==================== param_updown_counter
File: src/rtl/param_updown_counter.sv
// param_updown_counter: single-clock up/down counter with programmable modulus,
// direction, synchronous load (clamped to MOD-1) and wrap/saturate mode.
// tc is combinational; wrap is a registered one-cycle pulse after each wrap.
// Optional build macro COUNTER_STICKY_WRAP_EN adds wrap_clr / wrap_sticky.
module param_updown_counter #(
  parameter int WIDTH     = 4,
  parameter int MOD       = 2 ** WIDTH,
  parameter int RESET_VAL = MOD - 1
) (
  input  logic             clk,
  input  logic             rst,
  input  logic             en,
  input  logic             up_dn,
  input  logic             sat,
  input  logic             load,
  input  logic [WIDTH-1:0] load_val,
  output logic [WIDTH-1:0] q,
  output logic [WIDTH-1:0] qbar,
  output logic             tc,
  output logic             wrap
`ifdef COUNTER_STICKY_WRAP_EN
  ,
  input  logic             wrap_clr,
  output logic             wrap_sticky
`endif
);

  localparam logic [WIDTH-1:0] QMAX   = WIDTH'(MOD - 1);
  localparam logic [WIDTH-1:0] QRESET = WIDTH'(RESET_VAL);
  localparam logic [WIDTH:0]   QMAX_X = (WIDTH+1)'(MOD - 1);
  localparam logic [WIDTH:0]   ONE_X  = (WIDTH+1)'(1);

  // Limit a WIDTH+1 bit candidate to the legal range 0..MOD-1.
  function automatic logic [WIDTH-1:0] sat_to_mod(input logic [WIDTH:0] v);
    if (v > QMAX_X) begin
      return QMAX;
    end
    return v[WIDTH-1:0];
  endfunction

  logic [WIDTH-1:0] q_nxt;
  logic             wrap_nxt;

  // Next-state selection: load beats enable beats hold; bounds wrap or saturate.
  always_comb begin
    q_nxt    = q;
    wrap_nxt = 1'b0;
    if (load) begin
      q_nxt = sat_to_mod({1'b0, load_val});
    end else if (en) begin
      if (up_dn) begin
        if (q == QMAX) begin
          if (!sat) begin
            q_nxt    = '0;
            wrap_nxt = 1'b1;
          end
        end else begin
          q_nxt = sat_to_mod({1'b0, q} + ONE_X);
        end
      end else begin
        if (q == '0) begin
          if (!sat) begin
            q_nxt    = QMAX;
            wrap_nxt = 1'b1;
          end
        end else begin
          q_nxt = sat_to_mod({1'b0, q} - ONE_X);
        end
      end
    end
  end

  // Count register and wrap pulse; reset forces the start value immediately.
  always_ff @(posedge clk or posedge rst) begin
    if (rst) begin
      q    <= QRESET;
      wrap <= 1'b0;
    end else begin
      q    <= q_nxt;
      wrap <= wrap_nxt;
    end
  end

  assign qbar = ~q;
  assign tc   = en & ((up_dn & (q == QMAX)) | (~up_dn & (q == '0)));

`ifdef COUNTER_STICKY_WRAP_EN
  // Sticky wrap flag: a new wrap wins over a simultaneous clear.
  always_ff @(posedge clk or posedge rst) begin
    if (rst) begin
      wrap_sticky <= 1'b0;
    end else if (wrap_nxt) begin
      wrap_sticky <= 1'b1;
    end else if (wrap_clr) begin
      wrap_sticky <= 1'b0;
    end
  end
`endif

endmodule

File: config.mk
export PLATFORM = sky130hd
export DESIGN_NAME = param_updown_counter
export DESIGN_NICKNAME = d
export VERILOG_FILES = /design/src/rtl/param_updown_counter.sv
export SDC_FILE = /design/constraint.sdc
export NUM_CORES = 1
export LEC_CHECK = 0
export CAP_MARGIN = 10
export CORE_UTILIZATION = 29
export DETAILED_ROUTE_END_ITERATION = 12
export GPL_TIMING_DRIVEN = 1
export HOLD_SLACK_MARGIN = 0.15
export SLEW_MARGIN = 40
export SYNTH_ARGS = -nofsm -noshare
export SYNTH_HDL_FRONTEND = slang
export SYNTH_SLANG_ARGS = --single-unit
File: constraint.sdc
create_clock -name clk -period 1.6 [get_ports clk]
set_input_delay 0.32 -clock clk [delete_from_list [all_inputs] [get_ports clk]]
set_output_delay 0.32 -clock clk [all_outputs]
set_load 0.02 [all_outputs]
==================== rf_cmd_ctrl_flat
## config.mk

```make
export PLATFORM = sky130hd
export DESIGN_NAME = rf_cmd_ctrl_flat
export DESIGN_NICKNAME = d
export VERILOG_FILES = /design/src/rtl/rf_cmd_ctrl_if.sv /design/src/rtl/rf_cmd_ctrl.sv /design/src/flat_wrapper.sv
export SDC_FILE = /design/constraint.sdc
export NUM_CORES = 1
export LEC_CHECK = 0
export ABC_AREA = 0
export CORE_MARGIN = 3
export CORE_UTILIZATION = 45
export CTS_CLUSTER_DIAMETER = 30
export DETAILED_ROUTE_END_ITERATION = 7
export PLACE_DENSITY = 0.86
export SLEW_MARGIN = 15
export SYNTH_ARGS = -nofsm -noshare
export SYNTH_HDL_FRONTEND = slang
export SYNTH_SLANG_ARGS = --single-unit
```

## constraint.sdc

```tcl
create_clock -name i_CLK -period 3.02 [get_ports i_CLK]
set_input_delay 0.604 -clock i_CLK [delete_from_list [all_inputs] [get_ports i_CLK]]
set_output_delay 0.604 -clock i_CLK [all_outputs]
set_load 0.02 [all_outputs]
```

## src/rtl/rf_cmd_ctrl_if.sv

```systemverilog
// Bus bundle between the command front-end and its neighbours: UART RX bytes,
// register file read/write port and UART TX handshake.
interface rf_cmd_ctrl_if #(
  parameter int DATA_WIDTH = 8,
  parameter int ADDR_WIDTH = 4
);
  logic [DATA_WIDTH-1:0] i_RX_Data;
  logic                  i_RX_Valid;
  logic [DATA_WIDTH-1:0] i_RdData;
  logic                  i_RdData_Valid;
  logic                  i_TX_Ready;
  logic                  o_WrEn;
  logic                  o_RdEn;
  logic [ADDR_WIDTH-1:0] o_Address;
  logic [DATA_WIDTH-1:0] o_WrData;
  logic [DATA_WIDTH-1:0] o_TX_Data;
  logic                  o_TX_Valid;
  logic                  o_Busy;
  logic                  o_Err;

  modport master (
    input  i_RX_Data, i_RX_Valid, i_RdData, i_RdData_Valid, i_TX_Ready,
    output o_WrEn, o_RdEn, o_Address, o_WrData, o_TX_Data, o_TX_Valid,
           o_Busy, o_Err
  );

  modport slave (
    output i_RX_Data, i_RX_Valid, i_RdData, i_RdData_Valid, i_TX_Ready,
    input  o_WrEn, o_RdEn, o_Address, o_WrData, o_TX_Data, o_TX_Valid,
           o_Busy, o_Err
  );
endinterface

```

## src/rtl/rf_cmd_ctrl.sv

```systemverilog
// Decodes CMD/ADDR[/DATA] byte frames from the UART into register file
// accesses and forwards read results to the UART transmitter.
module rf_cmd_ctrl #(
  parameter int                    DATA_WIDTH = 8,
  parameter int                    ADDR_WIDTH = 4,
  parameter logic [DATA_WIDTH-1:0] WR_CMD     = 8'hAA,
  parameter logic [DATA_WIDTH-1:0] RD_CMD     = 8'hBB,
  parameter int                    RD_TIMEOUT = 4
) (
  input  logic             i_CLK,
  input  logic             i_RST,
  rf_cmd_ctrl_if.master    bus
);
  localparam int CNT_W = $clog2(RD_TIMEOUT + 1);

  typedef enum logic [2:0] {
    IDLE, WR_ADDR, WR_DATA, RD_ADDR, RD_WAIT, TX_SEND
  } state_t;

  state_t                state_q, state_d;
  logic [ADDR_WIDTH-1:0] addr_q, addr_d;
  logic [CNT_W-1:0]      cnt_q, cnt_d;
  logic                  wr_en_q, wr_en_d;
  logic                  rd_en_q, rd_en_d;
  logic [ADDR_WIDTH-1:0] address_q, address_d;
  logic [DATA_WIDTH-1:0] wr_data_q, wr_data_d;
  logic [DATA_WIDTH-1:0] tx_data_q, tx_data_d;
  logic                  tx_valid_q, tx_valid_d;
  logic                  busy_q, busy_d;
  logic                  err_q, err_d;
  logic                  addr_ok;

  assign addr_ok = (bus.i_RX_Data[DATA_WIDTH-1:ADDR_WIDTH] == '0);

  always_comb begin
    state_d    = state_q;
    addr_d     = addr_q;
    cnt_d      = cnt_q;
    wr_en_d    = 1'b0;
    rd_en_d    = 1'b0;
    address_d  = '0;
    wr_data_d  = '0;
    tx_data_d  = tx_data_q;
    tx_valid_d = tx_valid_q;
    err_d      = 1'b0;

    case (state_q)
      IDLE: begin
        if (bus.i_RX_Valid) begin
          if (bus.i_RX_Data == WR_CMD)      state_d = WR_ADDR;
          else if (bus.i_RX_Data == RD_CMD) state_d = RD_ADDR;
          else                              err_d   = 1'b1;
        end
      end
      WR_ADDR, RD_ADDR: begin
        if (bus.i_RX_Valid) begin
          if (!addr_ok) begin
            err_d   = 1'b1;
            state_d = IDLE;
          end else begin
            addr_d = bus.i_RX_Data[ADDR_WIDTH-1:0];
            if (state_q == WR_ADDR) begin
              state_d = WR_DATA;
            end else begin
              // Read is issued on the same edge the address is accepted.
              rd_en_d   = 1'b1;
              address_d = bus.i_RX_Data[ADDR_WIDTH-1:0];
              cnt_d     = '0;
              state_d   = RD_WAIT;
            end
          end
        end
      end
      WR_DATA: begin
        if (bus.i_RX_Valid) begin
          wr_en_d   = 1'b1;
          address_d = addr_q;
          wr_data_d = bus.i_RX_Data;
          state_d   = IDLE;
        end
      end
      RD_WAIT: begin
        err_d = bus.i_RX_Valid;
        if (bus.i_RdData_Valid) begin
          tx_data_d  = bus.i_RdData;
          tx_valid_d = 1'b1;
          state_d    = TX_SEND;
        end else if (!rd_en_q) begin
          // Timeout counting starts on the cycle after the read strobe.
          if (cnt_q == CNT_W'(RD_TIMEOUT - 1)) begin
            err_d   = 1'b1;
            state_d = IDLE;
          end else begin
            cnt_d = cnt_q + 1'b1;
          end
        end
      end
      TX_SEND: begin
        err_d = bus.i_RX_Valid;
        if (bus.i_TX_Ready) begin
          tx_valid_d = 1'b0;
          state_d    = IDLE;
        end
      end
      default: state_d = IDLE;
    endcase

    busy_d = (state_d != IDLE);
  end

  always_ff @(posedge i_CLK) begin
    if (i_RST) begin
      state_q    <= IDLE;
      addr_q     <= '0;
      cnt_q      <= '0;
      wr_en_q    <= 1'b0;
      rd_en_q    <= 1'b0;
      address_q  <= '0;
      wr_data_q  <= '0;
      tx_data_q  <= '0;
      tx_valid_q <= 1'b0;
      busy_q     <= 1'b0;
      err_q      <= 1'b0;
    end else begin
      state_q    <= state_d;
      addr_q     <= addr_d;
      cnt_q      <= cnt_d;
      wr_en_q    <= wr_en_d;
      rd_en_q    <= rd_en_d;
      address_q  <= address_d;
      wr_data_q  <= wr_data_d;
      tx_data_q  <= tx_data_d;
      tx_valid_q <= tx_valid_d;
      busy_q     <= busy_d;
      err_q      <= err_d;
    end
  end

  assign bus.o_WrEn     = wr_en_q;
  assign bus.o_RdEn     = rd_en_q;
  assign bus.o_Address  = address_q;
  assign bus.o_WrData   = wr_data_q;
  assign bus.o_TX_Data  = tx_data_q;
  assign bus.o_TX_Valid = tx_valid_q;
  assign bus.o_Busy     = busy_q;
  assign bus.o_Err      = err_q;
endmodule

```

## src/flat_wrapper.sv

```systemverilog
// flat-port wrapper written by rule: the top's interface ports become plain ports
module rf_cmd_ctrl_flat 
#(
  parameter int                    DATA_WIDTH = 8,
  parameter int                    ADDR_WIDTH = 4,
  parameter logic [DATA_WIDTH-1:0] WR_CMD     = 8'hAA,
  parameter logic [DATA_WIDTH-1:0] RD_CMD     = 8'hBB,
  parameter int                    RD_TIMEOUT = 4
)
  (i_CLK, i_RST, bus_i_RX_Data, bus_i_RX_Valid, bus_i_RdData, bus_i_RdData_Valid, bus_i_TX_Ready, bus_o_WrEn, bus_o_RdEn, bus_o_Address, bus_o_WrData, bus_o_TX_Data, bus_o_TX_Valid, bus_o_Busy, bus_o_Err);
  rf_cmd_ctrl_if #(.DATA_WIDTH(DATA_WIDTH), .ADDR_WIDTH(ADDR_WIDTH)) bus_i ();
  input  logic i_CLK;
  input  logic i_RST;
  input wire logic [$bits(bus_i.i_RX_Data)-1:0] bus_i_RX_Data;
  input wire logic [$bits(bus_i.i_RX_Valid)-1:0] bus_i_RX_Valid;
  input wire logic [$bits(bus_i.i_RdData)-1:0] bus_i_RdData;
  input wire logic [$bits(bus_i.i_RdData_Valid)-1:0] bus_i_RdData_Valid;
  input wire logic [$bits(bus_i.i_TX_Ready)-1:0] bus_i_TX_Ready;
  output wire logic [$bits(bus_i.o_WrEn)-1:0] bus_o_WrEn;
  output wire logic [$bits(bus_i.o_RdEn)-1:0] bus_o_RdEn;
  output wire logic [$bits(bus_i.o_Address)-1:0] bus_o_Address;
  output wire logic [$bits(bus_i.o_WrData)-1:0] bus_o_WrData;
  output wire logic [$bits(bus_i.o_TX_Data)-1:0] bus_o_TX_Data;
  output wire logic [$bits(bus_i.o_TX_Valid)-1:0] bus_o_TX_Valid;
  output wire logic [$bits(bus_i.o_Busy)-1:0] bus_o_Busy;
  output wire logic [$bits(bus_i.o_Err)-1:0] bus_o_Err;
  assign bus_i.i_RX_Data = bus_i_RX_Data;
  assign bus_i.i_RX_Valid = bus_i_RX_Valid;
  assign bus_i.i_RdData = bus_i_RdData;
  assign bus_i.i_RdData_Valid = bus_i_RdData_Valid;
  assign bus_i.i_TX_Ready = bus_i_TX_Ready;
  assign bus_o_WrEn = bus_i.o_WrEn;
  assign bus_o_RdEn = bus_i.o_RdEn;
  assign bus_o_Address = bus_i.o_Address;
  assign bus_o_WrData = bus_i.o_WrData;
  assign bus_o_TX_Data = bus_i.o_TX_Data;
  assign bus_o_TX_Valid = bus_i.o_TX_Valid;
  assign bus_o_Busy = bus_i.o_Busy;
  assign bus_o_Err = bus_i.o_Err;
  rf_cmd_ctrl #(.DATA_WIDTH(DATA_WIDTH), .ADDR_WIDTH(ADDR_WIDTH), .WR_CMD(WR_CMD), .RD_CMD(RD_CMD), .RD_TIMEOUT(RD_TIMEOUT)) u_core (.i_CLK(i_CLK), .i_RST(i_RST), .bus(bus_i));
endmodule
```

Figure 1. Clock network drawn from the DEF (rf_cmd_ctrl_flat).
The bar under the picture is 20 um long.
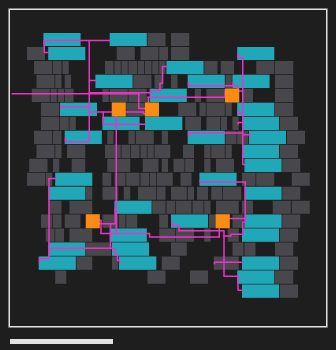
[cyan] flip-flops | count: 35
[magenta] clock wires | length: 363 um
[orange] cells driving clock nets | count: 5
flops lie: spread over the die
routed clock nets: 6
clock group power: 281 uW
clock share of power: 0.353
later-pin clock latency in the skew report: 0.33 ns
Clock Skew: 0.00956 ns

==> impl_table.tex, rf_cmd_ctrl_flat <==
% Yosys + OpenROAD metrics
\begin{tabular}{lr}
\hline
Metric & Value \\
\hline
\multicolumn{2}{l}{\textbf{Layout}} \\
Syn-to-layout area delta & 37.6\% \\
Final nets & 219 \\
Multi-input logic area & 631 um2 \\
Multi-input combinational cell count & 105 \\
Sequential Area & 701 um2 \\
Share of the final layout cell area in multi-input gates & 0.330 \\
\multicolumn{2}{l}{\textbf{Power}} \\
Power spent charging and discharging nets & 167 uW \\
Power density normalized to cell area & 417 nW/um2 \\
Peak supply drop & 292 uV \\
Design internal power & 629 uW \\
\multicolumn{2}{l}{\textbf{Critical path}} \\
Signal arrival time at the worst endpoint & 2.28 ns \\
Setup crit start kind & primary input \\
Register-to-Register Setup Slack & 1.39 ns \\
Reg2reg path depth & 4 \\
Critical R2R Launch & u\_core.state\_q[0] \\
Setup crit end kind & flip-flop \\
Launch point of the critical path & bus\_i\_RX\_Valid \\
\multicolumn{2}{l}{\textbf{Synthesis}} \\
Tally of yosys warning messages & 0 \\
Mean Syn Cell Area & 9.30 um2 \\
Cell types with the highest counts after synthesis & dfxtp\_1 (35), nand2\_1 (21), nor2\_1 (16) \\
Area share of the largest cell type after synthesis & 0.505 \\
\multicolumn{2}{l}{\textbf{Status}} \\
Result of the run & finished clean \\
\multicolumn{2}{l}{\textbf{STA}} \\
Fraction of the cycle the final worst path needs & 0.662 \\
Relative slew slack & 0.726 \\
Pins over their slew limit & 0 \\
Worst hold slack across all endpoints & 0.464 ns \\
\multicolumn{2}{l}{\textbf{Route}} \\
Number of nets still failing antenna checks after routing & 0 \\
Total number of vias & 1207 \\
Detailed-route wire length & 2.93 mm \\
Met2 wirelength from detailed routing & 1.36 mm \\
Mean number of vias per cell & 5.29 \\
\multicolumn{2}{l}{\textbf{Floorplan}} \\
Die Area & 3780 um2 \\
Starting density of the core & 0.486 \\
Die boundary width & 61.5 um \\
\multicolumn{2}{l}{\textbf{Global routing}} \\
Met1 track utilization from global routing & 0.182 \\
Maximum number of pins on one net before global-route repair & 16 \\
Total congestion overflow after global routing & 0 \\
Antenna violations before repair & 0 \\
\multicolumn{2}{l}{\textbf{Clock network}} \\
TritonCTS sink count & 35 \\
TritonCTS clock tree & built \\
Root Buffer & clkbuf\_4 \\
CTS HTree Levels & 2 \\
\hline
\end{tabular}
[rf_cmd_ctrl_flat: cell families (layout without fill, tap and decap cells)]
kind of cell	after synthesis	in the layout	share of synthesized area
adder cells (fa/ha/maj)	2	2	0.0180
multiplexers	4	4	0.0289
flip-flops	35	35	0.505
buffers and inverters	9	57	0.0397
AND/OR/NAND/NOR	69	69	0.265
AND-OR/OR-AND	29	29	0.136
XOR/XNOR	1	1	0.00632
[rf_cmd_ctrl_flat: worst max-delay path: stages]
cell	delay (ns)
clkdlybuf4s50_1	0.57
nor2b_2	0.26
and3_1	0.27
nor2b_1	0.38
and2_2	0.20
Figure 2. Clock network drawn from the DEF (param_updown_counter).
The bar under the picture is 10 um long.
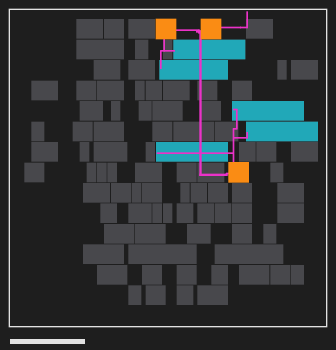
[cyan] flip-flops | count: 5
[orange] cells driving clock nets | count: 3
[magenta] clock wires | length: 67.3 um
routed clock nets: 4
clock share of power: 0.162
Clock Skew: 0.00538 ns
clock group power: 145 uW
later-pin clock latency in the skew report: 0.24 ns

==> impl_table.tex, param_updown_counter <==
% Yosys + OpenROAD metrics
\begin{tabular}{lr}
\hline
Metric & Value \\
\hline
\multicolumn{2}{l}{\textbf{Route}} \\
Detailed Routing Iterations Pass 1 & 4 \\
Post-route DRC violation count & 0 \\
\multicolumn{2}{l}{\textbf{Power}} \\
Power spent charging and discharging nets & 344 uW \\
Leakage power summed over all cells & 0.404 nW \\
\multicolumn{2}{l}{\textbf{Flow run}} \\
Count of maximum capacitance violations & 0 \\
\multicolumn{2}{l}{\textbf{Synthesis}} \\
Cell types with the highest counts after synthesis & inv\_1 (8), nor2\_1 (6), dfstp\_2 (4) \\
Largest combinational cell category by area & AND-OR/OR-AND gates \\
Top-count cell post-synth & inv\_1 \\
Instance count of the mapped netlist & 51 \\
Number of synthesized flops with an enable pin & 0 \\
Yosys cell count & 51 \\
\multicolumn{2}{l}{\textbf{Critical path}} \\
CP Data Required Time & 1.28 ns \\
Worst-path cell with the longest stage delay & dfstp\_2 \\
Chain of cells forming the critical path & buf\_6 > inv\_4 > ha\_4 > a41o\_1 > and2\_4 > buf\_6 \\
\multicolumn{2}{l}{\textbf{Clock network}} \\
Count of hold-fix buffers inserted at cts & 0 \\
\multicolumn{2}{l}{\textbf{Layout}} \\
Sequential Area & 130 um2 \\
Final-layout fill cell count & 137 \\
Syn-to-layout area delta & 83.0\% \\
\multicolumn{2}{l}{\textbf{Placed design}} \\
Count of buffers from port buffering & 19 \\
Routability Congestion & 0.812 \\
\multicolumn{2}{l}{\textbf{Floorplan}} \\
Std-Cell Core Area & 1510 um2 \\
\multicolumn{2}{l}{\textbf{Status}} \\
Failing checks & setup timing \\
Result of the run & finished with violations \\
\multicolumn{2}{l}{\textbf{STA}} \\
Final hold violation count & 0 \\
Worst hold slack across all endpoints & 0.278 ns \\
Min setup slack post-route & -0.295 ns \\
Final setup vio count & 5 \\
\hline
\end{tabular}
==> param_updown_counter: placed cells by master (no fill, tap or decap), types with 2 or more instances in the layout <==
cell type | netlist | final
buf_4 | 0 | 16
clkdlybuf4s50_1 | 0 | 10
inv_1 | 8 | 6
nor2_1 | 6 | 5
clkbuf_2 | 0 | 4
buf_6 | 1 | 4
dfstp_2 | 4 | 4
clkbuf_4 | 0 | 3
nor4_1 | 2 | 2
o31ai_1 | 3 | 2
nand2b_1 | 2 | 2
inv_4 | 0 | 2
mux2i_1 | 2 | 2
ha_4 | 0 | 2
buf_2 | 0 | 2

==> screenshots <==
Cell placement.
(a)
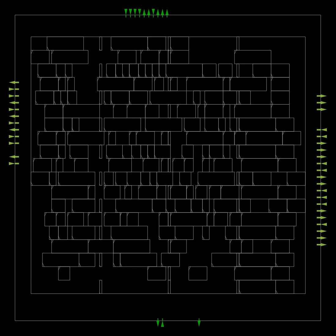
(b)
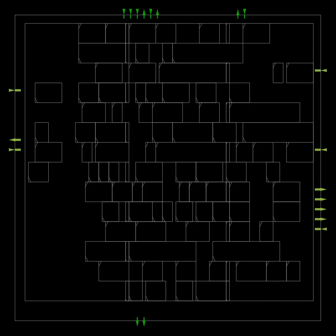
(b) is param_updown_counter.
(a) is rf_cmd_ctrl_flat.
- most cells: (a)
- highest utilization: (a)


==================== fetch_prefetch_queue_flat
Figure 3. Sequential cells grouped by signal name (fetch_prefetch_queue_flat).
The bar under the picture is 20 um long. Other sequential cells in the stronger grey, the rest of the logic in the fainter grey.
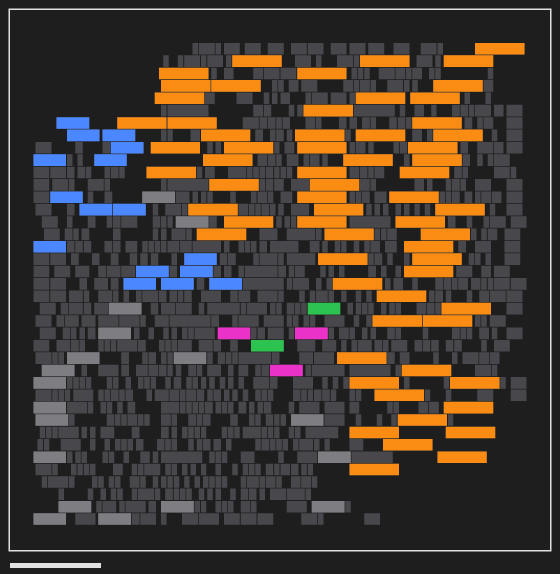

===== config.mk =====
export PLATFORM = sky130hd
export DESIGN_NAME = fetch_prefetch_queue_flat
export DESIGN_NICKNAME = d
export VERILOG_FILES = /design/src/rtl/fetch_pkg.sv /design/src/rtl/fetch_prefetch_queue_if.sv /design/src/rtl/fetch_ring.sv /design/src/rtl/fetch_prefetch_queue.sv /design/src/flat_wrapper.sv
export SDC_FILE = /design/constraint.sdc
export NUM_CORES = 1
export LEC_CHECK = 0
export ABC_AREA = 1
export CAP_MARGIN = 30
export CORE_MARGIN = 5
export CORE_UTILIZATION = 55
export CTS_BUF_LIST = sky130_fd_sc_hd__clkbuf_16
export CTS_CLUSTER_DIAMETER = 40
export DETAILED_ROUTE_END_ITERATION = 8
export GPL_TIMING_DRIVEN = 0
export MAX_ROUTING_LAYER = met4
export PLACE_DENSITY = 0.83
export SLEW_MARGIN = 10
export SYNTH_ARGS = -nofsm -noshare
export SYNTH_HDL_FRONTEND = slang
export SYNTH_SLANG_ARGS = --single-unit
export TNS_END_PERCENT = 30

===== constraint.sdc =====
create_clock -name clk -period 12.2 [get_ports clk]
set_clock_uncertainty 0.2 [all_clocks]
set_input_delay 1.83 -clock clk [delete_from_list [all_inputs] [get_ports clk]]
set_output_delay 1.83 -clock clk [all_outputs]
set_load 0.01 [all_outputs]

===== src/rtl/fetch_pkg.sv =====
// fetch_pkg: shared widths and ring pointer arithmetic for the fetch prefetch queue
package fetch_pkg;
  localparam int WORD_W = 16;
  localparam int OPC_W = 32;
  localparam int AW_DEF = 16;
  function automatic int unsigned ptr_add(int unsigned ptr, int unsigned n, int unsigned depth);
    return (ptr + n) & (depth - 1);
  endfunction
endpackage


===== src/rtl/fetch_prefetch_queue_if.sv =====
// fetch_prefetch_queue_if: core fetch port plus instruction memory read bus
interface fetch_prefetch_queue_if import fetch_pkg::*; #(parameter int AW = AW_DEF) ();
  logic [AW-1:0] i_mem_pc;
  logic [OPC_W-1:0] i_mem_opcode;
  logic i_mem_rdy;
  logic im_req;
  logic [AW-1:0] im_addr;
  logic im_rdy;
  logic [WORD_W-1:0] im_data;
  modport master(input i_mem_pc, im_rdy, im_data, output i_mem_opcode, i_mem_rdy, im_req, im_addr);
  modport slave(output i_mem_pc, im_rdy, im_data, input i_mem_opcode, i_mem_rdy, im_req, im_addr);
endinterface


===== src/rtl/fetch_ring.sv =====
// fetch_ring: DEPTH x 16 word ring, one write port, reads at idx and idx+1
module fetch_ring import fetch_pkg::*; #(
  parameter int DEPTH = 4,
  localparam int PW = $clog2(DEPTH)
) (
  input  logic clk,
  input  logic a_rst,
  input  logic we,
  input  logic [PW-1:0] waddr,
  input  logic [WORD_W-1:0] wdata,
  input  logic [PW-1:0] ridx,
  output logic [WORD_W-1:0] rd0,
  output logic [WORD_W-1:0] rd1
);
  logic [WORD_W-1:0] mem [DEPTH];
  // storage cleared on reset so the opcode window is never X
  always_ff @(posedge clk)
    if (a_rst) for (int i = 0; i < DEPTH; i++) mem[i] <= '0;
    else if (we) mem[waddr] <= wdata;
  assign rd0 = mem[ridx];
  assign rd1 = mem[PW'(ptr_add(32'(ridx), 1, DEPTH))];
endmodule


===== src/rtl/fetch_prefetch_queue.sv =====
// fetch_prefetch_queue: sequential 16-bit prefetch ring feeding the core fetch port; FETCH_STATS_EN adds stat_flush
module fetch_prefetch_queue import fetch_pkg::*; #(
  parameter int DEPTH = 4,
  parameter int AW = AW_DEF
) (
  input  logic clk,
  input  logic a_rst,
`ifdef FETCH_STATS_EN
  output logic [15:0] stat_flush,
`endif
  fetch_prefetch_queue_if.master bus
);
  localparam int PW = $clog2(DEPTH);
  localparam int CW = PW + 1;
  logic [PW-1:0] head, head_n, rd_idx;
  logic [CW-1:0] count, count_d, count_n;
  logic [AW-1:0] base, delta, req_addr, nxt_addr;
  logic pend, stale, hit, wr, pend_after, stale_n, issue;
  logic [WORD_W-1:0] rd0, rd1;
  // drop consumed words, then fill; a miss empties the ring and marks any in-flight read stale
  always_comb begin
    delta = bus.i_mem_pc - base;
    hit = delta <= AW'(count);
    wr = bus.im_rdy & pend & ~stale & hit;
    head_n = hit ? head + delta[PW-1:0] : head;
    count_d = hit ? count - CW'(delta) : '0;
    count_n = count_d + CW'(wr);
    pend_after = pend & ~bus.im_rdy;
    stale_n = pend_after & (stale | ~hit);
    issue = ~pend_after & (count_n < CW'(DEPTH));
    nxt_addr = bus.i_mem_pc + AW'(count_n);
    rd_idx = head + delta[PW-1:0];
  end
  // queue state and the single outstanding request
  always_ff @(posedge clk)
    if (a_rst) begin
      head <= '0;
      count <= '0;
      base <= '0;
      pend <= 1'b0;
      stale <= 1'b0;
      req_addr <= '0;
    end else begin
      head <= head_n;
      count <= count_n;
      base <= bus.i_mem_pc;
      pend <= pend_after | issue;
      stale <= stale_n;
      if (issue) req_addr <= nxt_addr;
    end
`ifdef FETCH_STATS_EN
  // saturating count of flush edges
  always_ff @(posedge clk)
    if (a_rst) stat_flush <= '0;
    else if (~hit && stat_flush != 16'hFFFF) stat_flush <= stat_flush + 16'd1;
`endif
  fetch_ring #(.DEPTH(DEPTH)) u_ring (
    .clk(clk),
    .a_rst(a_rst),
    .we(wr),
    .waddr(head_n + count_d[PW-1:0]),
    .wdata(bus.im_data),
    .ridx(rd_idx),
    .rd0(rd0),
    .rd1(rd1)
  );
  assign bus.i_mem_rdy = hit & (count_d >= CW'(2));
  assign bus.i_mem_opcode = {rd1, rd0};
  assign bus.im_req = pend;
  assign bus.im_addr = req_addr;
endmodule

===== src/flat_wrapper.sv =====
// flat-port wrapper written by rule: the top's interface ports become plain ports
module fetch_prefetch_queue_flat import fetch_pkg::*;
#(
  parameter int DEPTH = 4,
  parameter int AW = AW_DEF
)
  (clk, a_rst, bus_i_mem_pc, bus_im_rdy, bus_im_data, bus_i_mem_opcode, bus_i_mem_rdy, bus_im_req, bus_im_addr);
  fetch_prefetch_queue_if #(.AW(AW)) bus_i ();
  input  logic clk;
  input  logic a_rst;
  input wire logic [$bits(bus_i.i_mem_pc)-1:0] bus_i_mem_pc;
  input wire logic [$bits(bus_i.im_rdy)-1:0] bus_im_rdy;
  input wire logic [$bits(bus_i.im_data)-1:0] bus_im_data;
  output wire logic [$bits(bus_i.i_mem_opcode)-1:0] bus_i_mem_opcode;
  output wire logic [$bits(bus_i.i_mem_rdy)-1:0] bus_i_mem_rdy;
  output wire logic [$bits(bus_i.im_req)-1:0] bus_im_req;
  output wire logic [$bits(bus_i.im_addr)-1:0] bus_im_addr;
  assign bus_i.i_mem_pc = bus_i_mem_pc;
  assign bus_i.im_rdy = bus_im_rdy;
  assign bus_i.im_data = bus_im_data;
  assign bus_i_mem_opcode = bus_i.i_mem_opcode;
  assign bus_i_mem_rdy = bus_i.i_mem_rdy;
  assign bus_im_req = bus_i.im_req;
  assign bus_im_addr = bus_i.im_addr;
  fetch_prefetch_queue #(.DEPTH(DEPTH), .AW(AW)) u_core (.clk(clk), .a_rst(a_rst), .bus(bus_i));
endmodule

==================== inst_share_ctrl
`src/rtl/inst_share_ctrl_pkg.sv`:
```
// Shared types for the round-robin compute-unit scheduler: FSM states, the tag carried alongside
// each in-flight operation, and the id-width helper.
package inst_share_ctrl_pkg;

  // Wide enough for the largest supported requester count (16).
  localparam int unsigned MAX_ID_W = 4;

  typedef enum logic [1:0] {
    StIdle,
    StBusy,
    StDrain
  } state_e;

  typedef struct packed {
    logic                valid;
    logic [MAX_ID_W-1:0] id;
  } tag_t;

  function automatic int unsigned id_width(input int unsigned n);
    return (n <= 2) ? 1 : $clog2(n);
  endfunction

endpackage

```
`src/rtl/inst_share_ctrl_rr_arbiter.sv`:
```
// Combinational round-robin arbiter: grants the first active request at or after the pointer,
// wrapping from the top index back to zero.
module inst_share_ctrl_rr_arbiter
  import inst_share_ctrl_pkg::*;
#(
  parameter int unsigned NUM_REQ = 4,
  localparam int unsigned ID_W = id_width(NUM_REQ)
) (
  input  logic [NUM_REQ-1:0] i_req,
  input  logic [ID_W-1:0]    i_ptr,
  output logic [NUM_REQ-1:0] o_gnt,
  output logic [ID_W-1:0]    o_gnt_id
);

  logic w_found;

  always_comb begin
    o_gnt    = '0;
    o_gnt_id = '0;
    w_found  = 1'b0;
    // Pass 0 covers indices at/above the pointer, pass 1 the wrapped indices below it.
    for (int p = 0; p < 2; p++) begin
      for (int j = 0; j < NUM_REQ; j++) begin
        if (!w_found && i_req[j] && ((p == 0) == (j >= int'(i_ptr)))) begin
          w_found   = 1'b1;
          o_gnt[j]  = 1'b1;
          o_gnt_id  = ID_W'(j);
        end
      end
    end
  end

endmodule

```
`src/rtl/inst_share_ctrl.sv`:
```
// Round-robin scheduler sharing one fixed-latency (a,b)->z unit between NUM_REQ requesters;
// results come back in issue order tagged with the owning requester id.
module inst_share_ctrl
  import inst_share_ctrl_pkg::*;
#(
  parameter int unsigned NUM_REQ  = 4,
  parameter int unsigned DW       = 1,
  parameter int unsigned UNIT_LAT = 2,
  localparam int unsigned ID_W = id_width(NUM_REQ)
) (
  input  logic                  i_clk,
  input  logic                  i_rst,
  input  logic [NUM_REQ-1:0]    i_req_valid,
  output logic [NUM_REQ-1:0]    o_req_ready,
  input  logic [NUM_REQ*DW-1:0] i_req_a,
  input  logic [NUM_REQ*DW-1:0] i_req_b,
  output logic                  o_unit_valid,
  output logic [DW-1:0]         o_unit_a,
  output logic [DW-1:0]         o_unit_b,
  input  logic [DW-1:0]         i_unit_z,
  output logic                  o_rsp_valid,
  output logic [ID_W-1:0]       o_rsp_id,
  output logic [DW-1:0]         o_rsp_z,
  input  logic                  i_flush,
  output logic                  o_flush_done,
  output logic                  o_busy
);

  state_e                r_state, w_state_d;
  logic [ID_W-1:0]       r_ptr;
  logic [ID_W-1:0]       w_gnt_id;
  logic [NUM_REQ-1:0]    w_gnt;
  logic                  w_grant_en;
  logic                  w_hs;
  logic                  w_drained;
  logic                  w_flush_pulse;
  logic                  r_flush_ack;
  logic                  r_flush_done;
  logic                  r_unit_valid;
  logic [DW-1:0]         r_unit_a;
  logic [DW-1:0]         r_unit_b;
  logic [ID_W-1:0]       r_issue_id;
  tag_t                  r_tag [UNIT_LAT];
  tag_t                  w_tag_out;
  logic                  r_rsp_valid;
  logic [ID_W-1:0]       r_rsp_id;
  logic [DW-1:0]         r_rsp_z;

  inst_share_ctrl_rr_arbiter #(
    .NUM_REQ (NUM_REQ)
  ) u_arb (
    .i_req    (i_req_valid),
    .i_ptr    (r_ptr),
    .o_gnt    (w_gnt),
    .o_gnt_id (w_gnt_id)
  );

  assign o_req_ready = w_grant_en ? w_gnt : '0;
  assign w_hs        = |(i_req_valid & o_req_ready);
  assign w_tag_out   = r_tag[UNIT_LAT-1];

  // Nothing left to reach the response register; the response stage itself has no
  // backpressure, so it is empty by the following cycle.
  always_comb begin
    w_drained = !r_unit_valid;
    for (int k = 0; k < UNIT_LAT; k++) begin
      if (r_tag[k].valid) w_drained = 1'b0;
    end
  end

  always_comb begin
    w_state_d     = r_state;
    w_grant_en    = 1'b0;
    w_flush_pulse = 1'b0;
    unique case (r_state)
      StIdle: begin
        if (i_flush) begin
          w_state_d = StDrain;
        end else begin
          w_grant_en = !i_rst;
          if (w_hs) w_state_d = StBusy;
        end
      end
      StBusy: begin
        if (i_flush) begin
          w_state_d = StDrain;
        end else begin
          w_grant_en = !i_rst;
          if (!w_hs && w_drained) w_state_d = StIdle;
        end
      end
      StDrain: begin
        if (w_drained) begin
          w_state_d     = StIdle;
          w_flush_pulse = !r_flush_ack;
        end
      end
      default: w_state_d = StIdle;
    endcase
  end

  always_ff @(posedge i_clk) begin
    if (i_rst) begin
      r_state      <= StIdle;
      r_ptr        <= '0;
      r_flush_ack  <= 1'b0;
      r_flush_done <= 1'b0;
      r_unit_valid <= 1'b0;
      r_unit_a     <= '0;
      r_unit_b     <= '0;
      r_issue_id   <= '0;
      r_rsp_valid  <= 1'b0;
      r_rsp_id     <= '0;
      r_rsp_z      <= '0;
      for (int k = 0; k < UNIT_LAT; k++) r_tag[k] <= '0;
    end else begin
      r_state      <= w_state_d;
      r_flush_done <= w_flush_pulse;
      // One done pulse per flush assertion; re-arms only once flush drops.
      if (!i_flush) begin
        r_flush_ack <= 1'b0;
      end else if (w_flush_pulse) begin
        r_flush_ack <= 1'b1;
      end
      if (w_hs) begin
        r_ptr      <= (w_gnt_id == ID_W'(NUM_REQ - 1)) ? '0 : w_gnt_id + 1'b1;
        r_unit_a   <= i_req_a[w_gnt_id*DW +: DW];
        r_unit_b   <= i_req_b[w_gnt_id*DW +: DW];
        r_issue_id <= w_gnt_id;
      end
      r_unit_valid <= w_hs;
      r_tag[0]     <= {r_unit_valid, MAX_ID_W'(r_issue_id)};
      for (int k = 1; k < UNIT_LAT; k++) r_tag[k] <= r_tag[k-1];
      r_rsp_valid  <= w_tag_out.valid;
      r_rsp_id     <= w_tag_out.valid ? ID_W'(w_tag_out.id) : '0;
      r_rsp_z      <= w_tag_out.valid ? i_unit_z : '0;
    end
  end

  assign o_unit_valid = r_unit_valid;
  assign o_unit_a     = r_unit_a;
  assign o_unit_b     = r_unit_b;
  assign o_rsp_valid  = r_rsp_valid;
  assign o_rsp_id     = r_rsp_id;
  assign o_rsp_z      = r_rsp_z;
  assign o_flush_done = r_flush_done;
  assign o_busy       = (r_state != StIdle);

endmodule

```
`config.mk`:
```
export PLATFORM = sky130hd
export DESIGN_NAME = inst_share_ctrl
export DESIGN_NICKNAME = d
export VERILOG_FILES = /design/src/rtl/inst_share_ctrl_pkg.sv /design/src/rtl/inst_share_ctrl_rr_arbiter.sv /design/src/rtl/inst_share_ctrl.sv
export SDC_FILE = /design/constraint.sdc
export NUM_CORES = 1
export LEC_CHECK = 0
export CAP_MARGIN = 20
export CORE_MARGIN = 3
export CORE_UTILIZATION = 49
export CTS_CLUSTER_SIZE = 20
export DETAILED_ROUTE_END_ITERATION = 16
export PLACE_DENSITY_LB_ADDON = 0.12
export SYNTH_ARGS = -nofsm -noshare
export SYNTH_HDL_FRONTEND = slang
export SYNTH_SLANG_ARGS = --single-unit
```
`constraint.sdc`:
```
create_clock -name i_clk -period 2.8 [get_ports i_clk]
set_input_delay 0.56 -clock i_clk [delete_from_list [all_inputs] [get_ports i_clk]]
set_output_delay 0.56 -clock i_clk [all_outputs]
set_load 0.1 [all_outputs]
```

## Gallery

Clock network drawn from the DEF.
The bar under the picture is 20 um long.
picture 1
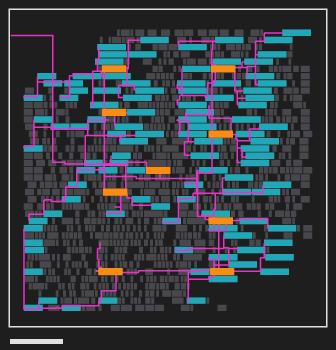
picture 2
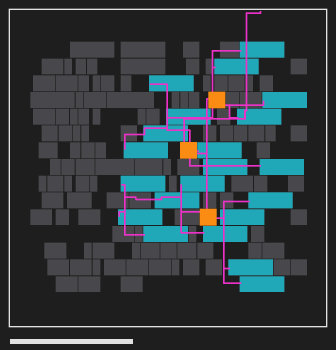
picture 2: inst_share_ctrl
picture 1: fetch_prefetch_queue_flat
The one with the most sequential cells is picture 1.
The one with the largest die is picture 1.

Figure 4. Routed metal per tile (fetch_prefetch_queue_flat).
The die is cut into 24 by 24 equal tiles; dark blue is low, red is high, scaled to the fullest tile. Values are wire area over tile area, all layers added.
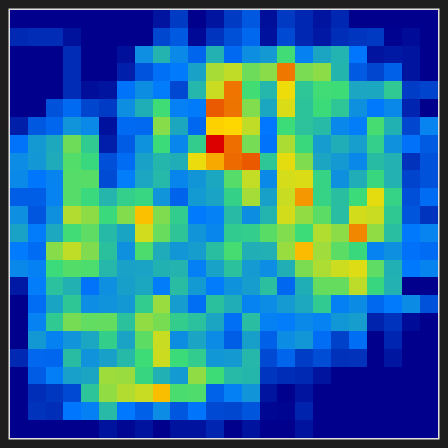
nearly empty tiles: 16%
mean over tiles: 0.20
emptiest ninth of the die: lower right
fullest tile: 0.67
tiles over half the peak: 18%

Notes on Figure 3 above:
[green] u_core.head | flops: 2
[magenta] u_core.count | flops: 3
[orange] u_core.u_ring.mem | flops: 64
[blue] u_core.bus.im_addr | flops: 16
not coloured: 18

==> impl_table.tex, fetch_prefetch_queue_flat <==
% Yosys + OpenROAD metrics
\begin{tabular}{lr}
\hline
Metric & Value \\
\hline
\multicolumn{2}{l}{\textbf{STA}} \\
Fraction of the cycle the final worst path needs & 0.620 \\
Worst hold slack across all endpoints & 0.265 ns \\
Relative slew slack & 0.405 \\
Pins over their slew limit & 0 \\
Fmax & 0.132 GHz \\
Total negative slack for setup checks & 0 ns \\
\multicolumn{2}{l}{\textbf{Synthesis}} \\
Cell area after synthesis & 6490 um2 \\
Mean Syn Cell Area & 7.71 um2 \\
Flip-flop and latch count after synthesis & 103 \\
Yosys chip area & 6490 um2 \\
Main synth FF type & edfxtp\_1 \\
\multicolumn{2}{l}{\textbf{Power}} \\
Design internal power & 627 uW \\
Combinational power & 245 uW \\
Clock group power & 278 uW \\
Switching part of the total power & 0.313 \\
\multicolumn{2}{l}{\textbf{Critical path}} \\
Critical path's largest stage delay & 0.54 ns \\
Register-to-Register Setup Slack & 6.43 ns \\
Family with the most delay on the worst path & buffers and inverters \\
Worst-path cell with the longest stage delay & clkdlybuf4s50\_1 \\
End point of the critical path & bus\_i\_mem\_opcode[14] \\
Launch point of the critical path & bus\_i\_mem\_pc[0] \\
CP Data Required Time & 10.17 ns \\
\multicolumn{2}{l}{\textbf{Global routing}} \\
Antenna violations before repair & 0 \\
\multicolumn{2}{l}{\textbf{Floorplan}} \\
Std-Cell Core Area & 11500 um2 \\
Die height & 119 um \\
\multicolumn{2}{l}{\textbf{Layout}} \\
Number of antenna cells inserted & 0 \\
Number of flip-flops under the largest register name & 64 \\
Share of the final layout cell area in multi-input gates & 0.399 \\
\multicolumn{2}{l}{\textbf{Clock network}} \\
Bufs on Longest Clock Path & 2 \\
\multicolumn{2}{l}{\textbf{Route}} \\
Number of nets still failing antenna checks after routing & 0 \\
Detailed-route wire length & 17.1 mm \\
\multicolumn{2}{l}{\textbf{Flow run}} \\
OpenROAD warning count & 27 \\
\multicolumn{2}{l}{\textbf{Status}} \\
Result of the run & finished clean \\
\multicolumn{2}{l}{\textbf{Min path}} \\
Worst Hold Path Cells & 2 \\
\hline
\end{tabular}
[fetch_prefetch_queue_flat: layer usage]
metal	track usage	up-vias	share of wire	wire length, um
li1	-	2920	-	-
met1	0.313	2765	0.42	7100
met2	0.418	277	0.48	8270
met3	0.0444	30	0.081	1390
met4	0.0854	0	0.019	333
met5	-	-	0	0
[fetch_prefetch_queue_flat: logic make-up after synthesis]
logic type / synth area share
compound gates: 0.106
xor+xnor: 0.0243
fa+ha+maj: 0.0593
buf+inv: 0.105
flops: 0.416
simple gates: 0.289
Figure 5. Routed metal per tile (inst_share_ctrl).
The die is cut into 10 by 10 equal tiles; dark blue is low, red is high, scaled to the fullest tile. Values are wire area over tile area, all layers added.
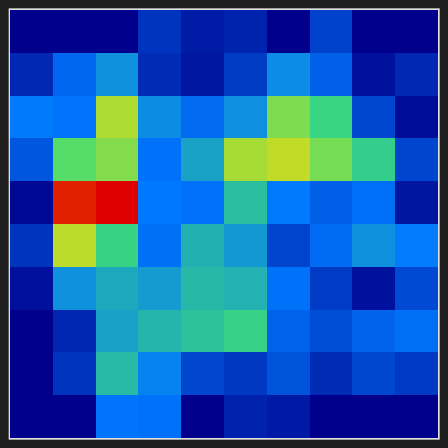
nearly empty tiles: 15%
mean over tiles: 0.11
emptiest ninth of the die: lower right
densest ninth of the die: middle left
tiles over half the peak: 10%
fullest tile: 0.48

==> impl_table.tex, inst_share_ctrl <==
% Yosys + OpenROAD metrics
\begin{tabular}{lr}
\hline
Metric & Value \\
\hline
\multicolumn{2}{l}{\textbf{Status}} \\
Result of the run & finished clean \\
\multicolumn{2}{l}{\textbf{Route}} \\
Mean number of vias per cell & 5.20 \\
Post-route DRC violation count & 0 \\
Detailed Routing Iterations Pass 1 & 4 \\
Number of nets still failing antenna checks after routing & 0 \\
\multicolumn{2}{l}{\textbf{Power}} \\
Combinational power & 191 uW \\
\multicolumn{2}{l}{\textbf{Synthesis}} \\
Number of synthesized flops with an enable pin & 0 \\
Mean Syn Cell Area & 9.24 um2 \\
\multicolumn{2}{l}{\textbf{Floorplan}} \\
Std-Cell Core Area & 1840 um2 \\
\multicolumn{2}{l}{\textbf{STA}} \\
Clock Skew & 0.00625 ns \\
Shortest period the worst path allows & 2.60 ns \\
\multicolumn{2}{l}{\textbf{Critical path}} \\
Family with the most delay on the worst path & simple AND/OR/NAND/NOR gates \\
\multicolumn{2}{l}{\textbf{Layout}} \\
Number of sequential storage elements & 21 \\
Inverters, non-clock & 6 \\
\multicolumn{2}{l}{\textbf{Placed design}} \\
Count of buffers from port buffering & 28 \\
\multicolumn{2}{l}{\textbf{Clock network}} \\
Later-pin clock latency in the skew report & 0.29 ns \\
\multicolumn{2}{l}{\textbf{Global routing}} \\
Antenna violations before repair & 0 \\
\hline
\end{tabular}
inst_share_ctrl: cells by family (layout without fill, tap and decap cells):
kind of cell,after synthesis,in the layout,synth area share
AOI/OAI and AO/OA,19,19,0.138
adders and majority gates,1,1,0.0124
buffers and inverters,14,40,0.108
DFF,21,21,0.417
muxes,8,8,0.0807
and+or+nand+nor,46,46,0.244
inst_share_ctrl: metrics by stage:
step	cells	cell area, um2	total power, mW
floorplan	109	1020	0.476
global placement	156	1290	0.518
detailed placement	156	1290	0.523
CTS	160	1320	0.658
global route	160	1320	0.682
finish	160	1320	0.650

==================== mul_share_ctrl
`src/rtl/mul_share_ctrl.sv`:
```
// Round-robin front end that time-shares one load/reset-controlled multiplier
// between two valid/ready requesters and returns each product on a shared bus.
module mul_share_ctrl #(
  parameter int WIDTH       = 6,
  parameter int MUL_LATENCY = 6
) (
  input  logic                 clk,
  input  logic                 reset,
  input  logic                 req0_valid,
  input  logic [WIDTH-1:0]     req0_a,
  input  logic [WIDTH-1:0]     req0_b,
  output logic                 req0_ready,
  input  logic                 req1_valid,
  input  logic [WIDTH-1:0]     req1_a,
  input  logic [WIDTH-1:0]     req1_b,
  output logic                 req1_ready,
  output logic                 rsp0_valid,
  input  logic                 rsp0_ready,
  output logic                 rsp1_valid,
  input  logic                 rsp1_ready,
  output logic [2*WIDTH-1:0]   rsp_product,
  output logic                 mul_reset,
  output logic                 mul_load,
  output logic [WIDTH-1:0]     mul_a,
  output logic [WIDTH-1:0]     mul_b,
  input  logic [2*WIDTH-1:0]   mul_product,
  output logic                 busy
);

  localparam int CNT_W = (MUL_LATENCY > 1) ? $clog2(MUL_LATENCY) : 1;
  localparam logic [CNT_W-1:0] CNT_LOAD = CNT_W'(MUL_LATENCY - 1);

  typedef enum logic [1:0] {IDLE, LOAD, WAIT, DONE} state_t;

  state_t           state;
  logic             last_grant;
  logic             grant;
  logic [CNT_W-1:0] cnt;
  logic             idle;
  logic             sel;
  logic             accept;
  logic             rsp_fire;

  // Requester 1 wins when it is alone, or when both ask and 0 was served last.
  assign idle       = (state == IDLE);
  assign sel        = (req0_valid && req1_valid) ? ~last_grant : req1_valid;
  assign req0_ready = idle && req0_valid && !sel;
  assign req1_ready = idle && req1_valid && sel;
  assign accept     = req0_ready || req1_ready;
  assign rsp_fire   = grant ? (rsp1_valid && rsp1_ready) : (rsp0_valid && rsp0_ready);

  always_ff @(posedge clk) begin
    if (reset) begin
      state       <= IDLE;
      last_grant  <= 1'b1;
      grant       <= 1'b0;
      cnt         <= '0;
      mul_a       <= '0;
      mul_b       <= '0;
      rsp_product <= '0;
      mul_reset   <= 1'b1;
      mul_load    <= 1'b0;
      busy        <= 1'b0;
      rsp0_valid  <= 1'b0;
      rsp1_valid  <= 1'b0;
    end else begin
      case (state)
        IDLE: begin
          if (accept) begin
            mul_a     <= sel ? req1_a : req0_a;
            mul_b     <= sel ? req1_b : req0_b;
            grant     <= sel;
            state     <= LOAD;
            mul_reset <= 1'b0;
            mul_load  <= 1'b1;
            busy      <= 1'b1;
          end
        end
        LOAD: begin
          cnt      <= CNT_LOAD;
          mul_load <= 1'b0;
          state    <= WAIT;
        end
        WAIT: begin
          if (cnt == '0) begin
            rsp_product <= mul_product;
            rsp0_valid  <= ~grant;
            rsp1_valid  <= grant;
            state       <= DONE;
          end else begin
            cnt <= cnt - CNT_W'(1);
          end
        end
        DONE: begin
          // Arbitration pointer only advances once the product has been taken.
          if (rsp_fire) begin
            last_grant <= grant;
            rsp0_valid <= 1'b0;
            rsp1_valid <= 1'b0;
            mul_reset  <= 1'b1;
            busy       <= 1'b0;
            state      <= IDLE;
          end
        end
        default: state <= IDLE;
      endcase
    end
  end

endmodule

```
`config.mk`:
```
export PLATFORM = sky130hd
export DESIGN_NAME = mul_share_ctrl
export DESIGN_NICKNAME = d
export VERILOG_FILES = /design/src/rtl/mul_share_ctrl.sv
export SDC_FILE = /design/constraint.sdc
export NUM_CORES = 1
export LEC_CHECK = 0
export ABC_AREA = 1
export CAP_MARGIN = 20
export CORE_AREA = 5 5 68 70
export CTS_BUF_LIST = sky130_fd_sc_hd__clkbuf_16
export DETAILED_ROUTE_END_ITERATION = 12
export DIE_AREA = 0 0 73 75
export PLACE_DENSITY = 0.84
export SYNTH_ARGS = -nofsm -noshare
export SYNTH_HDL_FRONTEND = slang
export SYNTH_SLANG_ARGS = --single-unit
```
`constraint.sdc`:
```
create_clock -name clk -period 2.4 [get_ports clk]
set_input_delay 0.36 -clock clk [delete_from_list [all_inputs] [get_ports clk]]
set_output_delay 0.36 -clock clk [all_outputs]
set_load 0.01 [all_outputs]
```
==================== stack_guard
### src/rtl/stack_guard.sv
// rtl/stack_guard.sv - push/pop sequencer guarding a 12-entry operand stack (optional STACK_GUARD_WATERMARK_EN)

`ifndef OP_PUSH_R
`define OP_PUSH_R 4'h1
`endif
`ifndef OP_POP_R
`define OP_POP_R 4'h2
`endif

module stack_guard #(
    parameter int          DATA_W  = 14,
    parameter int          VOLUME  = 12,
    parameter int          DEPTH_W = 4,
    parameter logic [3:0]  NOP_OP  = 4'h0
) (
    input  logic               clk,
    input  logic               reset,
    input  logic               req_valid,
    output logic               req_ready,
    input  logic [3:0]         req_opcode,
    input  logic [DATA_W-1:0]  req_data,
    output logic [3:0]         stk_opcode,
    output logic [DATA_W-1:0]  stk_push,
    input  logic [DATA_W-1:0]  stk_pop,
    output logic               stk_reset,
    output logic [DATA_W-1:0]  rd_data,
    output logic               rd_valid,
    output logic [DEPTH_W-1:0] depth,
    output logic               full,
    output logic               empty,
    output logic               ovf_err,
    output logic               unf_err,
`ifdef STACK_GUARD_WATERMARK_EN
    output logic [DEPTH_W-1:0] max_depth,
`endif
    input  logic               err_clr
);

    typedef enum logic [1:0] {
        IDLE        = 2'd0,
        POP_ISSUE   = 2'd1,
        POP_CAPTURE = 2'd2
    } state_t;

    localparam logic [DEPTH_W-1:0] VOL_D = DEPTH_W'(VOLUME);
    localparam logic [DEPTH_W-1:0] ONE_D = DEPTH_W'(1);

    state_t             state;
    logic               accept;
    logic               is_push;
    logic               is_pop;
    logic               do_push;
    logic               do_pop;
    logic               ovf_hit;
    logic               unf_hit;
    logic [DEPTH_W-1:0] depth_next;

    assign full      = (depth == VOL_D);
    assign empty     = (depth == '0);
    // Requests are only taken while idle and once the stack has left reset.
    assign req_ready = (state == IDLE) && !stk_reset;

    // Classify the incoming request and compute the depth after this edge.
    always_comb begin
        accept     = req_valid && req_ready;
        is_push    = accept && (req_opcode == `OP_PUSH_R);
        is_pop     = accept && (req_opcode == `OP_POP_R);
        do_push    = is_push && !full;
        do_pop     = is_pop && !empty;
        ovf_hit    = is_push && full;
        unf_hit    = is_pop && empty;
        depth_next = depth;
        if (do_push) begin
            depth_next = depth + ONE_D;
        end else if (do_pop) begin
            depth_next = depth - ONE_D;
        end
    end

    // Sequencer: forwards legal ops, runs the three-edge pop handshake, tracks depth and error flags.
    always_ff @(posedge clk or negedge reset) begin
        if (!reset) begin
            state      <= IDLE;
            depth      <= '0;
            stk_opcode <= NOP_OP;
            stk_push   <= '0;
            rd_data    <= '0;
            rd_valid   <= 1'b0;
            ovf_err    <= 1'b0;
            unf_err    <= 1'b0;
            stk_reset  <= 1'b1;
        end else begin
            stk_reset  <= 1'b0;
            stk_opcode <= NOP_OP;
            rd_valid   <= 1'b0;
            depth      <= depth_next;
            if (err_clr) begin
                ovf_err <= 1'b0;
                unf_err <= 1'b0;
            end
            if (ovf_hit) begin
                ovf_err <= 1'b1;
            end
            if (unf_hit) begin
                unf_err <= 1'b1;
            end
            case (state)
                IDLE: begin
                    if (do_push) begin
                        stk_opcode <= `OP_PUSH_R;
                        stk_push   <= req_data;
                    end else if (do_pop) begin
                        stk_opcode <= `OP_POP_R;
                        state      <= POP_ISSUE;
                    end
                end
                POP_ISSUE: begin
                    state <= POP_CAPTURE;
                end
                POP_CAPTURE: begin
                    rd_data  <= stk_pop;
                    rd_valid <= 1'b1;
                    state    <= IDLE;
                end
                default: begin
                    state <= IDLE;
                end
            endcase
        end
    end

`ifdef STACK_GUARD_WATERMARK_EN
    // High-water mark of depth; err_clr rebases it to the depth being written this edge.
    always_ff @(posedge clk or negedge reset) begin
        if (!reset) begin
            max_depth <= '0;
        end else if (err_clr) begin
            max_depth <= depth_next;
        end else if (depth_next > max_depth) begin
            max_depth <= depth_next;
        end
    end
`endif

endmodule

### config.mk
export PLATFORM = sky130hd
export DESIGN_NAME = stack_guard
export DESIGN_NICKNAME = d
export VERILOG_FILES = /design/src/rtl/stack_guard.sv
export SDC_FILE = /design/constraint.sdc
export NUM_CORES = 1
export LEC_CHECK = 0
export CAP_MARGIN = 0
export CORE_MARGIN = 1.5
export CORE_UTILIZATION = 35
export CTS_BUF_LIST = sky130_fd_sc_hd__clkbuf_8 sky130_fd_sc_hd__clkbuf_16
export CTS_CLUSTER_DIAMETER = 100
export DETAILED_ROUTE_END_ITERATION = 7
export MAX_ROUTING_LAYER = met4
export PLACE_DENSITY = 0.81
export SLEW_MARGIN = 20
export SYNTH_ARGS = -nofsm -noshare
export SYNTH_HDL_FRONTEND = slang
export SYNTH_SLANG_ARGS = --single-unit
### constraint.sdc
create_clock -name clk -period 3.3 [get_ports clk]
set_input_delay 0.495 -clock clk [delete_from_list [all_inputs] [get_ports clk]]
set_output_delay 0.495 -clock clk [all_outputs]
set_load 0.02 [all_outputs]
==================== mac_column_packer
<file path="src/rtl/npu_pkg.sv">
// Shared NPU datapath sizes and packer state encoding.
// No logic; constants and types only.
// Shared by the MAC array, column packer and adder tree.
package npu_pkg;

  // Default geometry shared across the MAC array, packer and adder tree
  localparam int NPU_COLUMN_WIDTH = 9;
  localparam int NPU_DATA_WIDTH   = 16;
  localparam int NPU_MAC_WIDTH    = NPU_DATA_WIDTH * 2;

  // Column packer states: collecting lanes, or holding a finished vector
  typedef enum logic {
    ST_FILL = 1'b0,
    ST_FULL = 1'b1
  } state_t;

endpackage

</file>
<file path="src/rtl/mac_column_packer.sv">
// Serial-to-parallel packer: COLUMN_WIDTH signed MAC products -> one packed vector.
// Latency: out_valid rises the cycle after the final (or in_last) lane is accepted.
// Backpressure: while a vector is held, in_ready follows out_ready combinationally.
module mac_column_packer
  import npu_pkg::*;
#(
  parameter int COLUMN_WIDTH = NPU_COLUMN_WIDTH,
  parameter int DATA_WIDTH   = NPU_DATA_WIDTH,
  parameter int MAC_WIDTH    = DATA_WIDTH * 2
) (
  input  logic                              clk,
  input  logic                              reset,
  input  logic                              in_valid,
  output logic                              in_ready,
  input  logic [MAC_WIDTH-1:0]              in_data,
  input  logic                              in_last,
  output logic                              out_valid,
  input  logic                              out_ready,
  output logic [COLUMN_WIDTH*MAC_WIDTH-1:0] out_data
);

  localparam int                CNT_W     = (COLUMN_WIDTH > 1) ? $clog2(COLUMN_WIDTH) : 1;
  localparam int                VEC_W     = COLUMN_WIDTH * MAC_WIDTH;
  localparam logic [CNT_W-1:0]  LAST_LANE = CNT_W'(COLUMN_WIDTH - 1);

  state_t             r_state;
  state_t             w_state_nxt;
  logic [CNT_W-1:0]   r_lane_cnt;
  logic [CNT_W-1:0]   w_lane_cnt_nxt;
  logic [VEC_W-1:0]   r_buf;
  logic [VEC_W-1:0]   w_buf_nxt;
  logic               w_in_acc;
  logic               w_out_xfer;

  // In FULL the slot frees exactly when the held vector leaves, so a new
  // word can be taken in the same cycle as the transfer (no bubble).
  assign in_ready   = reset && ((r_state == ST_FILL) || ((r_state == ST_FULL) && out_ready));
  assign out_valid  = (r_state == ST_FULL);
  assign out_data   = r_buf;

  assign w_in_acc   = in_valid && in_ready;
  assign w_out_xfer = out_valid && out_ready;

  // Next-state, lane counter and lane-write decode
  always_comb begin
    w_state_nxt    = r_state;
    w_lane_cnt_nxt = r_lane_cnt;
    w_buf_nxt      = r_buf;

    if (r_state == ST_FILL) begin
      if (w_in_acc) begin
        for (int k = 0; k < COLUMN_WIDTH; k++) begin
          if (r_lane_cnt == CNT_W'(k)) begin
            w_buf_nxt[k*MAC_WIDTH +: MAC_WIDTH] = in_data;
          end
        end
        if (in_last || (r_lane_cnt == LAST_LANE)) begin
          w_state_nxt = ST_FULL;
        end
        // Saturate on the last lane; the counter is reloaded on transfer.
        if (r_lane_cnt != LAST_LANE) begin
          w_lane_cnt_nxt = r_lane_cnt + CNT_W'(1);
        end
      end
    end else begin
      if (w_out_xfer) begin
        // Clearing on transfer makes any unwritten lane of the next vector
        // read zero, so short vectors sum correctly in the tree.
        w_buf_nxt      = '0;
        w_lane_cnt_nxt = '0;
        w_state_nxt    = ST_FILL;
        if (w_in_acc) begin
          w_buf_nxt[MAC_WIDTH-1:0] = in_data;
          w_lane_cnt_nxt           = CNT_W'(1);
          if (in_last || (LAST_LANE == '0)) begin
            w_state_nxt = ST_FULL;
          end
        end
      end
    end
  end

  // State, counter and lane buffer registers; reset discards any partial vector
  always_ff @(posedge clk or negedge reset) begin
    if (!reset) begin
      r_state    <= ST_FILL;
      r_lane_cnt <= '0;
      r_buf      <= '0;
    end else begin
      r_state    <= w_state_nxt;
      r_lane_cnt <= w_lane_cnt_nxt;
      r_buf      <= w_buf_nxt;
    end
  end

endmodule

</file>
<file path="config.mk">
export PLATFORM = sky130hd
export DESIGN_NAME = mac_column_packer
export DESIGN_NICKNAME = d
export VERILOG_FILES = /design/src/rtl/npu_pkg.sv /design/src/rtl/mac_column_packer.sv
export SDC_FILE = /design/constraint.sdc
export NUM_CORES = 1
export LEC_CHECK = 0
export ABC_AREA = 1
export CAP_MARGIN = 10
export CORE_MARGIN = 4
export CORE_UTILIZATION = 45
export CTS_BUF_LIST = sky130_fd_sc_hd__clkbuf_4 sky130_fd_sc_hd__clkbuf_8
export DETAILED_ROUTE_END_ITERATION = 8
export GPL_ROUTABILITY_DRIVEN = 1
export PLACE_DENSITY_LB_ADDON = 0.1
export SLEW_MARGIN = 10
export SYNTH_ARGS = -nofsm -noshare
export SYNTH_HDL_FRONTEND = slang
export SYNTH_SLANG_ARGS = --single-unit
</file>
<file path="constraint.sdc">
create_clock -name clk -period 1.4 [get_ports clk]
set_input_delay 0.21 -clock clk [delete_from_list [all_inputs] [get_ports clk]]
set_output_delay 0.21 -clock clk [all_outputs]
set_load 0.02 [all_outputs]
</file>

## Gallery

Drive-strength map.
Plate I
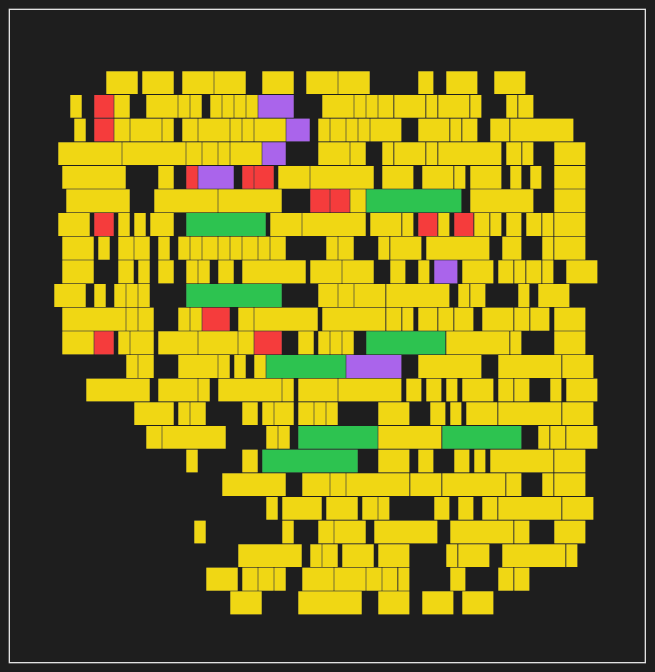
Plate II
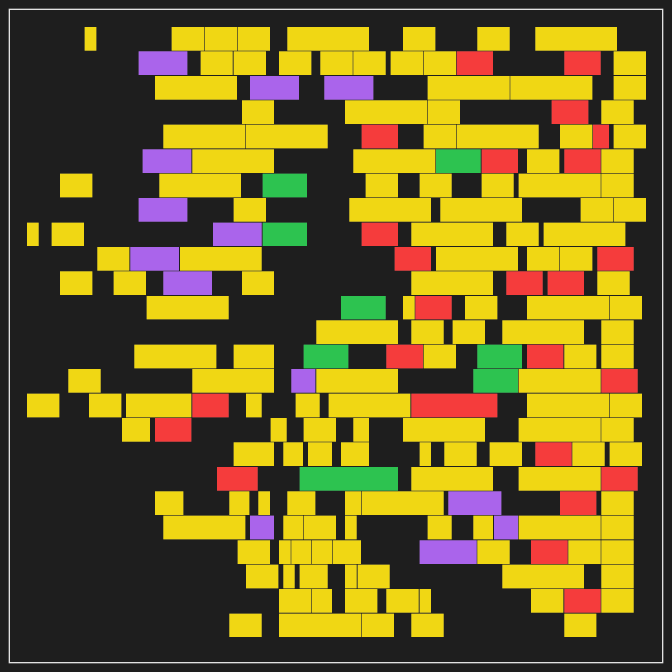
Plate III
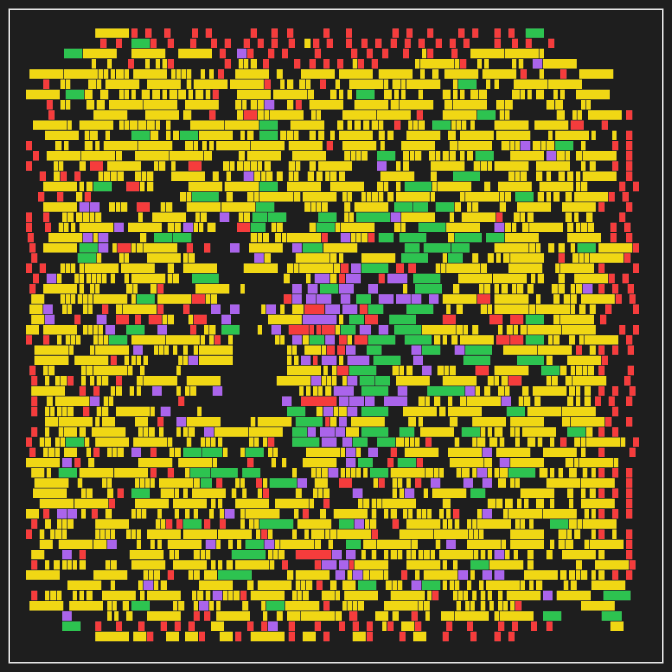
- most cells: Plate III
mac_column_packer: Plate III
stack_guard: Plate II
mul_share_ctrl: Plate I

Key to Plate II:
[purple] drive 3 to 4 | cells: 13 | share: 6.7% | most used: mux2_4
[red] drive 2 | cells: 25 | share: 13% | most used: mux2_2
[green] drive 6 and up | cells: 8 | share: 4.1% | most used: clkbuf_8
[yellow] drive 1 or less | cells: 148 | share: 76% | most used: clkdlybuf4s50_1

Figure 6. Clock network drawn from the DEF (mul_share_ctrl).
The bar under the picture is 20 um long.
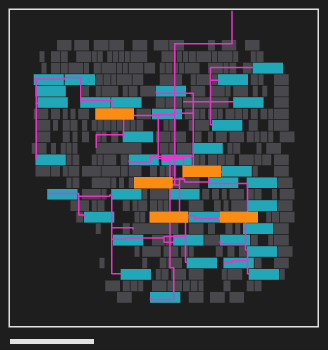
[orange] cells driving clock nets | count: 5
[magenta] clock wires | length: 477 um
[cyan] flip-flops | count: 36
routed clock nets: 6

==> impl_table.tex, mul_share_ctrl <==
% Yosys + OpenROAD metrics
\begin{tabular}{lr}
\hline
Metric & Value \\
\hline
\multicolumn{2}{l}{\textbf{Status}} \\
Result of the run & finished clean \\
\multicolumn{2}{l}{\textbf{Clock network}} \\
Count of hold-fix buffers inserted at cts & 0 \\
Cts repair resizes & 0 \\
\multicolumn{2}{l}{\textbf{Global routing}} \\
Wire length of the first global-routing pass & 7.02 mm \\
Fraction of met2 tracks used by global routing & 0.287 \\
Global Route met3 Usage & 0.0454 \\
\multicolumn{2}{l}{\textbf{Route}} \\
Total number of vias & 1729 \\
\multicolumn{2}{l}{\textbf{Flow run}} \\
Count of maximum capacitance violations & 0 \\
\multicolumn{2}{l}{\textbf{Placed design}} \\
Cell area after placement & 2490 um2 \\
Count of buffers from port buffering & 72 \\
\multicolumn{2}{l}{\textbf{Synthesis}} \\
Yosys cell count & 238 \\
Cell types with the highest counts after synthesis & nand2\_1 (49), dfxtp\_1 (36), inv\_1 (36) \\
AND/OR/NAND/NOR Cells, Area Fraction & 0.294 \\
Area share of the largest cell type after synthesis & 0.410 \\
Yosys chip area & 1760 um2 \\
Synth top area cells & dfxtp\_1 (41\%), nand2\_1 (10\%), nand3\_1 (9.1\%) \\
\multicolumn{2}{l}{\textbf{Critical path}} \\
Signal arrival time at the worst endpoint & 1.75 ns \\
Family with the most delay on the worst path & buffers and inverters \\
End point of the critical path & req1\_ready \\
Critical-path maximum fanout & 5 \\
\multicolumn{2}{l}{\textbf{Floorplan}} \\
Boundary pin count & 73 \\
\multicolumn{2}{l}{\textbf{Layout}} \\
Final-layout fill cell count & 334 \\
Commonest cells after routing, fill and taps aside & clkdlybuf4s50\_1 (72), nand2\_1 (49), inv\_1 (36), dfxtp\_1 (36), nand3\_1 (32) \\
\multicolumn{2}{l}{\textbf{STA}} \\
Pins over their slew limit & 0 \\
Clock Skew & 0.00452 ns \\
Fmax & 0.475 GHz \\
\hline
\end{tabular}
## mul_share_ctrl: area by class of cell
class,instances,share of cell area
repair buffers,75,0.275
inverters,38,0.0528
clock inverters,3,0.0333
flip-flops and latches,36,0.267
clock buffers,5,0.0463
well taps,50,0.0231
multi-input cells,155,0.303
## mul_share_ctrl: power breakdown
group          internal [mW]  leakage, nW  switching, mW
logic                  0.651        0.809          0.647
registers              0.800        0.297          0.110
clock network          0.700        0.104          0.241
total                   2.15         1.21          0.998
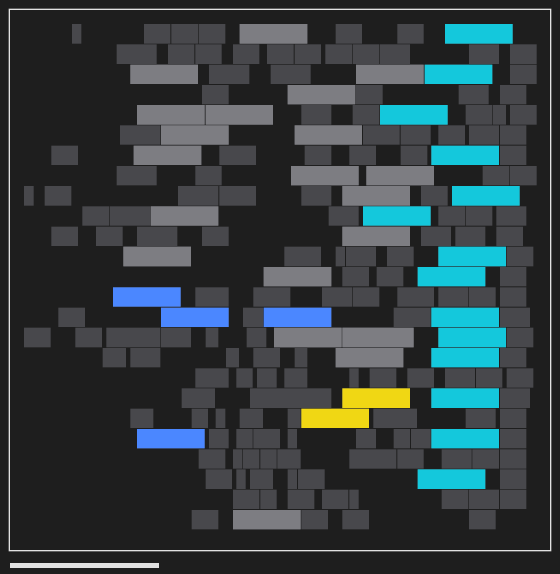
Figure 7: stack_guard, sequential cells grouped by signal name.
The bar under the picture is 20 um long. Other sequential cells in the stronger grey, the rest of the logic in the fainter grey.
[yellow] state | flops: 2
[cyan] rd_data | flops: 14
[blue] depth | flops: 4
not coloured: 20
Sequential Area: 1000 um2
final core utilization: 0.558
register fraction of the total cell area: 0.383
power of the sequential group: 690 uW

==> impl_table.tex, stack_guard <==
% Yosys + OpenROAD metrics
\begin{tabular}{lr}
\hline
Metric & Value \\
\hline
\multicolumn{2}{l}{\textbf{Floorplan}} \\
Die Area & 5270 um2 \\
Starting density of the core & 0.361 \\
\multicolumn{2}{l}{\textbf{STA}} \\
Relative slew slack & 0.429 \\
Clock Skew & 0.00816 ns \\
Total negative slack for setup checks & 0 ns \\
Final setup vio count & 0 \\
\multicolumn{2}{l}{\textbf{Power}} \\
Sequential group share of total power & 0.387 \\
Clock share of power & 0.240 \\
Comb power frac & 0.373 \\
\multicolumn{2}{l}{\textbf{Placed design}} \\
Count of buffers from port buffering & 76 \\
Inst Count DP & 240 \\
\multicolumn{2}{l}{\textbf{Critical path}} \\
Signal arrival time at the worst endpoint & 2.67 ns \\
Reg2reg path depth & 6 \\
\multicolumn{2}{l}{\textbf{Synthesis}} \\
Cell area after synthesis & 1690 um2 \\
Main synth FF type & dfrtp\_1 \\
Yosys chip area & 1690 um2 \\
Synth Seq Share & 0.592 \\
Flip-flop and latch count after synthesis & 40 \\
\multicolumn{2}{l}{\textbf{Global routing}} \\
Wire length of the first global-routing pass & 5.51 mm \\
Maximum number of pins on one net before global-route repair & 41 \\
\multicolumn{2}{l}{\textbf{Route}} \\
Total routed wire length on the met1 layer & 1.53 mm \\
Met2 wirelength from detailed routing & 1.63 mm \\
Top sig layer & met4 \\
\multicolumn{2}{l}{\textbf{Status}} \\
Result of the run & finished clean \\
\multicolumn{2}{l}{\textbf{Layout}} \\
Final-layout fill cell count & 414 \\
Number of sequential storage elements & 40 \\
Summed area of non-filler cells in the final layout & 2620 um2 \\
\hline
\end{tabular}
## stack_guard: placed cells by master, fill, tap and decap left out, drive strengths merged, types with 2 or more instances in the layout
cell / instances
nor2: 4
dfrtp: 39
mux2: 30
xor2: 2
conb: 3
nor3: 3
nand2b: 3
a22o: 2
ha: 2
clkdlybuf4s50: 75
buf: 4
inv: 2
clkbuf: 7
nand3: 2
Figure 8. Clock network drawn from the DEF (mac_column_packer).
The bar under the picture is 50 um long.
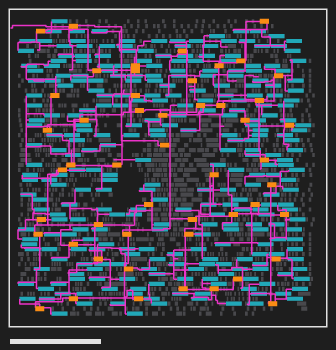
[cyan] flip-flops | count: 293
[orange] cells driving clock nets | count: 50
[magenta] clock wires | length: 3860 um
flops lie: spread over the die
clock group power: 7.85 mW
later-pin clock latency in the skew report: 0.56 ns
clock share of power: 0.209

Figure 9. Cell placement (mac_column_packer).
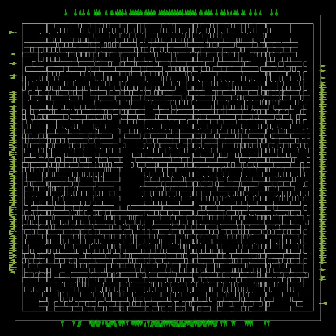
Placement Rows: 60
Std-Cell Core Area: 27000 um2

==> impl_table.tex, mac_column_packer <==
% Yosys + OpenROAD metrics
\begin{tabular}{lr}
\hline
Metric & Value \\
\hline
\multicolumn{2}{l}{\textbf{Status}} \\
Result of the run & finished with violations \\
Failing checks & setup timing \\
\multicolumn{2}{l}{\textbf{Power}} \\
Power density normalized to cell area & 2200 nW/um2 \\
Power of the sequential group & 14.1 mW \\
Power spent charging and discharging nets & 16.0 mW \\
\multicolumn{2}{l}{\textbf{Global routing}} \\
Total congestion overflow after global routing & 0 \\
Most crowded layer after global routing & met2 \\
\multicolumn{2}{l}{\textbf{Clock network}} \\
CTS HTree Levels & 2 \\
Clock-pin slew on the worst setup and hold paths & 0.06 ns \\
Number of buffers inserted to repair setup after CTS & 12 \\
\multicolumn{2}{l}{\textbf{Critical path}} \\
Crit. path cell count & 7 \\
Combined buffer and inverter count along the critical path & 4 \\
Chain of cells forming the critical path & buf\_4 > buf\_4 > a21o\_4 > buf\_12 > buf\_12 > nand4\_1 > nand2\_1 \\
Critical-path maximum fanout & 32 \\
Launch point of the critical path & out\_valid \\
\multicolumn{2}{l}{\textbf{STA}} \\
Min setup slack post-route & -0.214 ns \\
Final hold violation count & 0 \\
Final setup vio count & 312 \\
\multicolumn{2}{l}{\textbf{Synthesis}} \\
Area fraction in full adders, half adders and majority gates & 0.00406 \\
Fraction of synthesized cell area in xor and xnor cells & 0.000711 \\
Synth Area in Compound Gates & 0.00224 \\
Yosys chip area & 12300 um2 \\
Mux share of post-synthesis cell area & 0 \\
\multicolumn{2}{l}{\textbf{Floorplan}} \\
Die boundary width & 173 um \\
Die Area & 30100 um2 \\
\multicolumn{2}{l}{\textbf{Layout}} \\
Share of the final layout cell area in multi-input gates & 0.272 \\
\multicolumn{2}{l}{\textbf{Route}} \\
Met3 Routed Length & 3.68 mm \\
\multicolumn{2}{l}{\textbf{Min path}} \\
Origin of the worst min-delay path & reset \\
\multicolumn{2}{l}{\textbf{Placed design}} \\
Worst slack after detailed placement & -0.407 ns \\
Count of buffers from port buffering & 326 \\
\hline
\end{tabular}
-- mac_column_packer: synth_stat cells, drive strengths merged --
library cell	number
inv	45
buf	55
clkbuf	53
nand2	532
and2	1
o21ai	3
nand3	312
nand4	65
xor2	1
a21o	1
nor2	73
dfrtp	293
ha	4
-- mac_column_packer: cells by family after synthesis --
family,count (synthesis)
adders and majority gates,4
DFF,293
AOI/OAI and AO/OA,4
xor gates and xnor gates,1
buffers and inverters,153
and+or+nand+nor,983

==================== store_byte_writer_flat
Figure 10. Cell placement (store_byte_writer_flat).
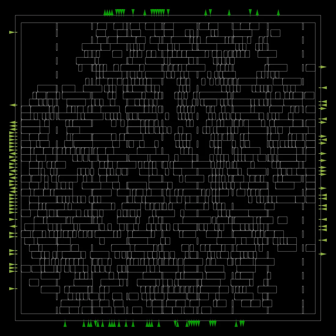

==> config.mk <==
export PLATFORM = sky130hd
export DESIGN_NAME = store_byte_writer_flat
export DESIGN_NICKNAME = d
export VERILOG_FILES = /design/src/rtl/store_byte_writer_if.sv /design/src/rtl/store_byte_writer.sv /design/src/flat_wrapper.sv
export SDC_FILE = /design/constraint.sdc
export NUM_CORES = 1
export LEC_CHECK = 0
export ABC_AREA = 1
export CAP_MARGIN = 20
export CELL_PAD_IN_SITES_DETAIL_PLACEMENT = 0
export CELL_PAD_IN_SITES_GLOBAL_PLACEMENT = 1
export CORE_MARGIN = 2
export CORE_UTILIZATION = 39
export CTS_BUF_LIST = sky130_fd_sc_hd__clkbuf_8
export DETAILED_ROUTE_END_ITERATION = 12
export HOLD_SLACK_MARGIN = 0.08
export PLACE_DENSITY = 0.86
export RECOVER_POWER = 50
export SETUP_SLACK_MARGIN = 0.05
export SLEW_MARGIN = 20
export SYNTH_ARGS = -nofsm -noshare
export SYNTH_HDL_FRONTEND = slang
export SYNTH_SLANG_ARGS = --single-unit
==> constraint.sdc <==
create_clock -name clk_in -period 2.9 [get_ports clk_in]
set_input_delay 0.435 -clock clk_in [delete_from_list [all_inputs] [get_ports clk_in]]
set_output_delay 0.435 -clock clk_in [all_outputs]
set_load 0.01 [all_outputs]
==> src/rtl/store_byte_writer_if.sv <==
// Store request / byte-write bus between the load-store buffer, store_byte_writer and the memory write port.
// slave is the writer's view; master is the upstream/memory-side view.
`ifndef INST_TYPE_WIDTH
`define INST_TYPE_WIDTH 6
`endif
`ifndef SB
`define SB 6'd12
`endif
`ifndef SH
`define SH 6'd13
`endif
`ifndef SW
`define SW 6'd14
`endif

interface store_byte_writer_if #(
  parameter int ADDR_W = 32,
  parameter int DATA_W = 32
);
  logic                        req_valid;
  logic [`INST_TYPE_WIDTH-1:0] req_ordertype;
  logic [ADDR_W-1:0]           req_addr;
  logic [DATA_W-1:0]           req_data;
  logic                        req_ready;
  logic                        mem_wr;
  logic [ADDR_W-1:0]           mem_a;
  logic [7:0]                  mem_dout;

  modport slave (
    input  req_valid, req_ordertype, req_addr, req_data,
    output req_ready, mem_wr, mem_a, mem_dout
  );

  modport master (
    output req_valid, req_ordertype, req_addr, req_data,
    input  req_ready, mem_wr, mem_a, mem_dout
  );
endinterface

==> src/rtl/store_byte_writer.sv <==
// Serialises one SB/SH/SW store into little-endian byte writes; N-byte store: bytes N cycles after accept, done one cycle later.
// rdy_in low freezes state, idx and latched request and suppresses mem_wr; requests wait on req_ready while busy.
module store_byte_writer #(
  parameter int ADDR_W = 32,
  parameter int DATA_W = 32
) (
  input  logic                    clk_in,
  input  logic                    rst_in,
  input  logic                    rdy_in,
  store_byte_writer_if.slave      bus,
  output logic                    done_out,
  output logic                    busy_out
);

  typedef enum logic {IDLE, WRITE} state_t;

  typedef struct packed {
    logic [ADDR_W-1:0] addr;
    logic [DATA_W-1:0] data;
    logic [2:0]        cnt;
  } req_t;

  state_t            state, state_nxt;
  req_t              lat, lat_nxt;
  logic [2:0]        idx, idx_nxt;
  logic [2:0]        req_cnt;
  logic              accept;
  logic              mem_wr_q, mem_wr_nxt;
  logic [ADDR_W-1:0] mem_a_q, mem_a_nxt;
  logic [7:0]        mem_dout_q, mem_dout_nxt;
  logic              done_nxt, busy_nxt;

  assign bus.req_ready = (state == IDLE) && !rst_in && rdy_in;
  assign accept        = bus.req_valid && bus.req_ready;

  assign bus.mem_wr    = mem_wr_q;
  assign bus.mem_a     = mem_a_q;
  assign bus.mem_dout  = mem_dout_q;

  // Unknown store types still complete, just with nothing to write.
  always_comb begin
    req_cnt = 3'd0;
    case (bus.req_ordertype)
      `SB:     req_cnt = 3'd1;
      `SH:     req_cnt = 3'd2;
      `SW:     req_cnt = 3'd4;
      default: req_cnt = 3'd0;
    endcase
  end

  always_comb begin
    state_nxt    = state;
    lat_nxt      = lat;
    idx_nxt      = idx;
    mem_wr_nxt   = 1'b0;
    mem_a_nxt    = mem_a_q;
    mem_dout_nxt = mem_dout_q;
    done_nxt     = 1'b0;
    if (rdy_in) begin
      case (state)
        IDLE: begin
          if (accept) begin
            lat_nxt.addr = bus.req_addr;
            lat_nxt.data = bus.req_data;
            lat_nxt.cnt  = req_cnt;
            idx_nxt      = 3'd0;
            state_nxt    = WRITE;
          end
        end
        WRITE: begin
          // One byte per enabled edge; the edge after the last byte closes out with done.
          if (idx != lat.cnt) begin
            mem_wr_nxt   = 1'b1;
            mem_a_nxt    = lat.addr + ADDR_W'(idx);
            mem_dout_nxt = lat.data[{idx[1:0], 3'b000} +: 8];
            idx_nxt      = idx + 3'd1;
          end else begin
            done_nxt  = 1'b1;
            state_nxt = IDLE;
          end
        end
        default: state_nxt = IDLE;
      endcase
    end
    busy_nxt = (state_nxt == WRITE);
  end

  always_ff @(posedge clk_in) begin
    if (rst_in) begin
      state      <= IDLE;
      lat        <= '0;
      idx        <= 3'd0;
      mem_wr_q   <= 1'b0;
      mem_a_q    <= '0;
      mem_dout_q <= 8'h00;
      done_out   <= 1'b0;
      busy_out   <= 1'b0;
    end else begin
      state      <= state_nxt;
      lat        <= lat_nxt;
      idx        <= idx_nxt;
      mem_wr_q   <= mem_wr_nxt;
      mem_a_q    <= mem_a_nxt;
      mem_dout_q <= mem_dout_nxt;
      done_out   <= done_nxt;
      busy_out   <= busy_nxt;
    end
  end

endmodule

==> src/flat_wrapper.sv <==
// flat-port wrapper written by rule: the top's interface ports become plain ports
module store_byte_writer_flat 
#(
  parameter int ADDR_W = 32,
  parameter int DATA_W = 32
)
  (clk_in, rst_in, rdy_in, done_out, busy_out, bus_req_valid, bus_req_ordertype, bus_req_addr, bus_req_data, bus_req_ready, bus_mem_wr, bus_mem_a, bus_mem_dout);
  store_byte_writer_if #(.ADDR_W(ADDR_W), .DATA_W(DATA_W)) bus_i ();
  input  logic clk_in;
  input  logic rst_in;
  input  logic rdy_in;
  output logic done_out;
  output logic busy_out;
  input wire logic [$bits(bus_i.req_valid)-1:0] bus_req_valid;
  input wire logic [$bits(bus_i.req_ordertype)-1:0] bus_req_ordertype;
  input wire logic [$bits(bus_i.req_addr)-1:0] bus_req_addr;
  input wire logic [$bits(bus_i.req_data)-1:0] bus_req_data;
  output wire logic [$bits(bus_i.req_ready)-1:0] bus_req_ready;
  output wire logic [$bits(bus_i.mem_wr)-1:0] bus_mem_wr;
  output wire logic [$bits(bus_i.mem_a)-1:0] bus_mem_a;
  output wire logic [$bits(bus_i.mem_dout)-1:0] bus_mem_dout;
  assign bus_i.req_valid = bus_req_valid;
  assign bus_i.req_ordertype = bus_req_ordertype;
  assign bus_i.req_addr = bus_req_addr;
  assign bus_i.req_data = bus_req_data;
  assign bus_req_ready = bus_i.req_ready;
  assign bus_mem_wr = bus_i.mem_wr;
  assign bus_mem_a = bus_i.mem_a;
  assign bus_mem_dout = bus_i.mem_dout;
  store_byte_writer #(.ADDR_W(ADDR_W), .DATA_W(DATA_W)) u_core (.clk_in(clk_in), .rst_in(rst_in), .rdy_in(rdy_in), .bus(bus_i), .done_out(done_out), .busy_out(busy_out));
endmodule
==================== instr_decode
`src/rtl/rv32_pkg.sv`:
```
// rtl/rv32_pkg.sv - shared RV32I opcode, ALU-op and immediate-format definitions
//
// Purpose: common constants for the decoder and immediate generator.
// Contents: opcode localparams, 2-bit ALU-op class encodings,
//           immediate-format enum.
package rv32_pkg;

  localparam int XLEN_DEFAULT = 32;

  localparam logic [6:0] OP_R      = 7'b0110011;
  localparam logic [6:0] OP_IMM    = 7'b0010011;
  localparam logic [6:0] OP_LOAD   = 7'b0000011;
  localparam logic [6:0] OP_STORE  = 7'b0100011;
  localparam logic [6:0] OP_BRANCH = 7'b1100011;
  localparam logic [6:0] OP_JAL    = 7'b1101111;
  localparam logic [6:0] OP_JALR   = 7'b1100111;
  localparam logic [6:0] OP_LUI    = 7'b0110111;
  localparam logic [6:0] OP_AUIPC  = 7'b0010111;

  localparam logic [1:0] ALUOP_ADD = 2'b00;
  localparam logic [1:0] ALUOP_BR  = 2'b01;
  localparam logic [1:0] ALUOP_R   = 2'b10;
  localparam logic [1:0] ALUOP_I   = 2'b11;

  // IMM_NONE yields zero: used for R-type and unrecognised opcodes.
  typedef enum logic [2:0] {
    IMM_NONE,
    IMM_I,
    IMM_S,
    IMM_B,
    IMM_U,
    IMM_J
  } imm_fmt_e;

endpackage

```
`src/rtl/imm_gen.sv`:
```
// rtl/imm_gen.sv - combinational RV32I immediate generator
//
// Purpose: builds the sign-extended immediate for the format chosen by
//          the decoder.
// Ports:
//   instr_hi   in  25  instruction bits [31:7] (opcode is not needed here)
//   fmt        in      immediate format select
//   immediate  out 32  sign-extended immediate
module imm_gen
  import rv32_pkg::*;
(
  input  logic [31:7] instr_hi,
  input  imm_fmt_e    fmt,
  output logic [31:0] immediate
);

  logic sign;

  assign sign = instr_hi[31];

  always_comb begin
    immediate = '0;
    unique case (fmt)
      IMM_I: immediate = {{20{sign}}, instr_hi[31:20]};
      IMM_S: immediate = {{20{sign}}, instr_hi[31:25], instr_hi[11:7]};
      IMM_B: immediate = {{19{sign}}, sign, instr_hi[7], instr_hi[30:25],
                          instr_hi[11:8], 1'b0};
      IMM_U: immediate = {instr_hi[31:12], 12'b0};
      IMM_J: immediate = {{11{sign}}, sign, instr_hi[19:12], instr_hi[20],
                          instr_hi[30:21], 1'b0};
      default: immediate = '0;
    endcase
  end

endmodule

```
`src/rtl/instr_decode.sv`:
```
// rtl/instr_decode.sv - RV32I main decoder / control unit with registered outputs
//
// Purpose: decodes the opcode of a valid instruction into datapath control
//          strobes, the ALU-op class and the sign-extended immediate, all
//          registered one cycle after the instruction is presented.
// Ports:
//   clk, rst_n      clock (rising edge), asynchronous active-low reset
//   in_valid, instr instruction word and its qualifier
//   out_valid       registered outputs hold a decoded instruction
//   branch, jump, mem_read, memtoreg, mem_write, alu_src, write_enable
//                   control strobes
//   alu_op          2-bit ALU-op class for the ALU-control block
//   illegal_instr   opcode not recognised
//   immediate       sign-extended immediate
module instr_decode
  import rv32_pkg::*;
#(
  parameter int XLEN = 32
) (
  input  logic            clk,
  input  logic            rst_n,
  input  logic            in_valid,
  input  logic [XLEN-1:0] instr,
  output logic            out_valid,
  output logic            branch,
  output logic            jump,
  output logic            mem_read,
  output logic            memtoreg,
  output logic            mem_write,
  output logic            alu_src,
  output logic [1:0]      alu_op,
  output logic            write_enable,
  output logic            illegal_instr,
  output logic [XLEN-1:0] immediate
);

  logic [6:0]      opcode;
  imm_fmt_e        fmt;
  logic [XLEN-1:0] imm_next;

  logic       branch_d;
  logic       jump_d;
  logic       mem_read_d;
  logic       memtoreg_d;
  logic       mem_write_d;
  logic       alu_src_d;
  logic [1:0] alu_op_d;
  logic       write_enable_d;
  logic       illegal_d;

  assign opcode = instr[6:0];

  // Control table; funct3/funct7 are left to the ALU-control block.
  always_comb begin
    branch_d       = 1'b0;
    jump_d         = 1'b0;
    mem_read_d     = 1'b0;
    memtoreg_d     = 1'b0;
    mem_write_d    = 1'b0;
    alu_src_d      = 1'b0;
    alu_op_d       = ALUOP_ADD;
    write_enable_d = 1'b0;
    illegal_d      = 1'b0;
    fmt            = IMM_NONE;
    case (opcode)
      OP_R: begin
        write_enable_d = 1'b1;
        alu_op_d       = ALUOP_R;
      end
      OP_IMM: begin
        alu_src_d      = 1'b1;
        write_enable_d = 1'b1;
        alu_op_d       = ALUOP_I;
        fmt            = IMM_I;
      end
      OP_LOAD: begin
        alu_src_d      = 1'b1;
        memtoreg_d     = 1'b1;
        mem_read_d     = 1'b1;
        write_enable_d = 1'b1;
        fmt            = IMM_I;
      end
      OP_STORE: begin
        alu_src_d   = 1'b1;
        mem_write_d = 1'b1;
        fmt         = IMM_S;
      end
      OP_BRANCH: begin
        branch_d = 1'b1;
        alu_op_d = ALUOP_BR;
        fmt      = IMM_B;
      end
      OP_JAL: begin
        jump_d         = 1'b1;
        write_enable_d = 1'b1;
        fmt            = IMM_J;
      end
      OP_JALR: begin
        jump_d         = 1'b1;
        alu_src_d      = 1'b1;
        write_enable_d = 1'b1;
        fmt            = IMM_I;
      end
      OP_LUI, OP_AUIPC: begin
        alu_src_d      = 1'b1;
        write_enable_d = 1'b1;
        fmt            = IMM_U;
      end
      default: begin
        illegal_d = 1'b1;
      end
    endcase
  end

  imm_gen u_imm_gen (
    .instr_hi  (instr[31:7]),
    .fmt       (fmt),
    .immediate (imm_next)
  );

  // An invalid cycle registers a bubble: every output returns to zero.
  always_ff @(posedge clk or negedge rst_n) begin
    if (!rst_n) begin
      out_valid     <= 1'b0;
      branch        <= 1'b0;
      jump          <= 1'b0;
      mem_read      <= 1'b0;
      memtoreg      <= 1'b0;
      mem_write     <= 1'b0;
      alu_src       <= 1'b0;
      alu_op        <= 2'b00;
      write_enable  <= 1'b0;
      illegal_instr <= 1'b0;
      immediate     <= '0;
    end else if (in_valid) begin
      out_valid     <= 1'b1;
      branch        <= branch_d;
      jump          <= jump_d;
      mem_read      <= mem_read_d;
      memtoreg      <= memtoreg_d;
      mem_write     <= mem_write_d;
      alu_src       <= alu_src_d;
      alu_op        <= alu_op_d;
      write_enable  <= write_enable_d;
      illegal_instr <= illegal_d;
      immediate     <= imm_next;
    end else begin
      out_valid     <= 1'b0;
      branch        <= 1'b0;
      jump          <= 1'b0;
      mem_read      <= 1'b0;
      memtoreg      <= 1'b0;
      mem_write     <= 1'b0;
      alu_src       <= 1'b0;
      alu_op        <= 2'b00;
      write_enable  <= 1'b0;
      illegal_instr <= 1'b0;
      immediate     <= '0;
    end
  end

endmodule

```
`config.mk`:
```
export PLATFORM = sky130hd
export DESIGN_NAME = instr_decode
export DESIGN_NICKNAME = d
export VERILOG_FILES = /design/src/rtl/rv32_pkg.sv /design/src/rtl/imm_gen.sv /design/src/rtl/instr_decode.sv
export SDC_FILE = /design/constraint.sdc
export NUM_CORES = 1
export LEC_CHECK = 0
export CORE_ASPECT_RATIO = 1.5
export CORE_UTILIZATION = 40
export DETAILED_ROUTE_END_ITERATION = 12
export PLACE_DENSITY = 0.83
export SETUP_SLACK_MARGIN = 0.5
export SYNTH_ARGS = -nofsm -noshare
export SYNTH_HDL_FRONTEND = slang
export SYNTH_HIERARCHICAL = 1
export SYNTH_SLANG_ARGS = --single-unit
```
`constraint.sdc`:
```
create_clock -name clk -period 1.1 [get_ports clk]
set_input_delay 0.22 -clock clk [delete_from_list [all_inputs] [get_ports clk]]
set_output_delay 0.22 -clock clk [all_outputs]
set_load 0.01 [all_outputs]
```
==================== div_fix_point
--- config.mk ---
export PLATFORM = sky130hd
export DESIGN_NAME = div_fix_point
export DESIGN_NICKNAME = d
export VERILOG_FILES = /design/src/rtl/fix_point_pkg.sv /design/src/rtl/fix_point_abs.sv /design/src/rtl/div_fix_point.sv
export SDC_FILE = /design/constraint.sdc
export NUM_CORES = 1
export LEC_CHECK = 0
export CAP_MARGIN = 20
export CORE_UTILIZATION = 40
export DETAILED_ROUTE_END_ITERATION = 10
export PLACE_DENSITY = 0.63
export SYNTH_ARGS = -nofsm -noshare
export SYNTH_HDL_FRONTEND = slang
export SYNTH_HIERARCHICAL = 1
export SYNTH_SLANG_ARGS = --single-unit
--- constraint.sdc ---
create_clock -name clk -period 8.85 [get_ports clk]
set_input_delay 1.3275 -clock clk [delete_from_list [all_inputs] [get_ports clk]]
set_output_delay 1.3275 -clock clk [all_outputs]
set_load 0.01 [all_outputs]
--- src/rtl/fix_point_pkg.sv ---
// Shared definitions for the fixed-point arithmetic blocks (divider, multiplier).
package fix_point_pkg;

  localparam int Q_DEF = 12;
  localparam int N_DEF = 32;

  typedef enum logic [1:0] {
    IDLE   = 2'd0,
    CALC   = 2'd1,
    FINISH = 2'd2
  } div_state_e;

  // Saturation codes: largest positive and most negative symmetric value.
  localparam logic [N_DEF-1:0] SAT_POS = {1'b0, {(N_DEF-1){1'b1}}};
  localparam logic [N_DEF-1:0] SAT_NEG = {1'b1, {(N_DEF-2){1'b0}}, 1'b1};

endpackage

--- src/rtl/fix_point_abs.sv ---
// Sign/magnitude split of a two's complement word. The most negative value
// has no positive counterpart, so its magnitude clamps to all ones.
module fix_point_abs
  import fix_point_pkg::*;
#(
  parameter int N = N_DEF
) (
  input  logic [N-1:0] val,
  output logic         neg,
  output logic [N-2:0] mag
);

  // Negate the low bits only; the dropped sign bit is always zero after negation
  always_comb begin
    neg = val[N-1];
    if (val == {1'b1, {(N-1){1'b0}}}) begin
      mag = '1;
    end else if (val[N-1]) begin
      mag = (~val[N-2:0]) + {{(N-2){1'b0}}, 1'b1};
    end else begin
      mag = val[N-2:0];
    end
  end

endmodule

--- src/rtl/div_fix_point.sv ---
// Signed fixed-point divider, out = in_1 / in_2, one quotient bit per clock.
// Restoring division of (|in_1| << Q) by |in_2|, truncating toward zero,
// with saturation and divide-by-zero reporting.
module div_fix_point
  import fix_point_pkg::*;
#(
  parameter int Q = Q_DEF,
  parameter int N = N_DEF
) (
  input  logic         clk,
  input  logic         rst_n,
  input  logic         start,
  input  logic [N-1:0] in_1,
  input  logic [N-1:0] in_2,
  output logic [N-1:0] out,
  output logic         busy,
  output logic         done,
  output logic         div_by_zero,
  output logic         overflow
);

  localparam int AW = N - 1 + Q;          // dividend / quotient width
  localparam int CW = $clog2(AW + 1);
  localparam logic [CW-1:0] CNT_LOAD = CW'(AW);
  localparam logic [CW-1:0] CNT_ONE  = CW'(1);

  div_state_e state_q, state_d;
  logic [CW-1:0] cnt_q, cnt_d;
  logic [AW-1:0] acc_q, acc_d;            // dividend bits shift out, quotient bits shift in
  logic [N-2:0]  rem_q, rem_d;
  logic [N-2:0]  dvs_q, dvs_d;
  logic          rneg_q, rneg_d;          // sign of the result
  logic          aneg_q, aneg_d;          // sign of the dividend, for /0 saturation
  logic          zero_q, zero_d;
  logic [N-1:0]  out_q, out_d;
  logic          busy_q, busy_d;
  logic          done_q, done_d;
  logic          dbz_q, dbz_d;
  logic          ovf_q, ovf_d;

  logic         a_neg, b_neg;
  logic [N-2:0] a_mag, b_mag;
  logic         accept;
  logic [N-1:0] rem_shift;
  logic         fits;
  logic         sat;
  logic [N-2:0] mag_fin;

  fix_point_abs #(.N(N)) u_abs_a (.val(in_1), .neg(a_neg), .mag(a_mag));
  fix_point_abs #(.N(N)) u_abs_b (.val(in_2), .neg(b_neg), .mag(b_mag));

  // busy also covers the done cycle, so it blocks a start there as well
  assign accept = (state_q == IDLE) && start && !busy_q;

  // State register
  always_ff @(posedge clk or negedge rst_n) begin
    if (!rst_n) state_q <= IDLE;
    else        state_q <= state_d;
  end

  // Next-state logic; FINISH waits until the counter drains so that the
  // divide-by-zero path (counter loaded with 1) lands on a fixed latency
  always_comb begin
    state_d = state_q;
    case (state_q)
      IDLE:    if (accept) state_d = (in_2 == '0) ? FINISH : CALC;
      CALC:    if (cnt_q == CNT_ONE) state_d = FINISH;
      FINISH:  if (cnt_q == '0) state_d = IDLE;
      default: state_d = IDLE;
    endcase
  end

  // Datapath and output stage: operand capture, restoring step, result resolution
  always_comb begin
    cnt_d   = cnt_q;
    acc_d   = acc_q;
    rem_d   = rem_q;
    dvs_d   = dvs_q;
    rneg_d  = rneg_q;
    aneg_d  = aneg_q;
    zero_d  = zero_q;
    out_d   = out_q;
    busy_d  = busy_q;
    done_d  = 1'b0;
    dbz_d   = dbz_q;
    ovf_d   = ovf_q;

    rem_shift = {rem_q, acc_q[AW-1]};
    fits      = (rem_shift >= {1'b0, dvs_q});
    sat       = |acc_q[AW-1:N-1];
    mag_fin   = sat ? '1 : acc_q[N-2:0];

    case (state_q)
      IDLE: begin
        if (done_q) busy_d = 1'b0;
        if (accept) begin
          acc_d  = {a_mag, {Q{1'b0}}};
          rem_d  = '0;
          dvs_d  = b_mag;
          rneg_d = a_neg ^ b_neg;
          aneg_d = a_neg;
          zero_d = (in_2 == '0);
          cnt_d  = (in_2 == '0) ? CNT_ONE : CNT_LOAD;
          dbz_d  = 1'b0;
          ovf_d  = 1'b0;
          busy_d = 1'b1;
        end
      end
      CALC: begin
        rem_d = fits ? (rem_shift[N-2:0] - dvs_q) : rem_shift[N-2:0];
        acc_d = {acc_q[AW-2:0], fits};
        cnt_d = cnt_q - CNT_ONE;
      end
      FINISH: begin
        if (cnt_q != '0) begin
          cnt_d = cnt_q - CNT_ONE;
        end else begin
          done_d = 1'b1;
          if (zero_q) begin
            dbz_d = 1'b1;
            out_d = aneg_q ? SAT_NEG : SAT_POS;
          end else begin
            ovf_d = sat;
            out_d = rneg_q ? -{1'b0, mag_fin} : {1'b0, mag_fin};
          end
        end
      end
      default: ;
    endcase
  end

  // Datapath and output registers
  always_ff @(posedge clk or negedge rst_n) begin
    if (!rst_n) begin
      cnt_q  <= '0;
      acc_q  <= '0;
      rem_q  <= '0;
      dvs_q  <= '0;
      rneg_q <= 1'b0;
      aneg_q <= 1'b0;
      zero_q <= 1'b0;
      out_q  <= '0;
      busy_q <= 1'b0;
      done_q <= 1'b0;
      dbz_q  <= 1'b0;
      ovf_q  <= 1'b0;
    end else begin
      cnt_q  <= cnt_d;
      acc_q  <= acc_d;
      rem_q  <= rem_d;
      dvs_q  <= dvs_d;
      rneg_q <= rneg_d;
      aneg_q <= aneg_d;
      zero_q <= zero_d;
      out_q  <= out_d;
      busy_q <= busy_d;
      done_q <= done_d;
      dbz_q  <= dbz_d;
      ovf_q  <= ovf_d;
    end
  end

  assign out         = out_q;
  assign busy        = busy_q;
  assign done        = done_q;
  assign div_by_zero = dbz_q;
  assign overflow    = ovf_q;

endmodule


==> gallery <==
Sequential cells grouped by signal name.
shot_01.png
The bar under the picture is 20 um long. Other sequential cells in the stronger grey, the rest of the logic in the fainter grey.
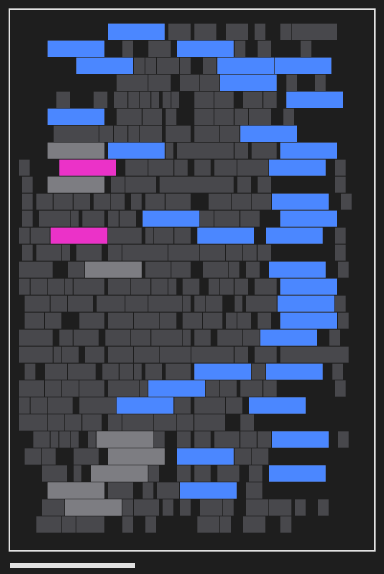
shot_02.png
The bar under the picture is 20 um long. Other sequential cells in the stronger grey, the rest of the logic in the fainter grey.
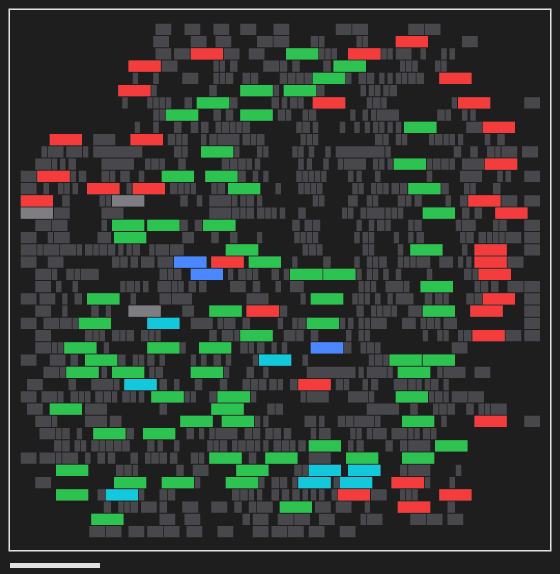
shot_03.png
The bar under the picture is 50 um long. Other sequential cells in the stronger grey, the rest of the logic in the fainter grey.
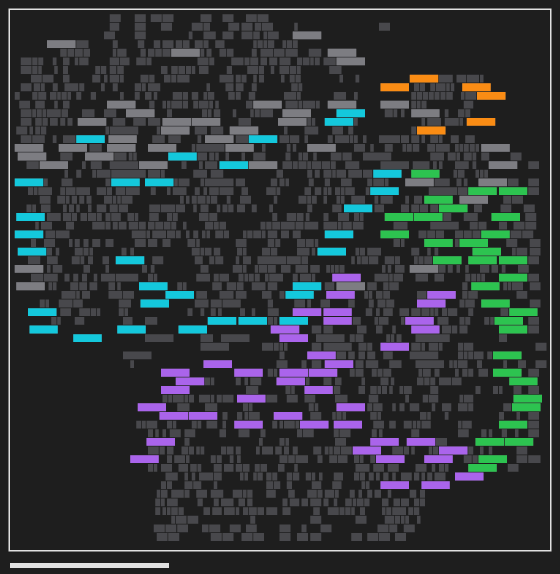
| picture | from |
|---|---|
| shot_03.png | div_fix_point |
| shot_02.png | store_byte_writer_flat |
| shot_01.png | instr_decode |
The one with the most sequential cells is shot_03.png.
The one with the fewest sequential cells is shot_01.png.

Key to shot_01.png:
[blue] immediate | flops: 32
[magenta] alu_op | flops: 2

Figure 11. Routed metal per tile (div_fix_point).
The die is cut into 34 by 34 equal tiles; dark blue is low, red is high, scaled to the fullest tile. Values are wire area over tile area, all layers added.
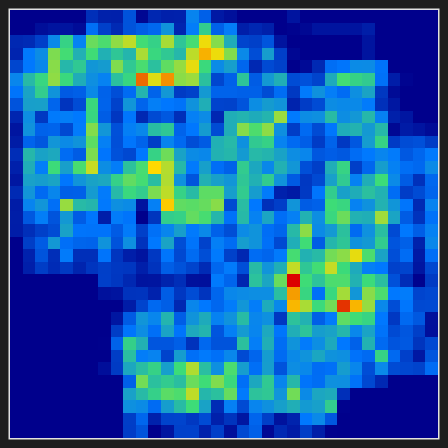
fullest tile: 0.67
nearly empty tiles: 19%
tiles over half the peak: 8.7%
mean over tiles: 0.16

Figure 12. Drive-strength map (div_fix_point).
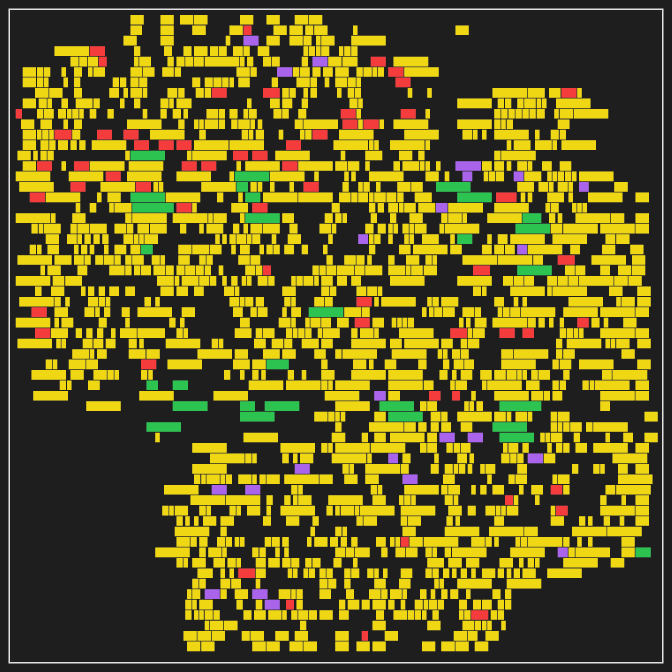
[red] drive 2 | cells: 59 | share: 4.2% | most used: mux2_2
[green] drive 6 and up | cells: 29 | share: 2.1% | most used: clkbuf_16
[purple] drive 3 to 4 | cells: 23 | share: 1.6% | most used: or4_4
[yellow] drive 1 or less | cells: 1293 | share: 92% | most used: dfrtp_1

==> impl_table.tex, div_fix_point <==
% Yosys + OpenROAD metrics
\begin{tabular}{lr}
\hline
Metric & Value \\
\hline
\multicolumn{2}{l}{\textbf{Status}} \\
Result of the run & finished clean \\
\multicolumn{2}{l}{\textbf{Route}} \\
Initial detailed-routing violation count & 812 \\
Number of nets still failing antenna checks after routing & 0 \\
Met3 Routed Length & 1.08 mm \\
\multicolumn{2}{l}{\textbf{Global routing}} \\
Wire length of the first global-routing pass & 48.2 mm \\
Global Route met3 Usage & 0.0295 \\
Via count of the first global-routing pass & 9346 \\
\multicolumn{2}{l}{\textbf{Synthesis}} \\
Main synth FF type & dfrtp\_1 \\
Cell type with the largest total area & dfrtp\_1 \\
Top-count cell post-synth & dfrtp\_1 \\
Synth top area cells & dfrtp\_1 (34\%), o21ai\_0 (6.4\%), mux2i\_1 (5.2\%) \\
Area fraction in full adders, half adders and majority gates & 0.0473 \\
Share of flip-flops with an asynchronous set or reset after synthesis & 1.00 \\
\multicolumn{2}{l}{\textbf{Power}} \\
Peak supply drop & 212 uV \\
Power Total & 2.50 mW \\
Power spent charging and discharging nets & 936 uW \\
\multicolumn{2}{l}{\textbf{STA}} \\
RSZ-0062 raised after global routing & false \\
Shortest period the worst path allows & 4.38 ns \\
Total negative slack for setup checks & 0 ns \\
Final hold violation count & 0 \\
\multicolumn{2}{l}{\textbf{Min path}} \\
Hold crit path type & reg2reg \\
\multicolumn{2}{l}{\textbf{Clock network}} \\
Number of buffers inserted to repair setup after CTS & 0 \\
TritonCTS sink count & 152 \\
Number of buffers created by CTS & 17 \\
CTS HTree Levels & 4 \\
\multicolumn{2}{l}{\textbf{Layout}} \\
Final nets & 1500 \\
Final core utilization & 0.470 \\
Final-layout fill cell count & 2700 \\
\multicolumn{2}{l}{\textbf{Floorplan}} \\
Placement Rows & 61 \\
Die height & 170 um \\
\multicolumn{2}{l}{\textbf{Placed design}} \\
Count of buffers from port buffering & 102 \\
\hline
\end{tabular}
div_fix_point: sequential cells by signal, indices dropped and copies added (netlist names):
register,cells
out,32
aneg_q,1
state_q,2
busy,1
div_by_zero,1
dvs_q,31
overflow,1
done,1
cnt_q,6
zero_q,1
rneg_q,1
acc_q,43
rem_q,31
div_fix_point: layout make-up:
type	count	area (um2)	share of cell area
Timing Repair Buffer	107	1050	0.0805
Tap cell	378	473	0.0363
Inverter	70	263	0.0201
Clock buffer	18	439	0.0337
Clock inverter	14	180	0.0138
Multi-Input combinational cell	1043	6840	0.524
Sequential cell	152	3800	0.292
Figure 13. Clock network drawn from the DEF (instr_decode).
The bar under the picture is 20 um long.
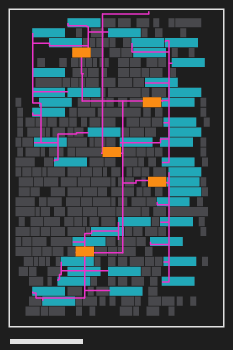
[orange] cells driving clock nets | count: 5
[magenta] clock wires | length: 455 um
[cyan] flip-flops | count: 42
routed clock nets: 6

Figure 14. Routed metal per tile (instr_decode).
The die is cut into 12 by 17 equal tiles; dark blue is low, red is high, scaled to the fullest tile. Values are wire area over tile area, all layers added.
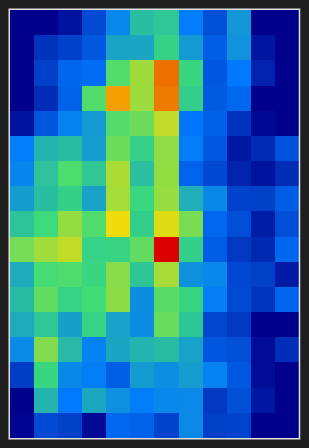
nearly empty tiles: 11%
emptiest ninth of the die: lower right
fullest tile: 0.60
mean over tiles: 0.18
global-route total usage across every layer: 0.235
routed wire length per instance: 15.6 um
detailed-route wire length: 5.77 mm
total number of vias: 1804

==> impl_table.tex, instr_decode <==
% Yosys + OpenROAD metrics
\begin{tabular}{lr}
\hline
Metric & Value \\
\hline
\multicolumn{2}{l}{\textbf{STA}} \\
Final hold violation count & 42 \\
Min setup slack post-route & -0.418 ns \\
Worst hold slack across all endpoints & -0.125 ns \\
Final setup vio count & 33 \\
Relative slew slack & 0.764 \\
\multicolumn{2}{l}{\textbf{Floorplan}} \\
Boundary pin count & 78 \\
Starting density of the core & 0.419 \\
Die height & 86.5 um \\
\multicolumn{2}{l}{\textbf{Status}} \\
Result of the run & finished with violations \\
Failing checks & hold timing, setup timing \\
\multicolumn{2}{l}{\textbf{Critical path}} \\
CP Data Required Time & 1.33 ns \\
Category of the critical setup timing path & in2reg \\
\multicolumn{2}{l}{\textbf{Global routing}} \\
Total congestion overflow after global routing & 0 \\
Antenna violations before repair & 0 \\
\multicolumn{2}{l}{\textbf{Layout}} \\
Multi-input logic area & 978 um2 \\
\multicolumn{2}{l}{\textbf{Clock network}} \\
Clock-pin slew on the worst setup and hold paths & 0.08 ns \\
TritonCTS clock tree & built \\
\multicolumn{2}{l}{\textbf{Power}} \\
Leakage power summed over all cells & 1.78 nW \\
\multicolumn{2}{l}{\textbf{Route}} \\
Total routed wire length on the met1 layer & 2.13 mm \\
\hline
\end{tabular}
-- instr_decode: logic make-up after synthesis --
family	count (synthesis)	synth area share
simple gates	88	0.274
compound gates	40	0.137
flops	42	0.553
buf+inv	13	0.0362
-- instr_decode: report_power, final --
part	total [mW]	switching, mW	internal [mW]
sequential	1.57	0.00647	1.57
combinational	0.528	0.225	0.303
clock	1.21	0.486	0.725
-- instr_decode: state kept, by name, summed over array words and instances (netlist names) --
register and count:
out_valid 1, alu_op 2, illegal_instr 1, mem_write 1
write_enable 1, branch 1, alu_src 1, jump 1
immediate 32, memtoreg 1
Figure 15. Clock network drawn from the DEF (store_byte_writer_flat).
The bar under the picture is 20 um long.
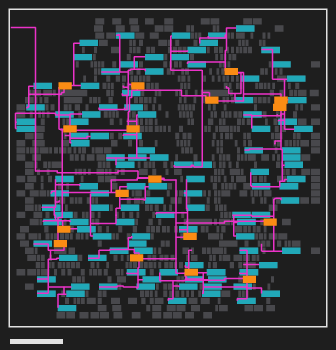
[orange] cells driving clock nets | count: 17
[cyan] flip-flops | count: 113
[magenta] clock wires | length: 1500 um
routed clock nets: 18
flops lie: spread over the die

## Picture notes: Figure 10
Std-Cell Core Area: 13200 um2
tap cell count: 176

==> impl_table.tex, store_byte_writer_flat <==
% Yosys + OpenROAD metrics
\begin{tabular}{lr}
\hline
Metric & Value \\
\hline
\multicolumn{2}{l}{\textbf{Status}} \\
Result of the run & finished clean \\
\multicolumn{2}{l}{\textbf{Critical path}} \\
Critical-path maximum fanout & 34 \\
Crit. path cell count & 8 \\
Combined buffer and inverter count along the critical path & 3 \\
\multicolumn{2}{l}{\textbf{Power}} \\
Max power group & registers \\
Leakage power summed over all cells & 2.89 nW \\
Combinational power & 311 uW \\
\multicolumn{2}{l}{\textbf{STA}} \\
Worst hold slack across all endpoints & 0.455 ns \\
Total negative slack for setup checks & 0 ns \\
RSZ-0062 raised after global routing & false \\
\multicolumn{2}{l}{\textbf{Global routing}} \\
Maximum number of pins on one net before global-route repair & 74 \\
\multicolumn{2}{l}{\textbf{Layout}} \\
Clock network area share & 0.0579 \\
Data-path buffer share of cell area in the final layout & 0.183 \\
Final nets & 963 \\
Final core utilization & 0.526 \\
\multicolumn{2}{l}{\textbf{Placed design}} \\
Routability Congestion & 0.892 \\
Inst Count DP & 1041 \\
\multicolumn{2}{l}{\textbf{Route}} \\
Post-route DRC violation count & 0 \\
Detailed Routing Iterations Pass 1 & 5 \\
\multicolumn{2}{l}{\textbf{Min path}} \\
Hold crit path type & reg2reg \\
\multicolumn{2}{l}{\textbf{Synthesis}} \\
Yosys chip area & 5240 um2 \\
Yosys cell count & 773 \\
Number of nets at floorplan & 852 \\
\multicolumn{2}{l}{\textbf{Clock network}} \\
Count of hold-fix buffers inserted at cts & 0 \\
\multicolumn{2}{l}{\textbf{Flow run}} \\
OpenROAD warning count & 26 \\
\hline
\end{tabular}
==> store_byte_writer_flat: sequential cells by signal (all words and copies together), names as in the netlist <==
signal               count
u_core.lat              67
u_core.bus.mem_dout      8
u_core.done_out          1
u_core.bus.mem_a        32
u_core.busy_out          1
u_core.idx               3
u_core.bus.mem_wr        1
==> store_byte_writer_flat: per-layer routing <==
metal,GRT usage,share of wire,up-vias,wire [um]
li1,-,-,2684,-
met1,0.293,0.48,2365,7280
met2,0.345,0.45,151,6860
met3,0.0594,0.057,12,866
met4,0.0699,0.0091,0,138
met5,0,0,-,0

==================== guitar_input_conditioner
Figure 16. Sequential cells grouped by signal name (guitar_input_conditioner).
The bar under the picture is 50 um long. Other sequential cells in the stronger grey, the rest of the logic in the fainter grey.
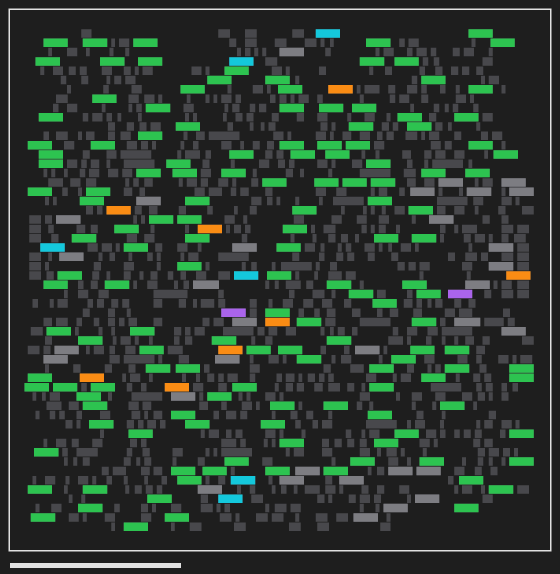
==> src/rtl/guitar_input_conditioner.sv <==
// guitar_input_conditioner: synchronize/debounce guitar frets and strum levers, derive level bus, sticky hits and strum counters
// Ports:
//   clock, reset          system clock, synchronous active-high reset
//   p1b1..p1b3, p2b1..p2b3 raw active-low fret buttons (asynchronous)
//   p1ls, p2ls            raw active-high strum levers (asynchronous)
//   hit_clear[5:0]        per-bit clear of hits (same bit order as hits)
//   guitar_in[5:0]        fret pressed AND that player's lever active
//   hits[5:0]             sticky fret-at-strum flags
//   strum_cnt_p1/p2[7:0]  wrapping strum event counters
module guitar_input_conditioner #(
    parameter int DEBOUNCE_CYCLES = 250000,
    parameter int CNT_W           = 18
) (
    input  logic       clock,
    input  logic       reset,
    input  logic       p1b1,
    input  logic       p1b2,
    input  logic       p1b3,
    input  logic       p1ls,
    input  logic       p2b1,
    input  logic       p2b2,
    input  logic       p2b3,
    input  logic       p2ls,
    input  logic [5:0] hit_clear,
    output logic [5:0] guitar_in,
    output logic [5:0] hits,
    output logic [7:0] strum_cnt_p1,
    output logic [7:0] strum_cnt_p2
);
    // Channel order: [5:0] frets (p1b1..p2b3), [6] p1ls, [7] p2ls.
    // Idle value: frets released (high), levers inactive (low).
    localparam logic [7:0]       IDLE     = 8'h3F;
    localparam logic [CNT_W-1:0] CNT_LAST = CNT_W'(DEBOUNCE_CYCLES - 1);
    logic [7:0]       raw;
    logic [7:0]       meta_q;
    logic [7:0]       sync_q;
    logic [7:0]       stable_q;
    logic [7:0]       stable_d;
    logic [CNT_W-1:0] cnt_q [8];
    logic [CNT_W-1:0] cnt_d [8];
    logic [1:0]       ls_d_q;
    logic [1:0]       strum_evt;
    logic [5:0]       pressed;
    logic [5:0]       active;
    logic [5:0]       hit_set;
    logic [5:0]       hits_q;
    logic [5:0]       hits_d;
    logic [7:0]       cnt_p1_q;
    logic [7:0]       cnt_p1_d;
    logic [7:0]       cnt_p2_q;
    logic [7:0]       cnt_p2_d;
    assign raw = {p2ls, p1ls, p2b3, p2b2, p2b1, p1b3, p1b2, p1b1};
    // Accept a new level only after it has differed from stable for DEBOUNCE_CYCLES samples.
    always_comb begin
        for (int i = 0; i < 8; i++) begin
            stable_d[i] = stable_q[i];
            cnt_d[i]    = '0;
            if (sync_q[i] != stable_q[i]) begin
                if (cnt_q[i] == CNT_LAST)
                    stable_d[i] = sync_q[i];
                else
                    cnt_d[i] = cnt_q[i] + 1'b1;
            end
        end
    end
    assign pressed   = ~stable_q[5:0];
    assign active    = {{3{stable_q[7]}}, {3{stable_q[6]}}};
    assign guitar_in = pressed & active;
    assign strum_evt = stable_q[7:6] & ~ls_d_q;
    // A hit landing in the same cycle as its clear wins.
    assign hit_set   = pressed & {{3{strum_evt[1]}}, {3{strum_evt[0]}}};
    assign hits_d    = hit_set | (hits_q & ~hit_clear);
    assign cnt_p1_d  = strum_evt[0] ? cnt_p1_q + 8'd1 : cnt_p1_q;
    assign cnt_p2_d  = strum_evt[1] ? cnt_p2_q + 8'd1 : cnt_p2_q;
    always_ff @(posedge clock) begin
        if (reset) begin
            meta_q   <= IDLE;
            sync_q   <= IDLE;
            stable_q <= IDLE;
            for (int i = 0; i < 8; i++) cnt_q[i] <= '0;
            ls_d_q   <= '0;
            hits_q   <= '0;
            cnt_p1_q <= '0;
            cnt_p2_q <= '0;
        end else begin
            meta_q   <= raw;
            sync_q   <= meta_q;
            stable_q <= stable_d;
            for (int i = 0; i < 8; i++) cnt_q[i] <= cnt_d[i];
            ls_d_q   <= stable_q[7:6];
            hits_q   <= hits_d;
            cnt_p1_q <= cnt_p1_d;
            cnt_p2_q <= cnt_p2_d;
        end
    end
    assign hits         = hits_q;
    assign strum_cnt_p1 = cnt_p1_q;
    assign strum_cnt_p2 = cnt_p2_q;
endmodule

==> config.mk <==
export PLATFORM = sky130hd
export DESIGN_NAME = guitar_input_conditioner
export DESIGN_NICKNAME = d
export VERILOG_FILES = /design/src/rtl/guitar_input_conditioner.sv
export SDC_FILE = /design/constraint.sdc
export NUM_CORES = 1
export LEC_CHECK = 0
export CAP_MARGIN = 40
export CELL_PAD_IN_SITES_DETAIL_PLACEMENT = 1
export CELL_PAD_IN_SITES_GLOBAL_PLACEMENT = 2
export CORE_MARGIN = 4
export CORE_UTILIZATION = 37
export CTS_BUF_LIST = sky130_fd_sc_hd__clkbuf_4 sky130_fd_sc_hd__clkbuf_8 sky130_fd_sc_hd__clkbuf_16
export DETAILED_ROUTE_END_ITERATION = 10
export PLACE_DENSITY_LB_ADDON = 0.1
export SLEW_MARGIN = 20
export SYNTH_ARGS = -nofsm -noshare
export SYNTH_HDL_FRONTEND = slang
export SYNTH_SLANG_ARGS = --single-unit
==> constraint.sdc <==
create_clock -name clock -period 2.2 [get_ports clock]
set_input_delay 0.44 -clock clock [delete_from_list [all_inputs] [get_ports clock]]
set_output_delay 0.44 -clock clock [all_outputs]
set_load 0.005 [all_outputs]
==> impl_table.tex <==
% Yosys + OpenROAD metrics
\begin{tabular}{lr}
\hline
Metric & Value \\
\hline
\multicolumn{2}{l}{\textbf{Route}} \\
Number of nets still failing antenna checks after routing & 0 \\
Met3 Routed Length & 462 um \\
\multicolumn{2}{l}{\textbf{Layout}} \\
Summed area of non-filler cells in the final layout & 9700 um2 \\
Inverters, non-clock & 35 \\
Cell class ranked first by area & multi-input combinational cells \\
\multicolumn{2}{l}{\textbf{Global routing}} \\
Global Route met3 Usage & 0.0366 \\
Via count of the first global-routing pass & 6630 \\
Global-route total usage across every layer & 0.162 \\
\multicolumn{2}{l}{\textbf{Synthesis}} \\
Flip-flop and latch count after synthesis & 192 \\
Instance count of the mapped netlist & 951 \\
AND/OR/NAND/NOR Cells, Area Fraction & 0.308 \\
Fraction of synthesized cell area in xor and xnor cells & 0.142 \\
\multicolumn{2}{l}{\textbf{Power}} \\
Leakage power summed over all cells & 2.92 nW \\
Power spent charging and discharging nets & 1.51 mW \\
Sequential group share of total power & 0.534 \\
\multicolumn{2}{l}{\textbf{Floorplan}} \\
Tap cell count & 280 \\
\multicolumn{2}{l}{\textbf{STA}} \\
Worst Tran Pin Value & 0.602 ns \\
Shortest period the worst path allows & 2.08 ns \\
\multicolumn{2}{l}{\textbf{Status}} \\
Result of the run & finished clean \\
\multicolumn{2}{l}{\textbf{Critical path}} \\
Setup crit end kind & output pin \\
Critical path's largest stage delay & 0.55 ns \\
\multicolumn{2}{l}{\textbf{Clock network}} \\
Later-pin clock latency in the skew report & 0.43 ns \\
Cts repair resizes & 2 \\
\hline
\end{tabular}
About Figure 16:
[cyan] hits | flops: 6
[green] cnt_q | flops: 144 | where: spread over the die
[purple] ls_d_q | flops: 2
[orange] sync_q | flops: 8
not coloured: 32
final core utilization: 0.442
Sequential Area: 3850 um2

sequential cells by signal, indices dropped and copies added (netlist names):
register,flops
stable_q,8
cnt_q,144
strum_cnt_p2,8
meta_q,8
strum_cnt_p1,8
hits,6
ls_d_q,2
sync_q,8
worst paths after layout:
check	cells past startpoint	endpoint	slack, ns
max reg2reg	6	cnt_q[0][65]	0.33
max	2	guitar_in[2]	0.12
min reg2reg	1	sync_q[0]	0.42
min	1	sync_q[0]	0.42


==> screenshots <==
Sequential cells grouped by signal name.
panel A
The bar under the picture is 20 um long. Other sequential cells in the stronger grey, the rest of the logic in the fainter grey.
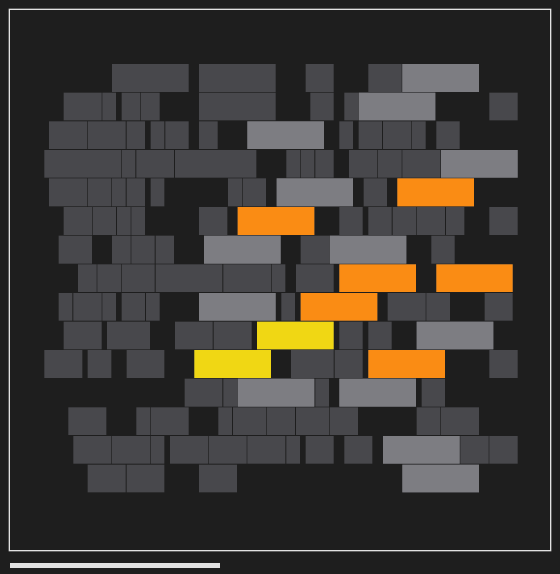
panel B
The bar under the picture is 20 um long. Other sequential cells in the stronger grey, the rest of the logic in the fainter grey.
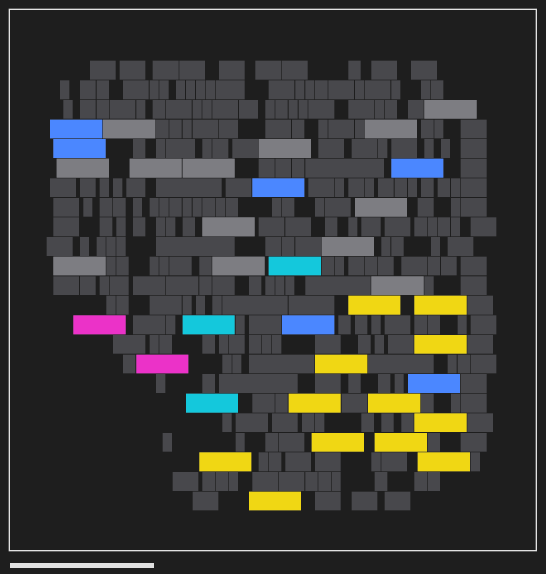
panel C
The bar under the picture is 50 um long. Other sequential cells in the stronger grey, the rest of the logic in the fainter grey.
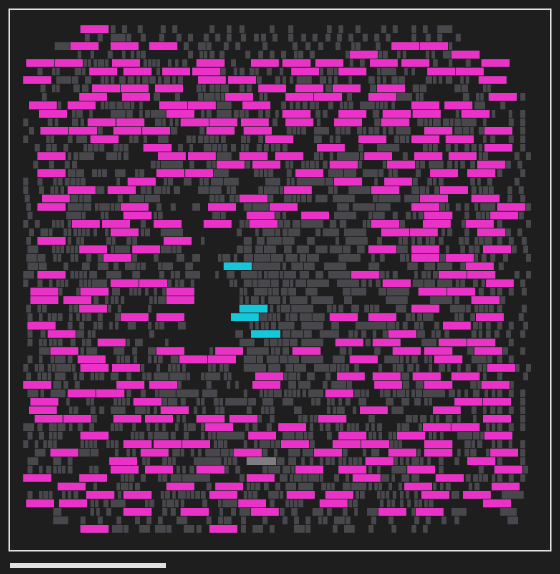
panel D
The bar under the picture is 20 um long. Other sequential cells in the stronger grey, the rest of the logic in the fainter grey.
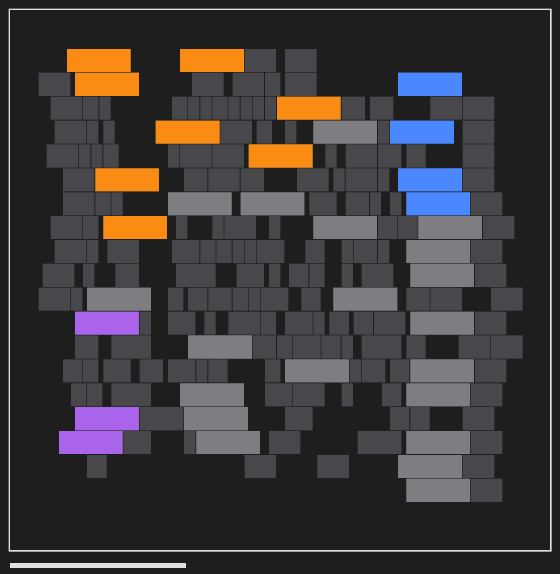
Panel D is rf_cmd_ctrl_flat.
Panel B is mul_share_ctrl.
Panel C is mac_column_packer.
Panel A is inst_share_ctrl.
- smallest die: panel A
- fewest cells: panel A


## Gallery

Drive-strength map.
image #1
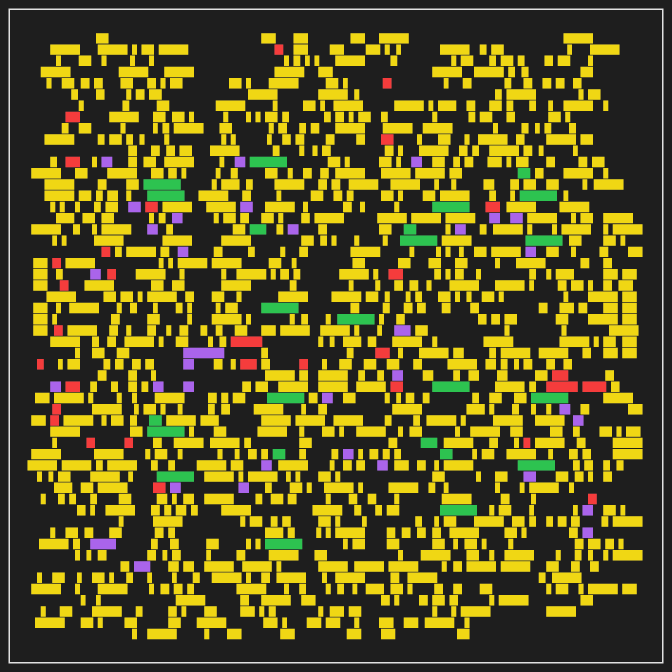
image #2
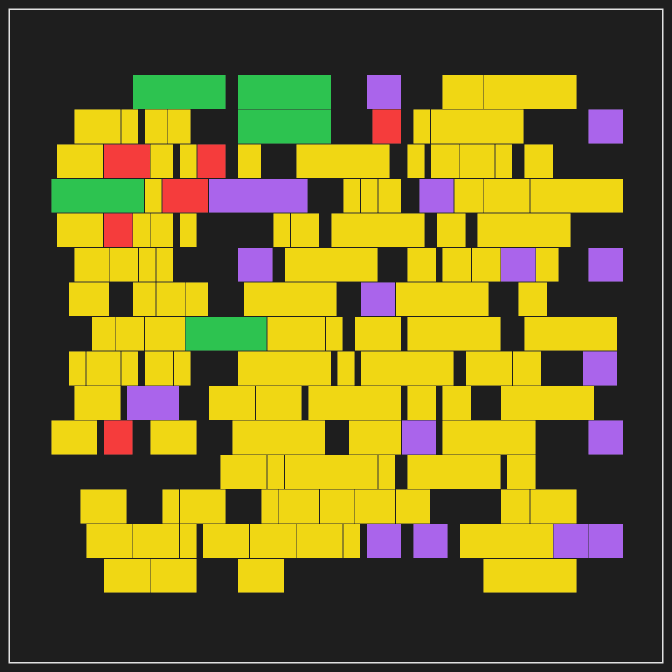
image #3
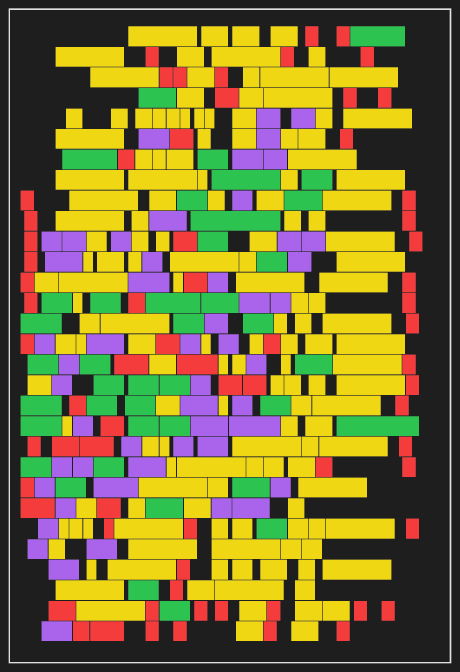
image #4
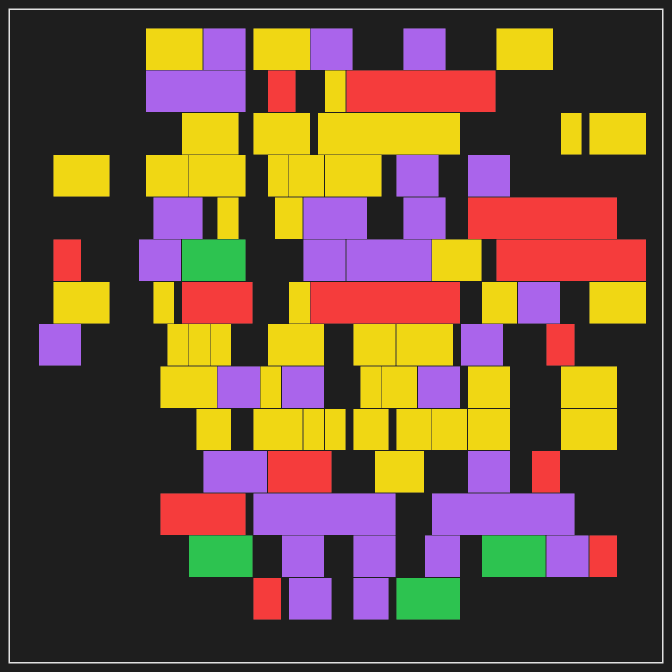
image #5
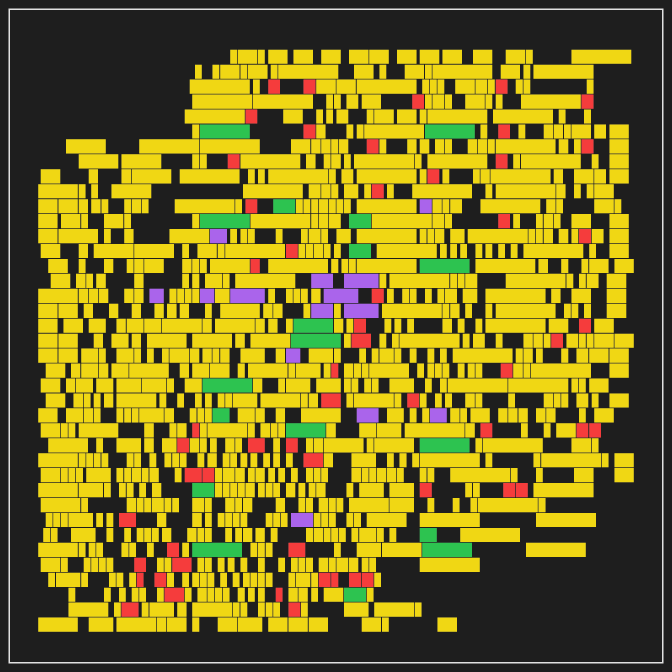
image #6
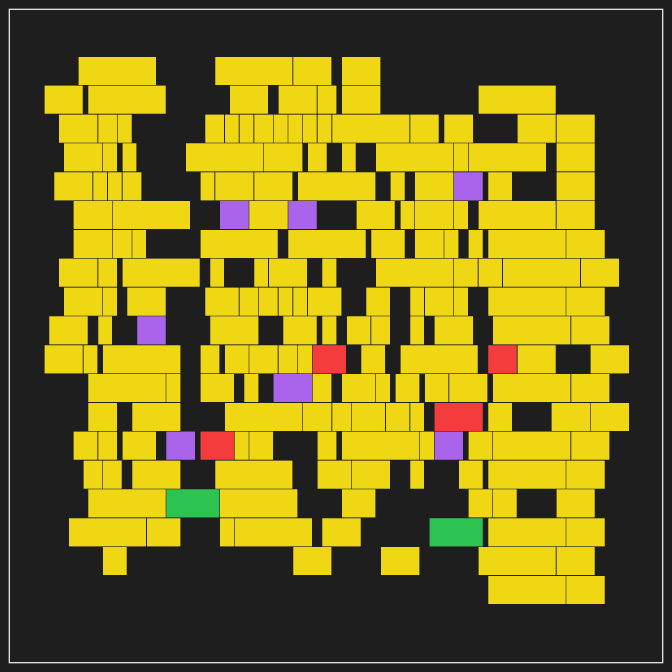
Of these, most cells: image #1
Of these, fewest cells: image #4
| from | picture |
|---|---|
| inst_share_ctrl | image #2 |
| rf_cmd_ctrl_flat | image #6 |
| instr_decode | image #3 |
| fetch_prefetch_queue_flat | image #5 |
| param_updown_counter | image #4 |
| guitar_input_conditioner | image #1 |

Key to image #4:
[yellow] drive 1 or less | cells: 45 | share: 50% | most used: clkdlybuf4s50_1
[green] drive 6 and up | cells: 4 | share: 4.4% | most used: buf_6
[red] drive 2 | cells: 13 | share: 14%
[purple] drive 3 to 4 | cells: 28 | share: 31% | most used: buf_4

Power figures rest on the tool's default switching activity, not on a simulated workload.
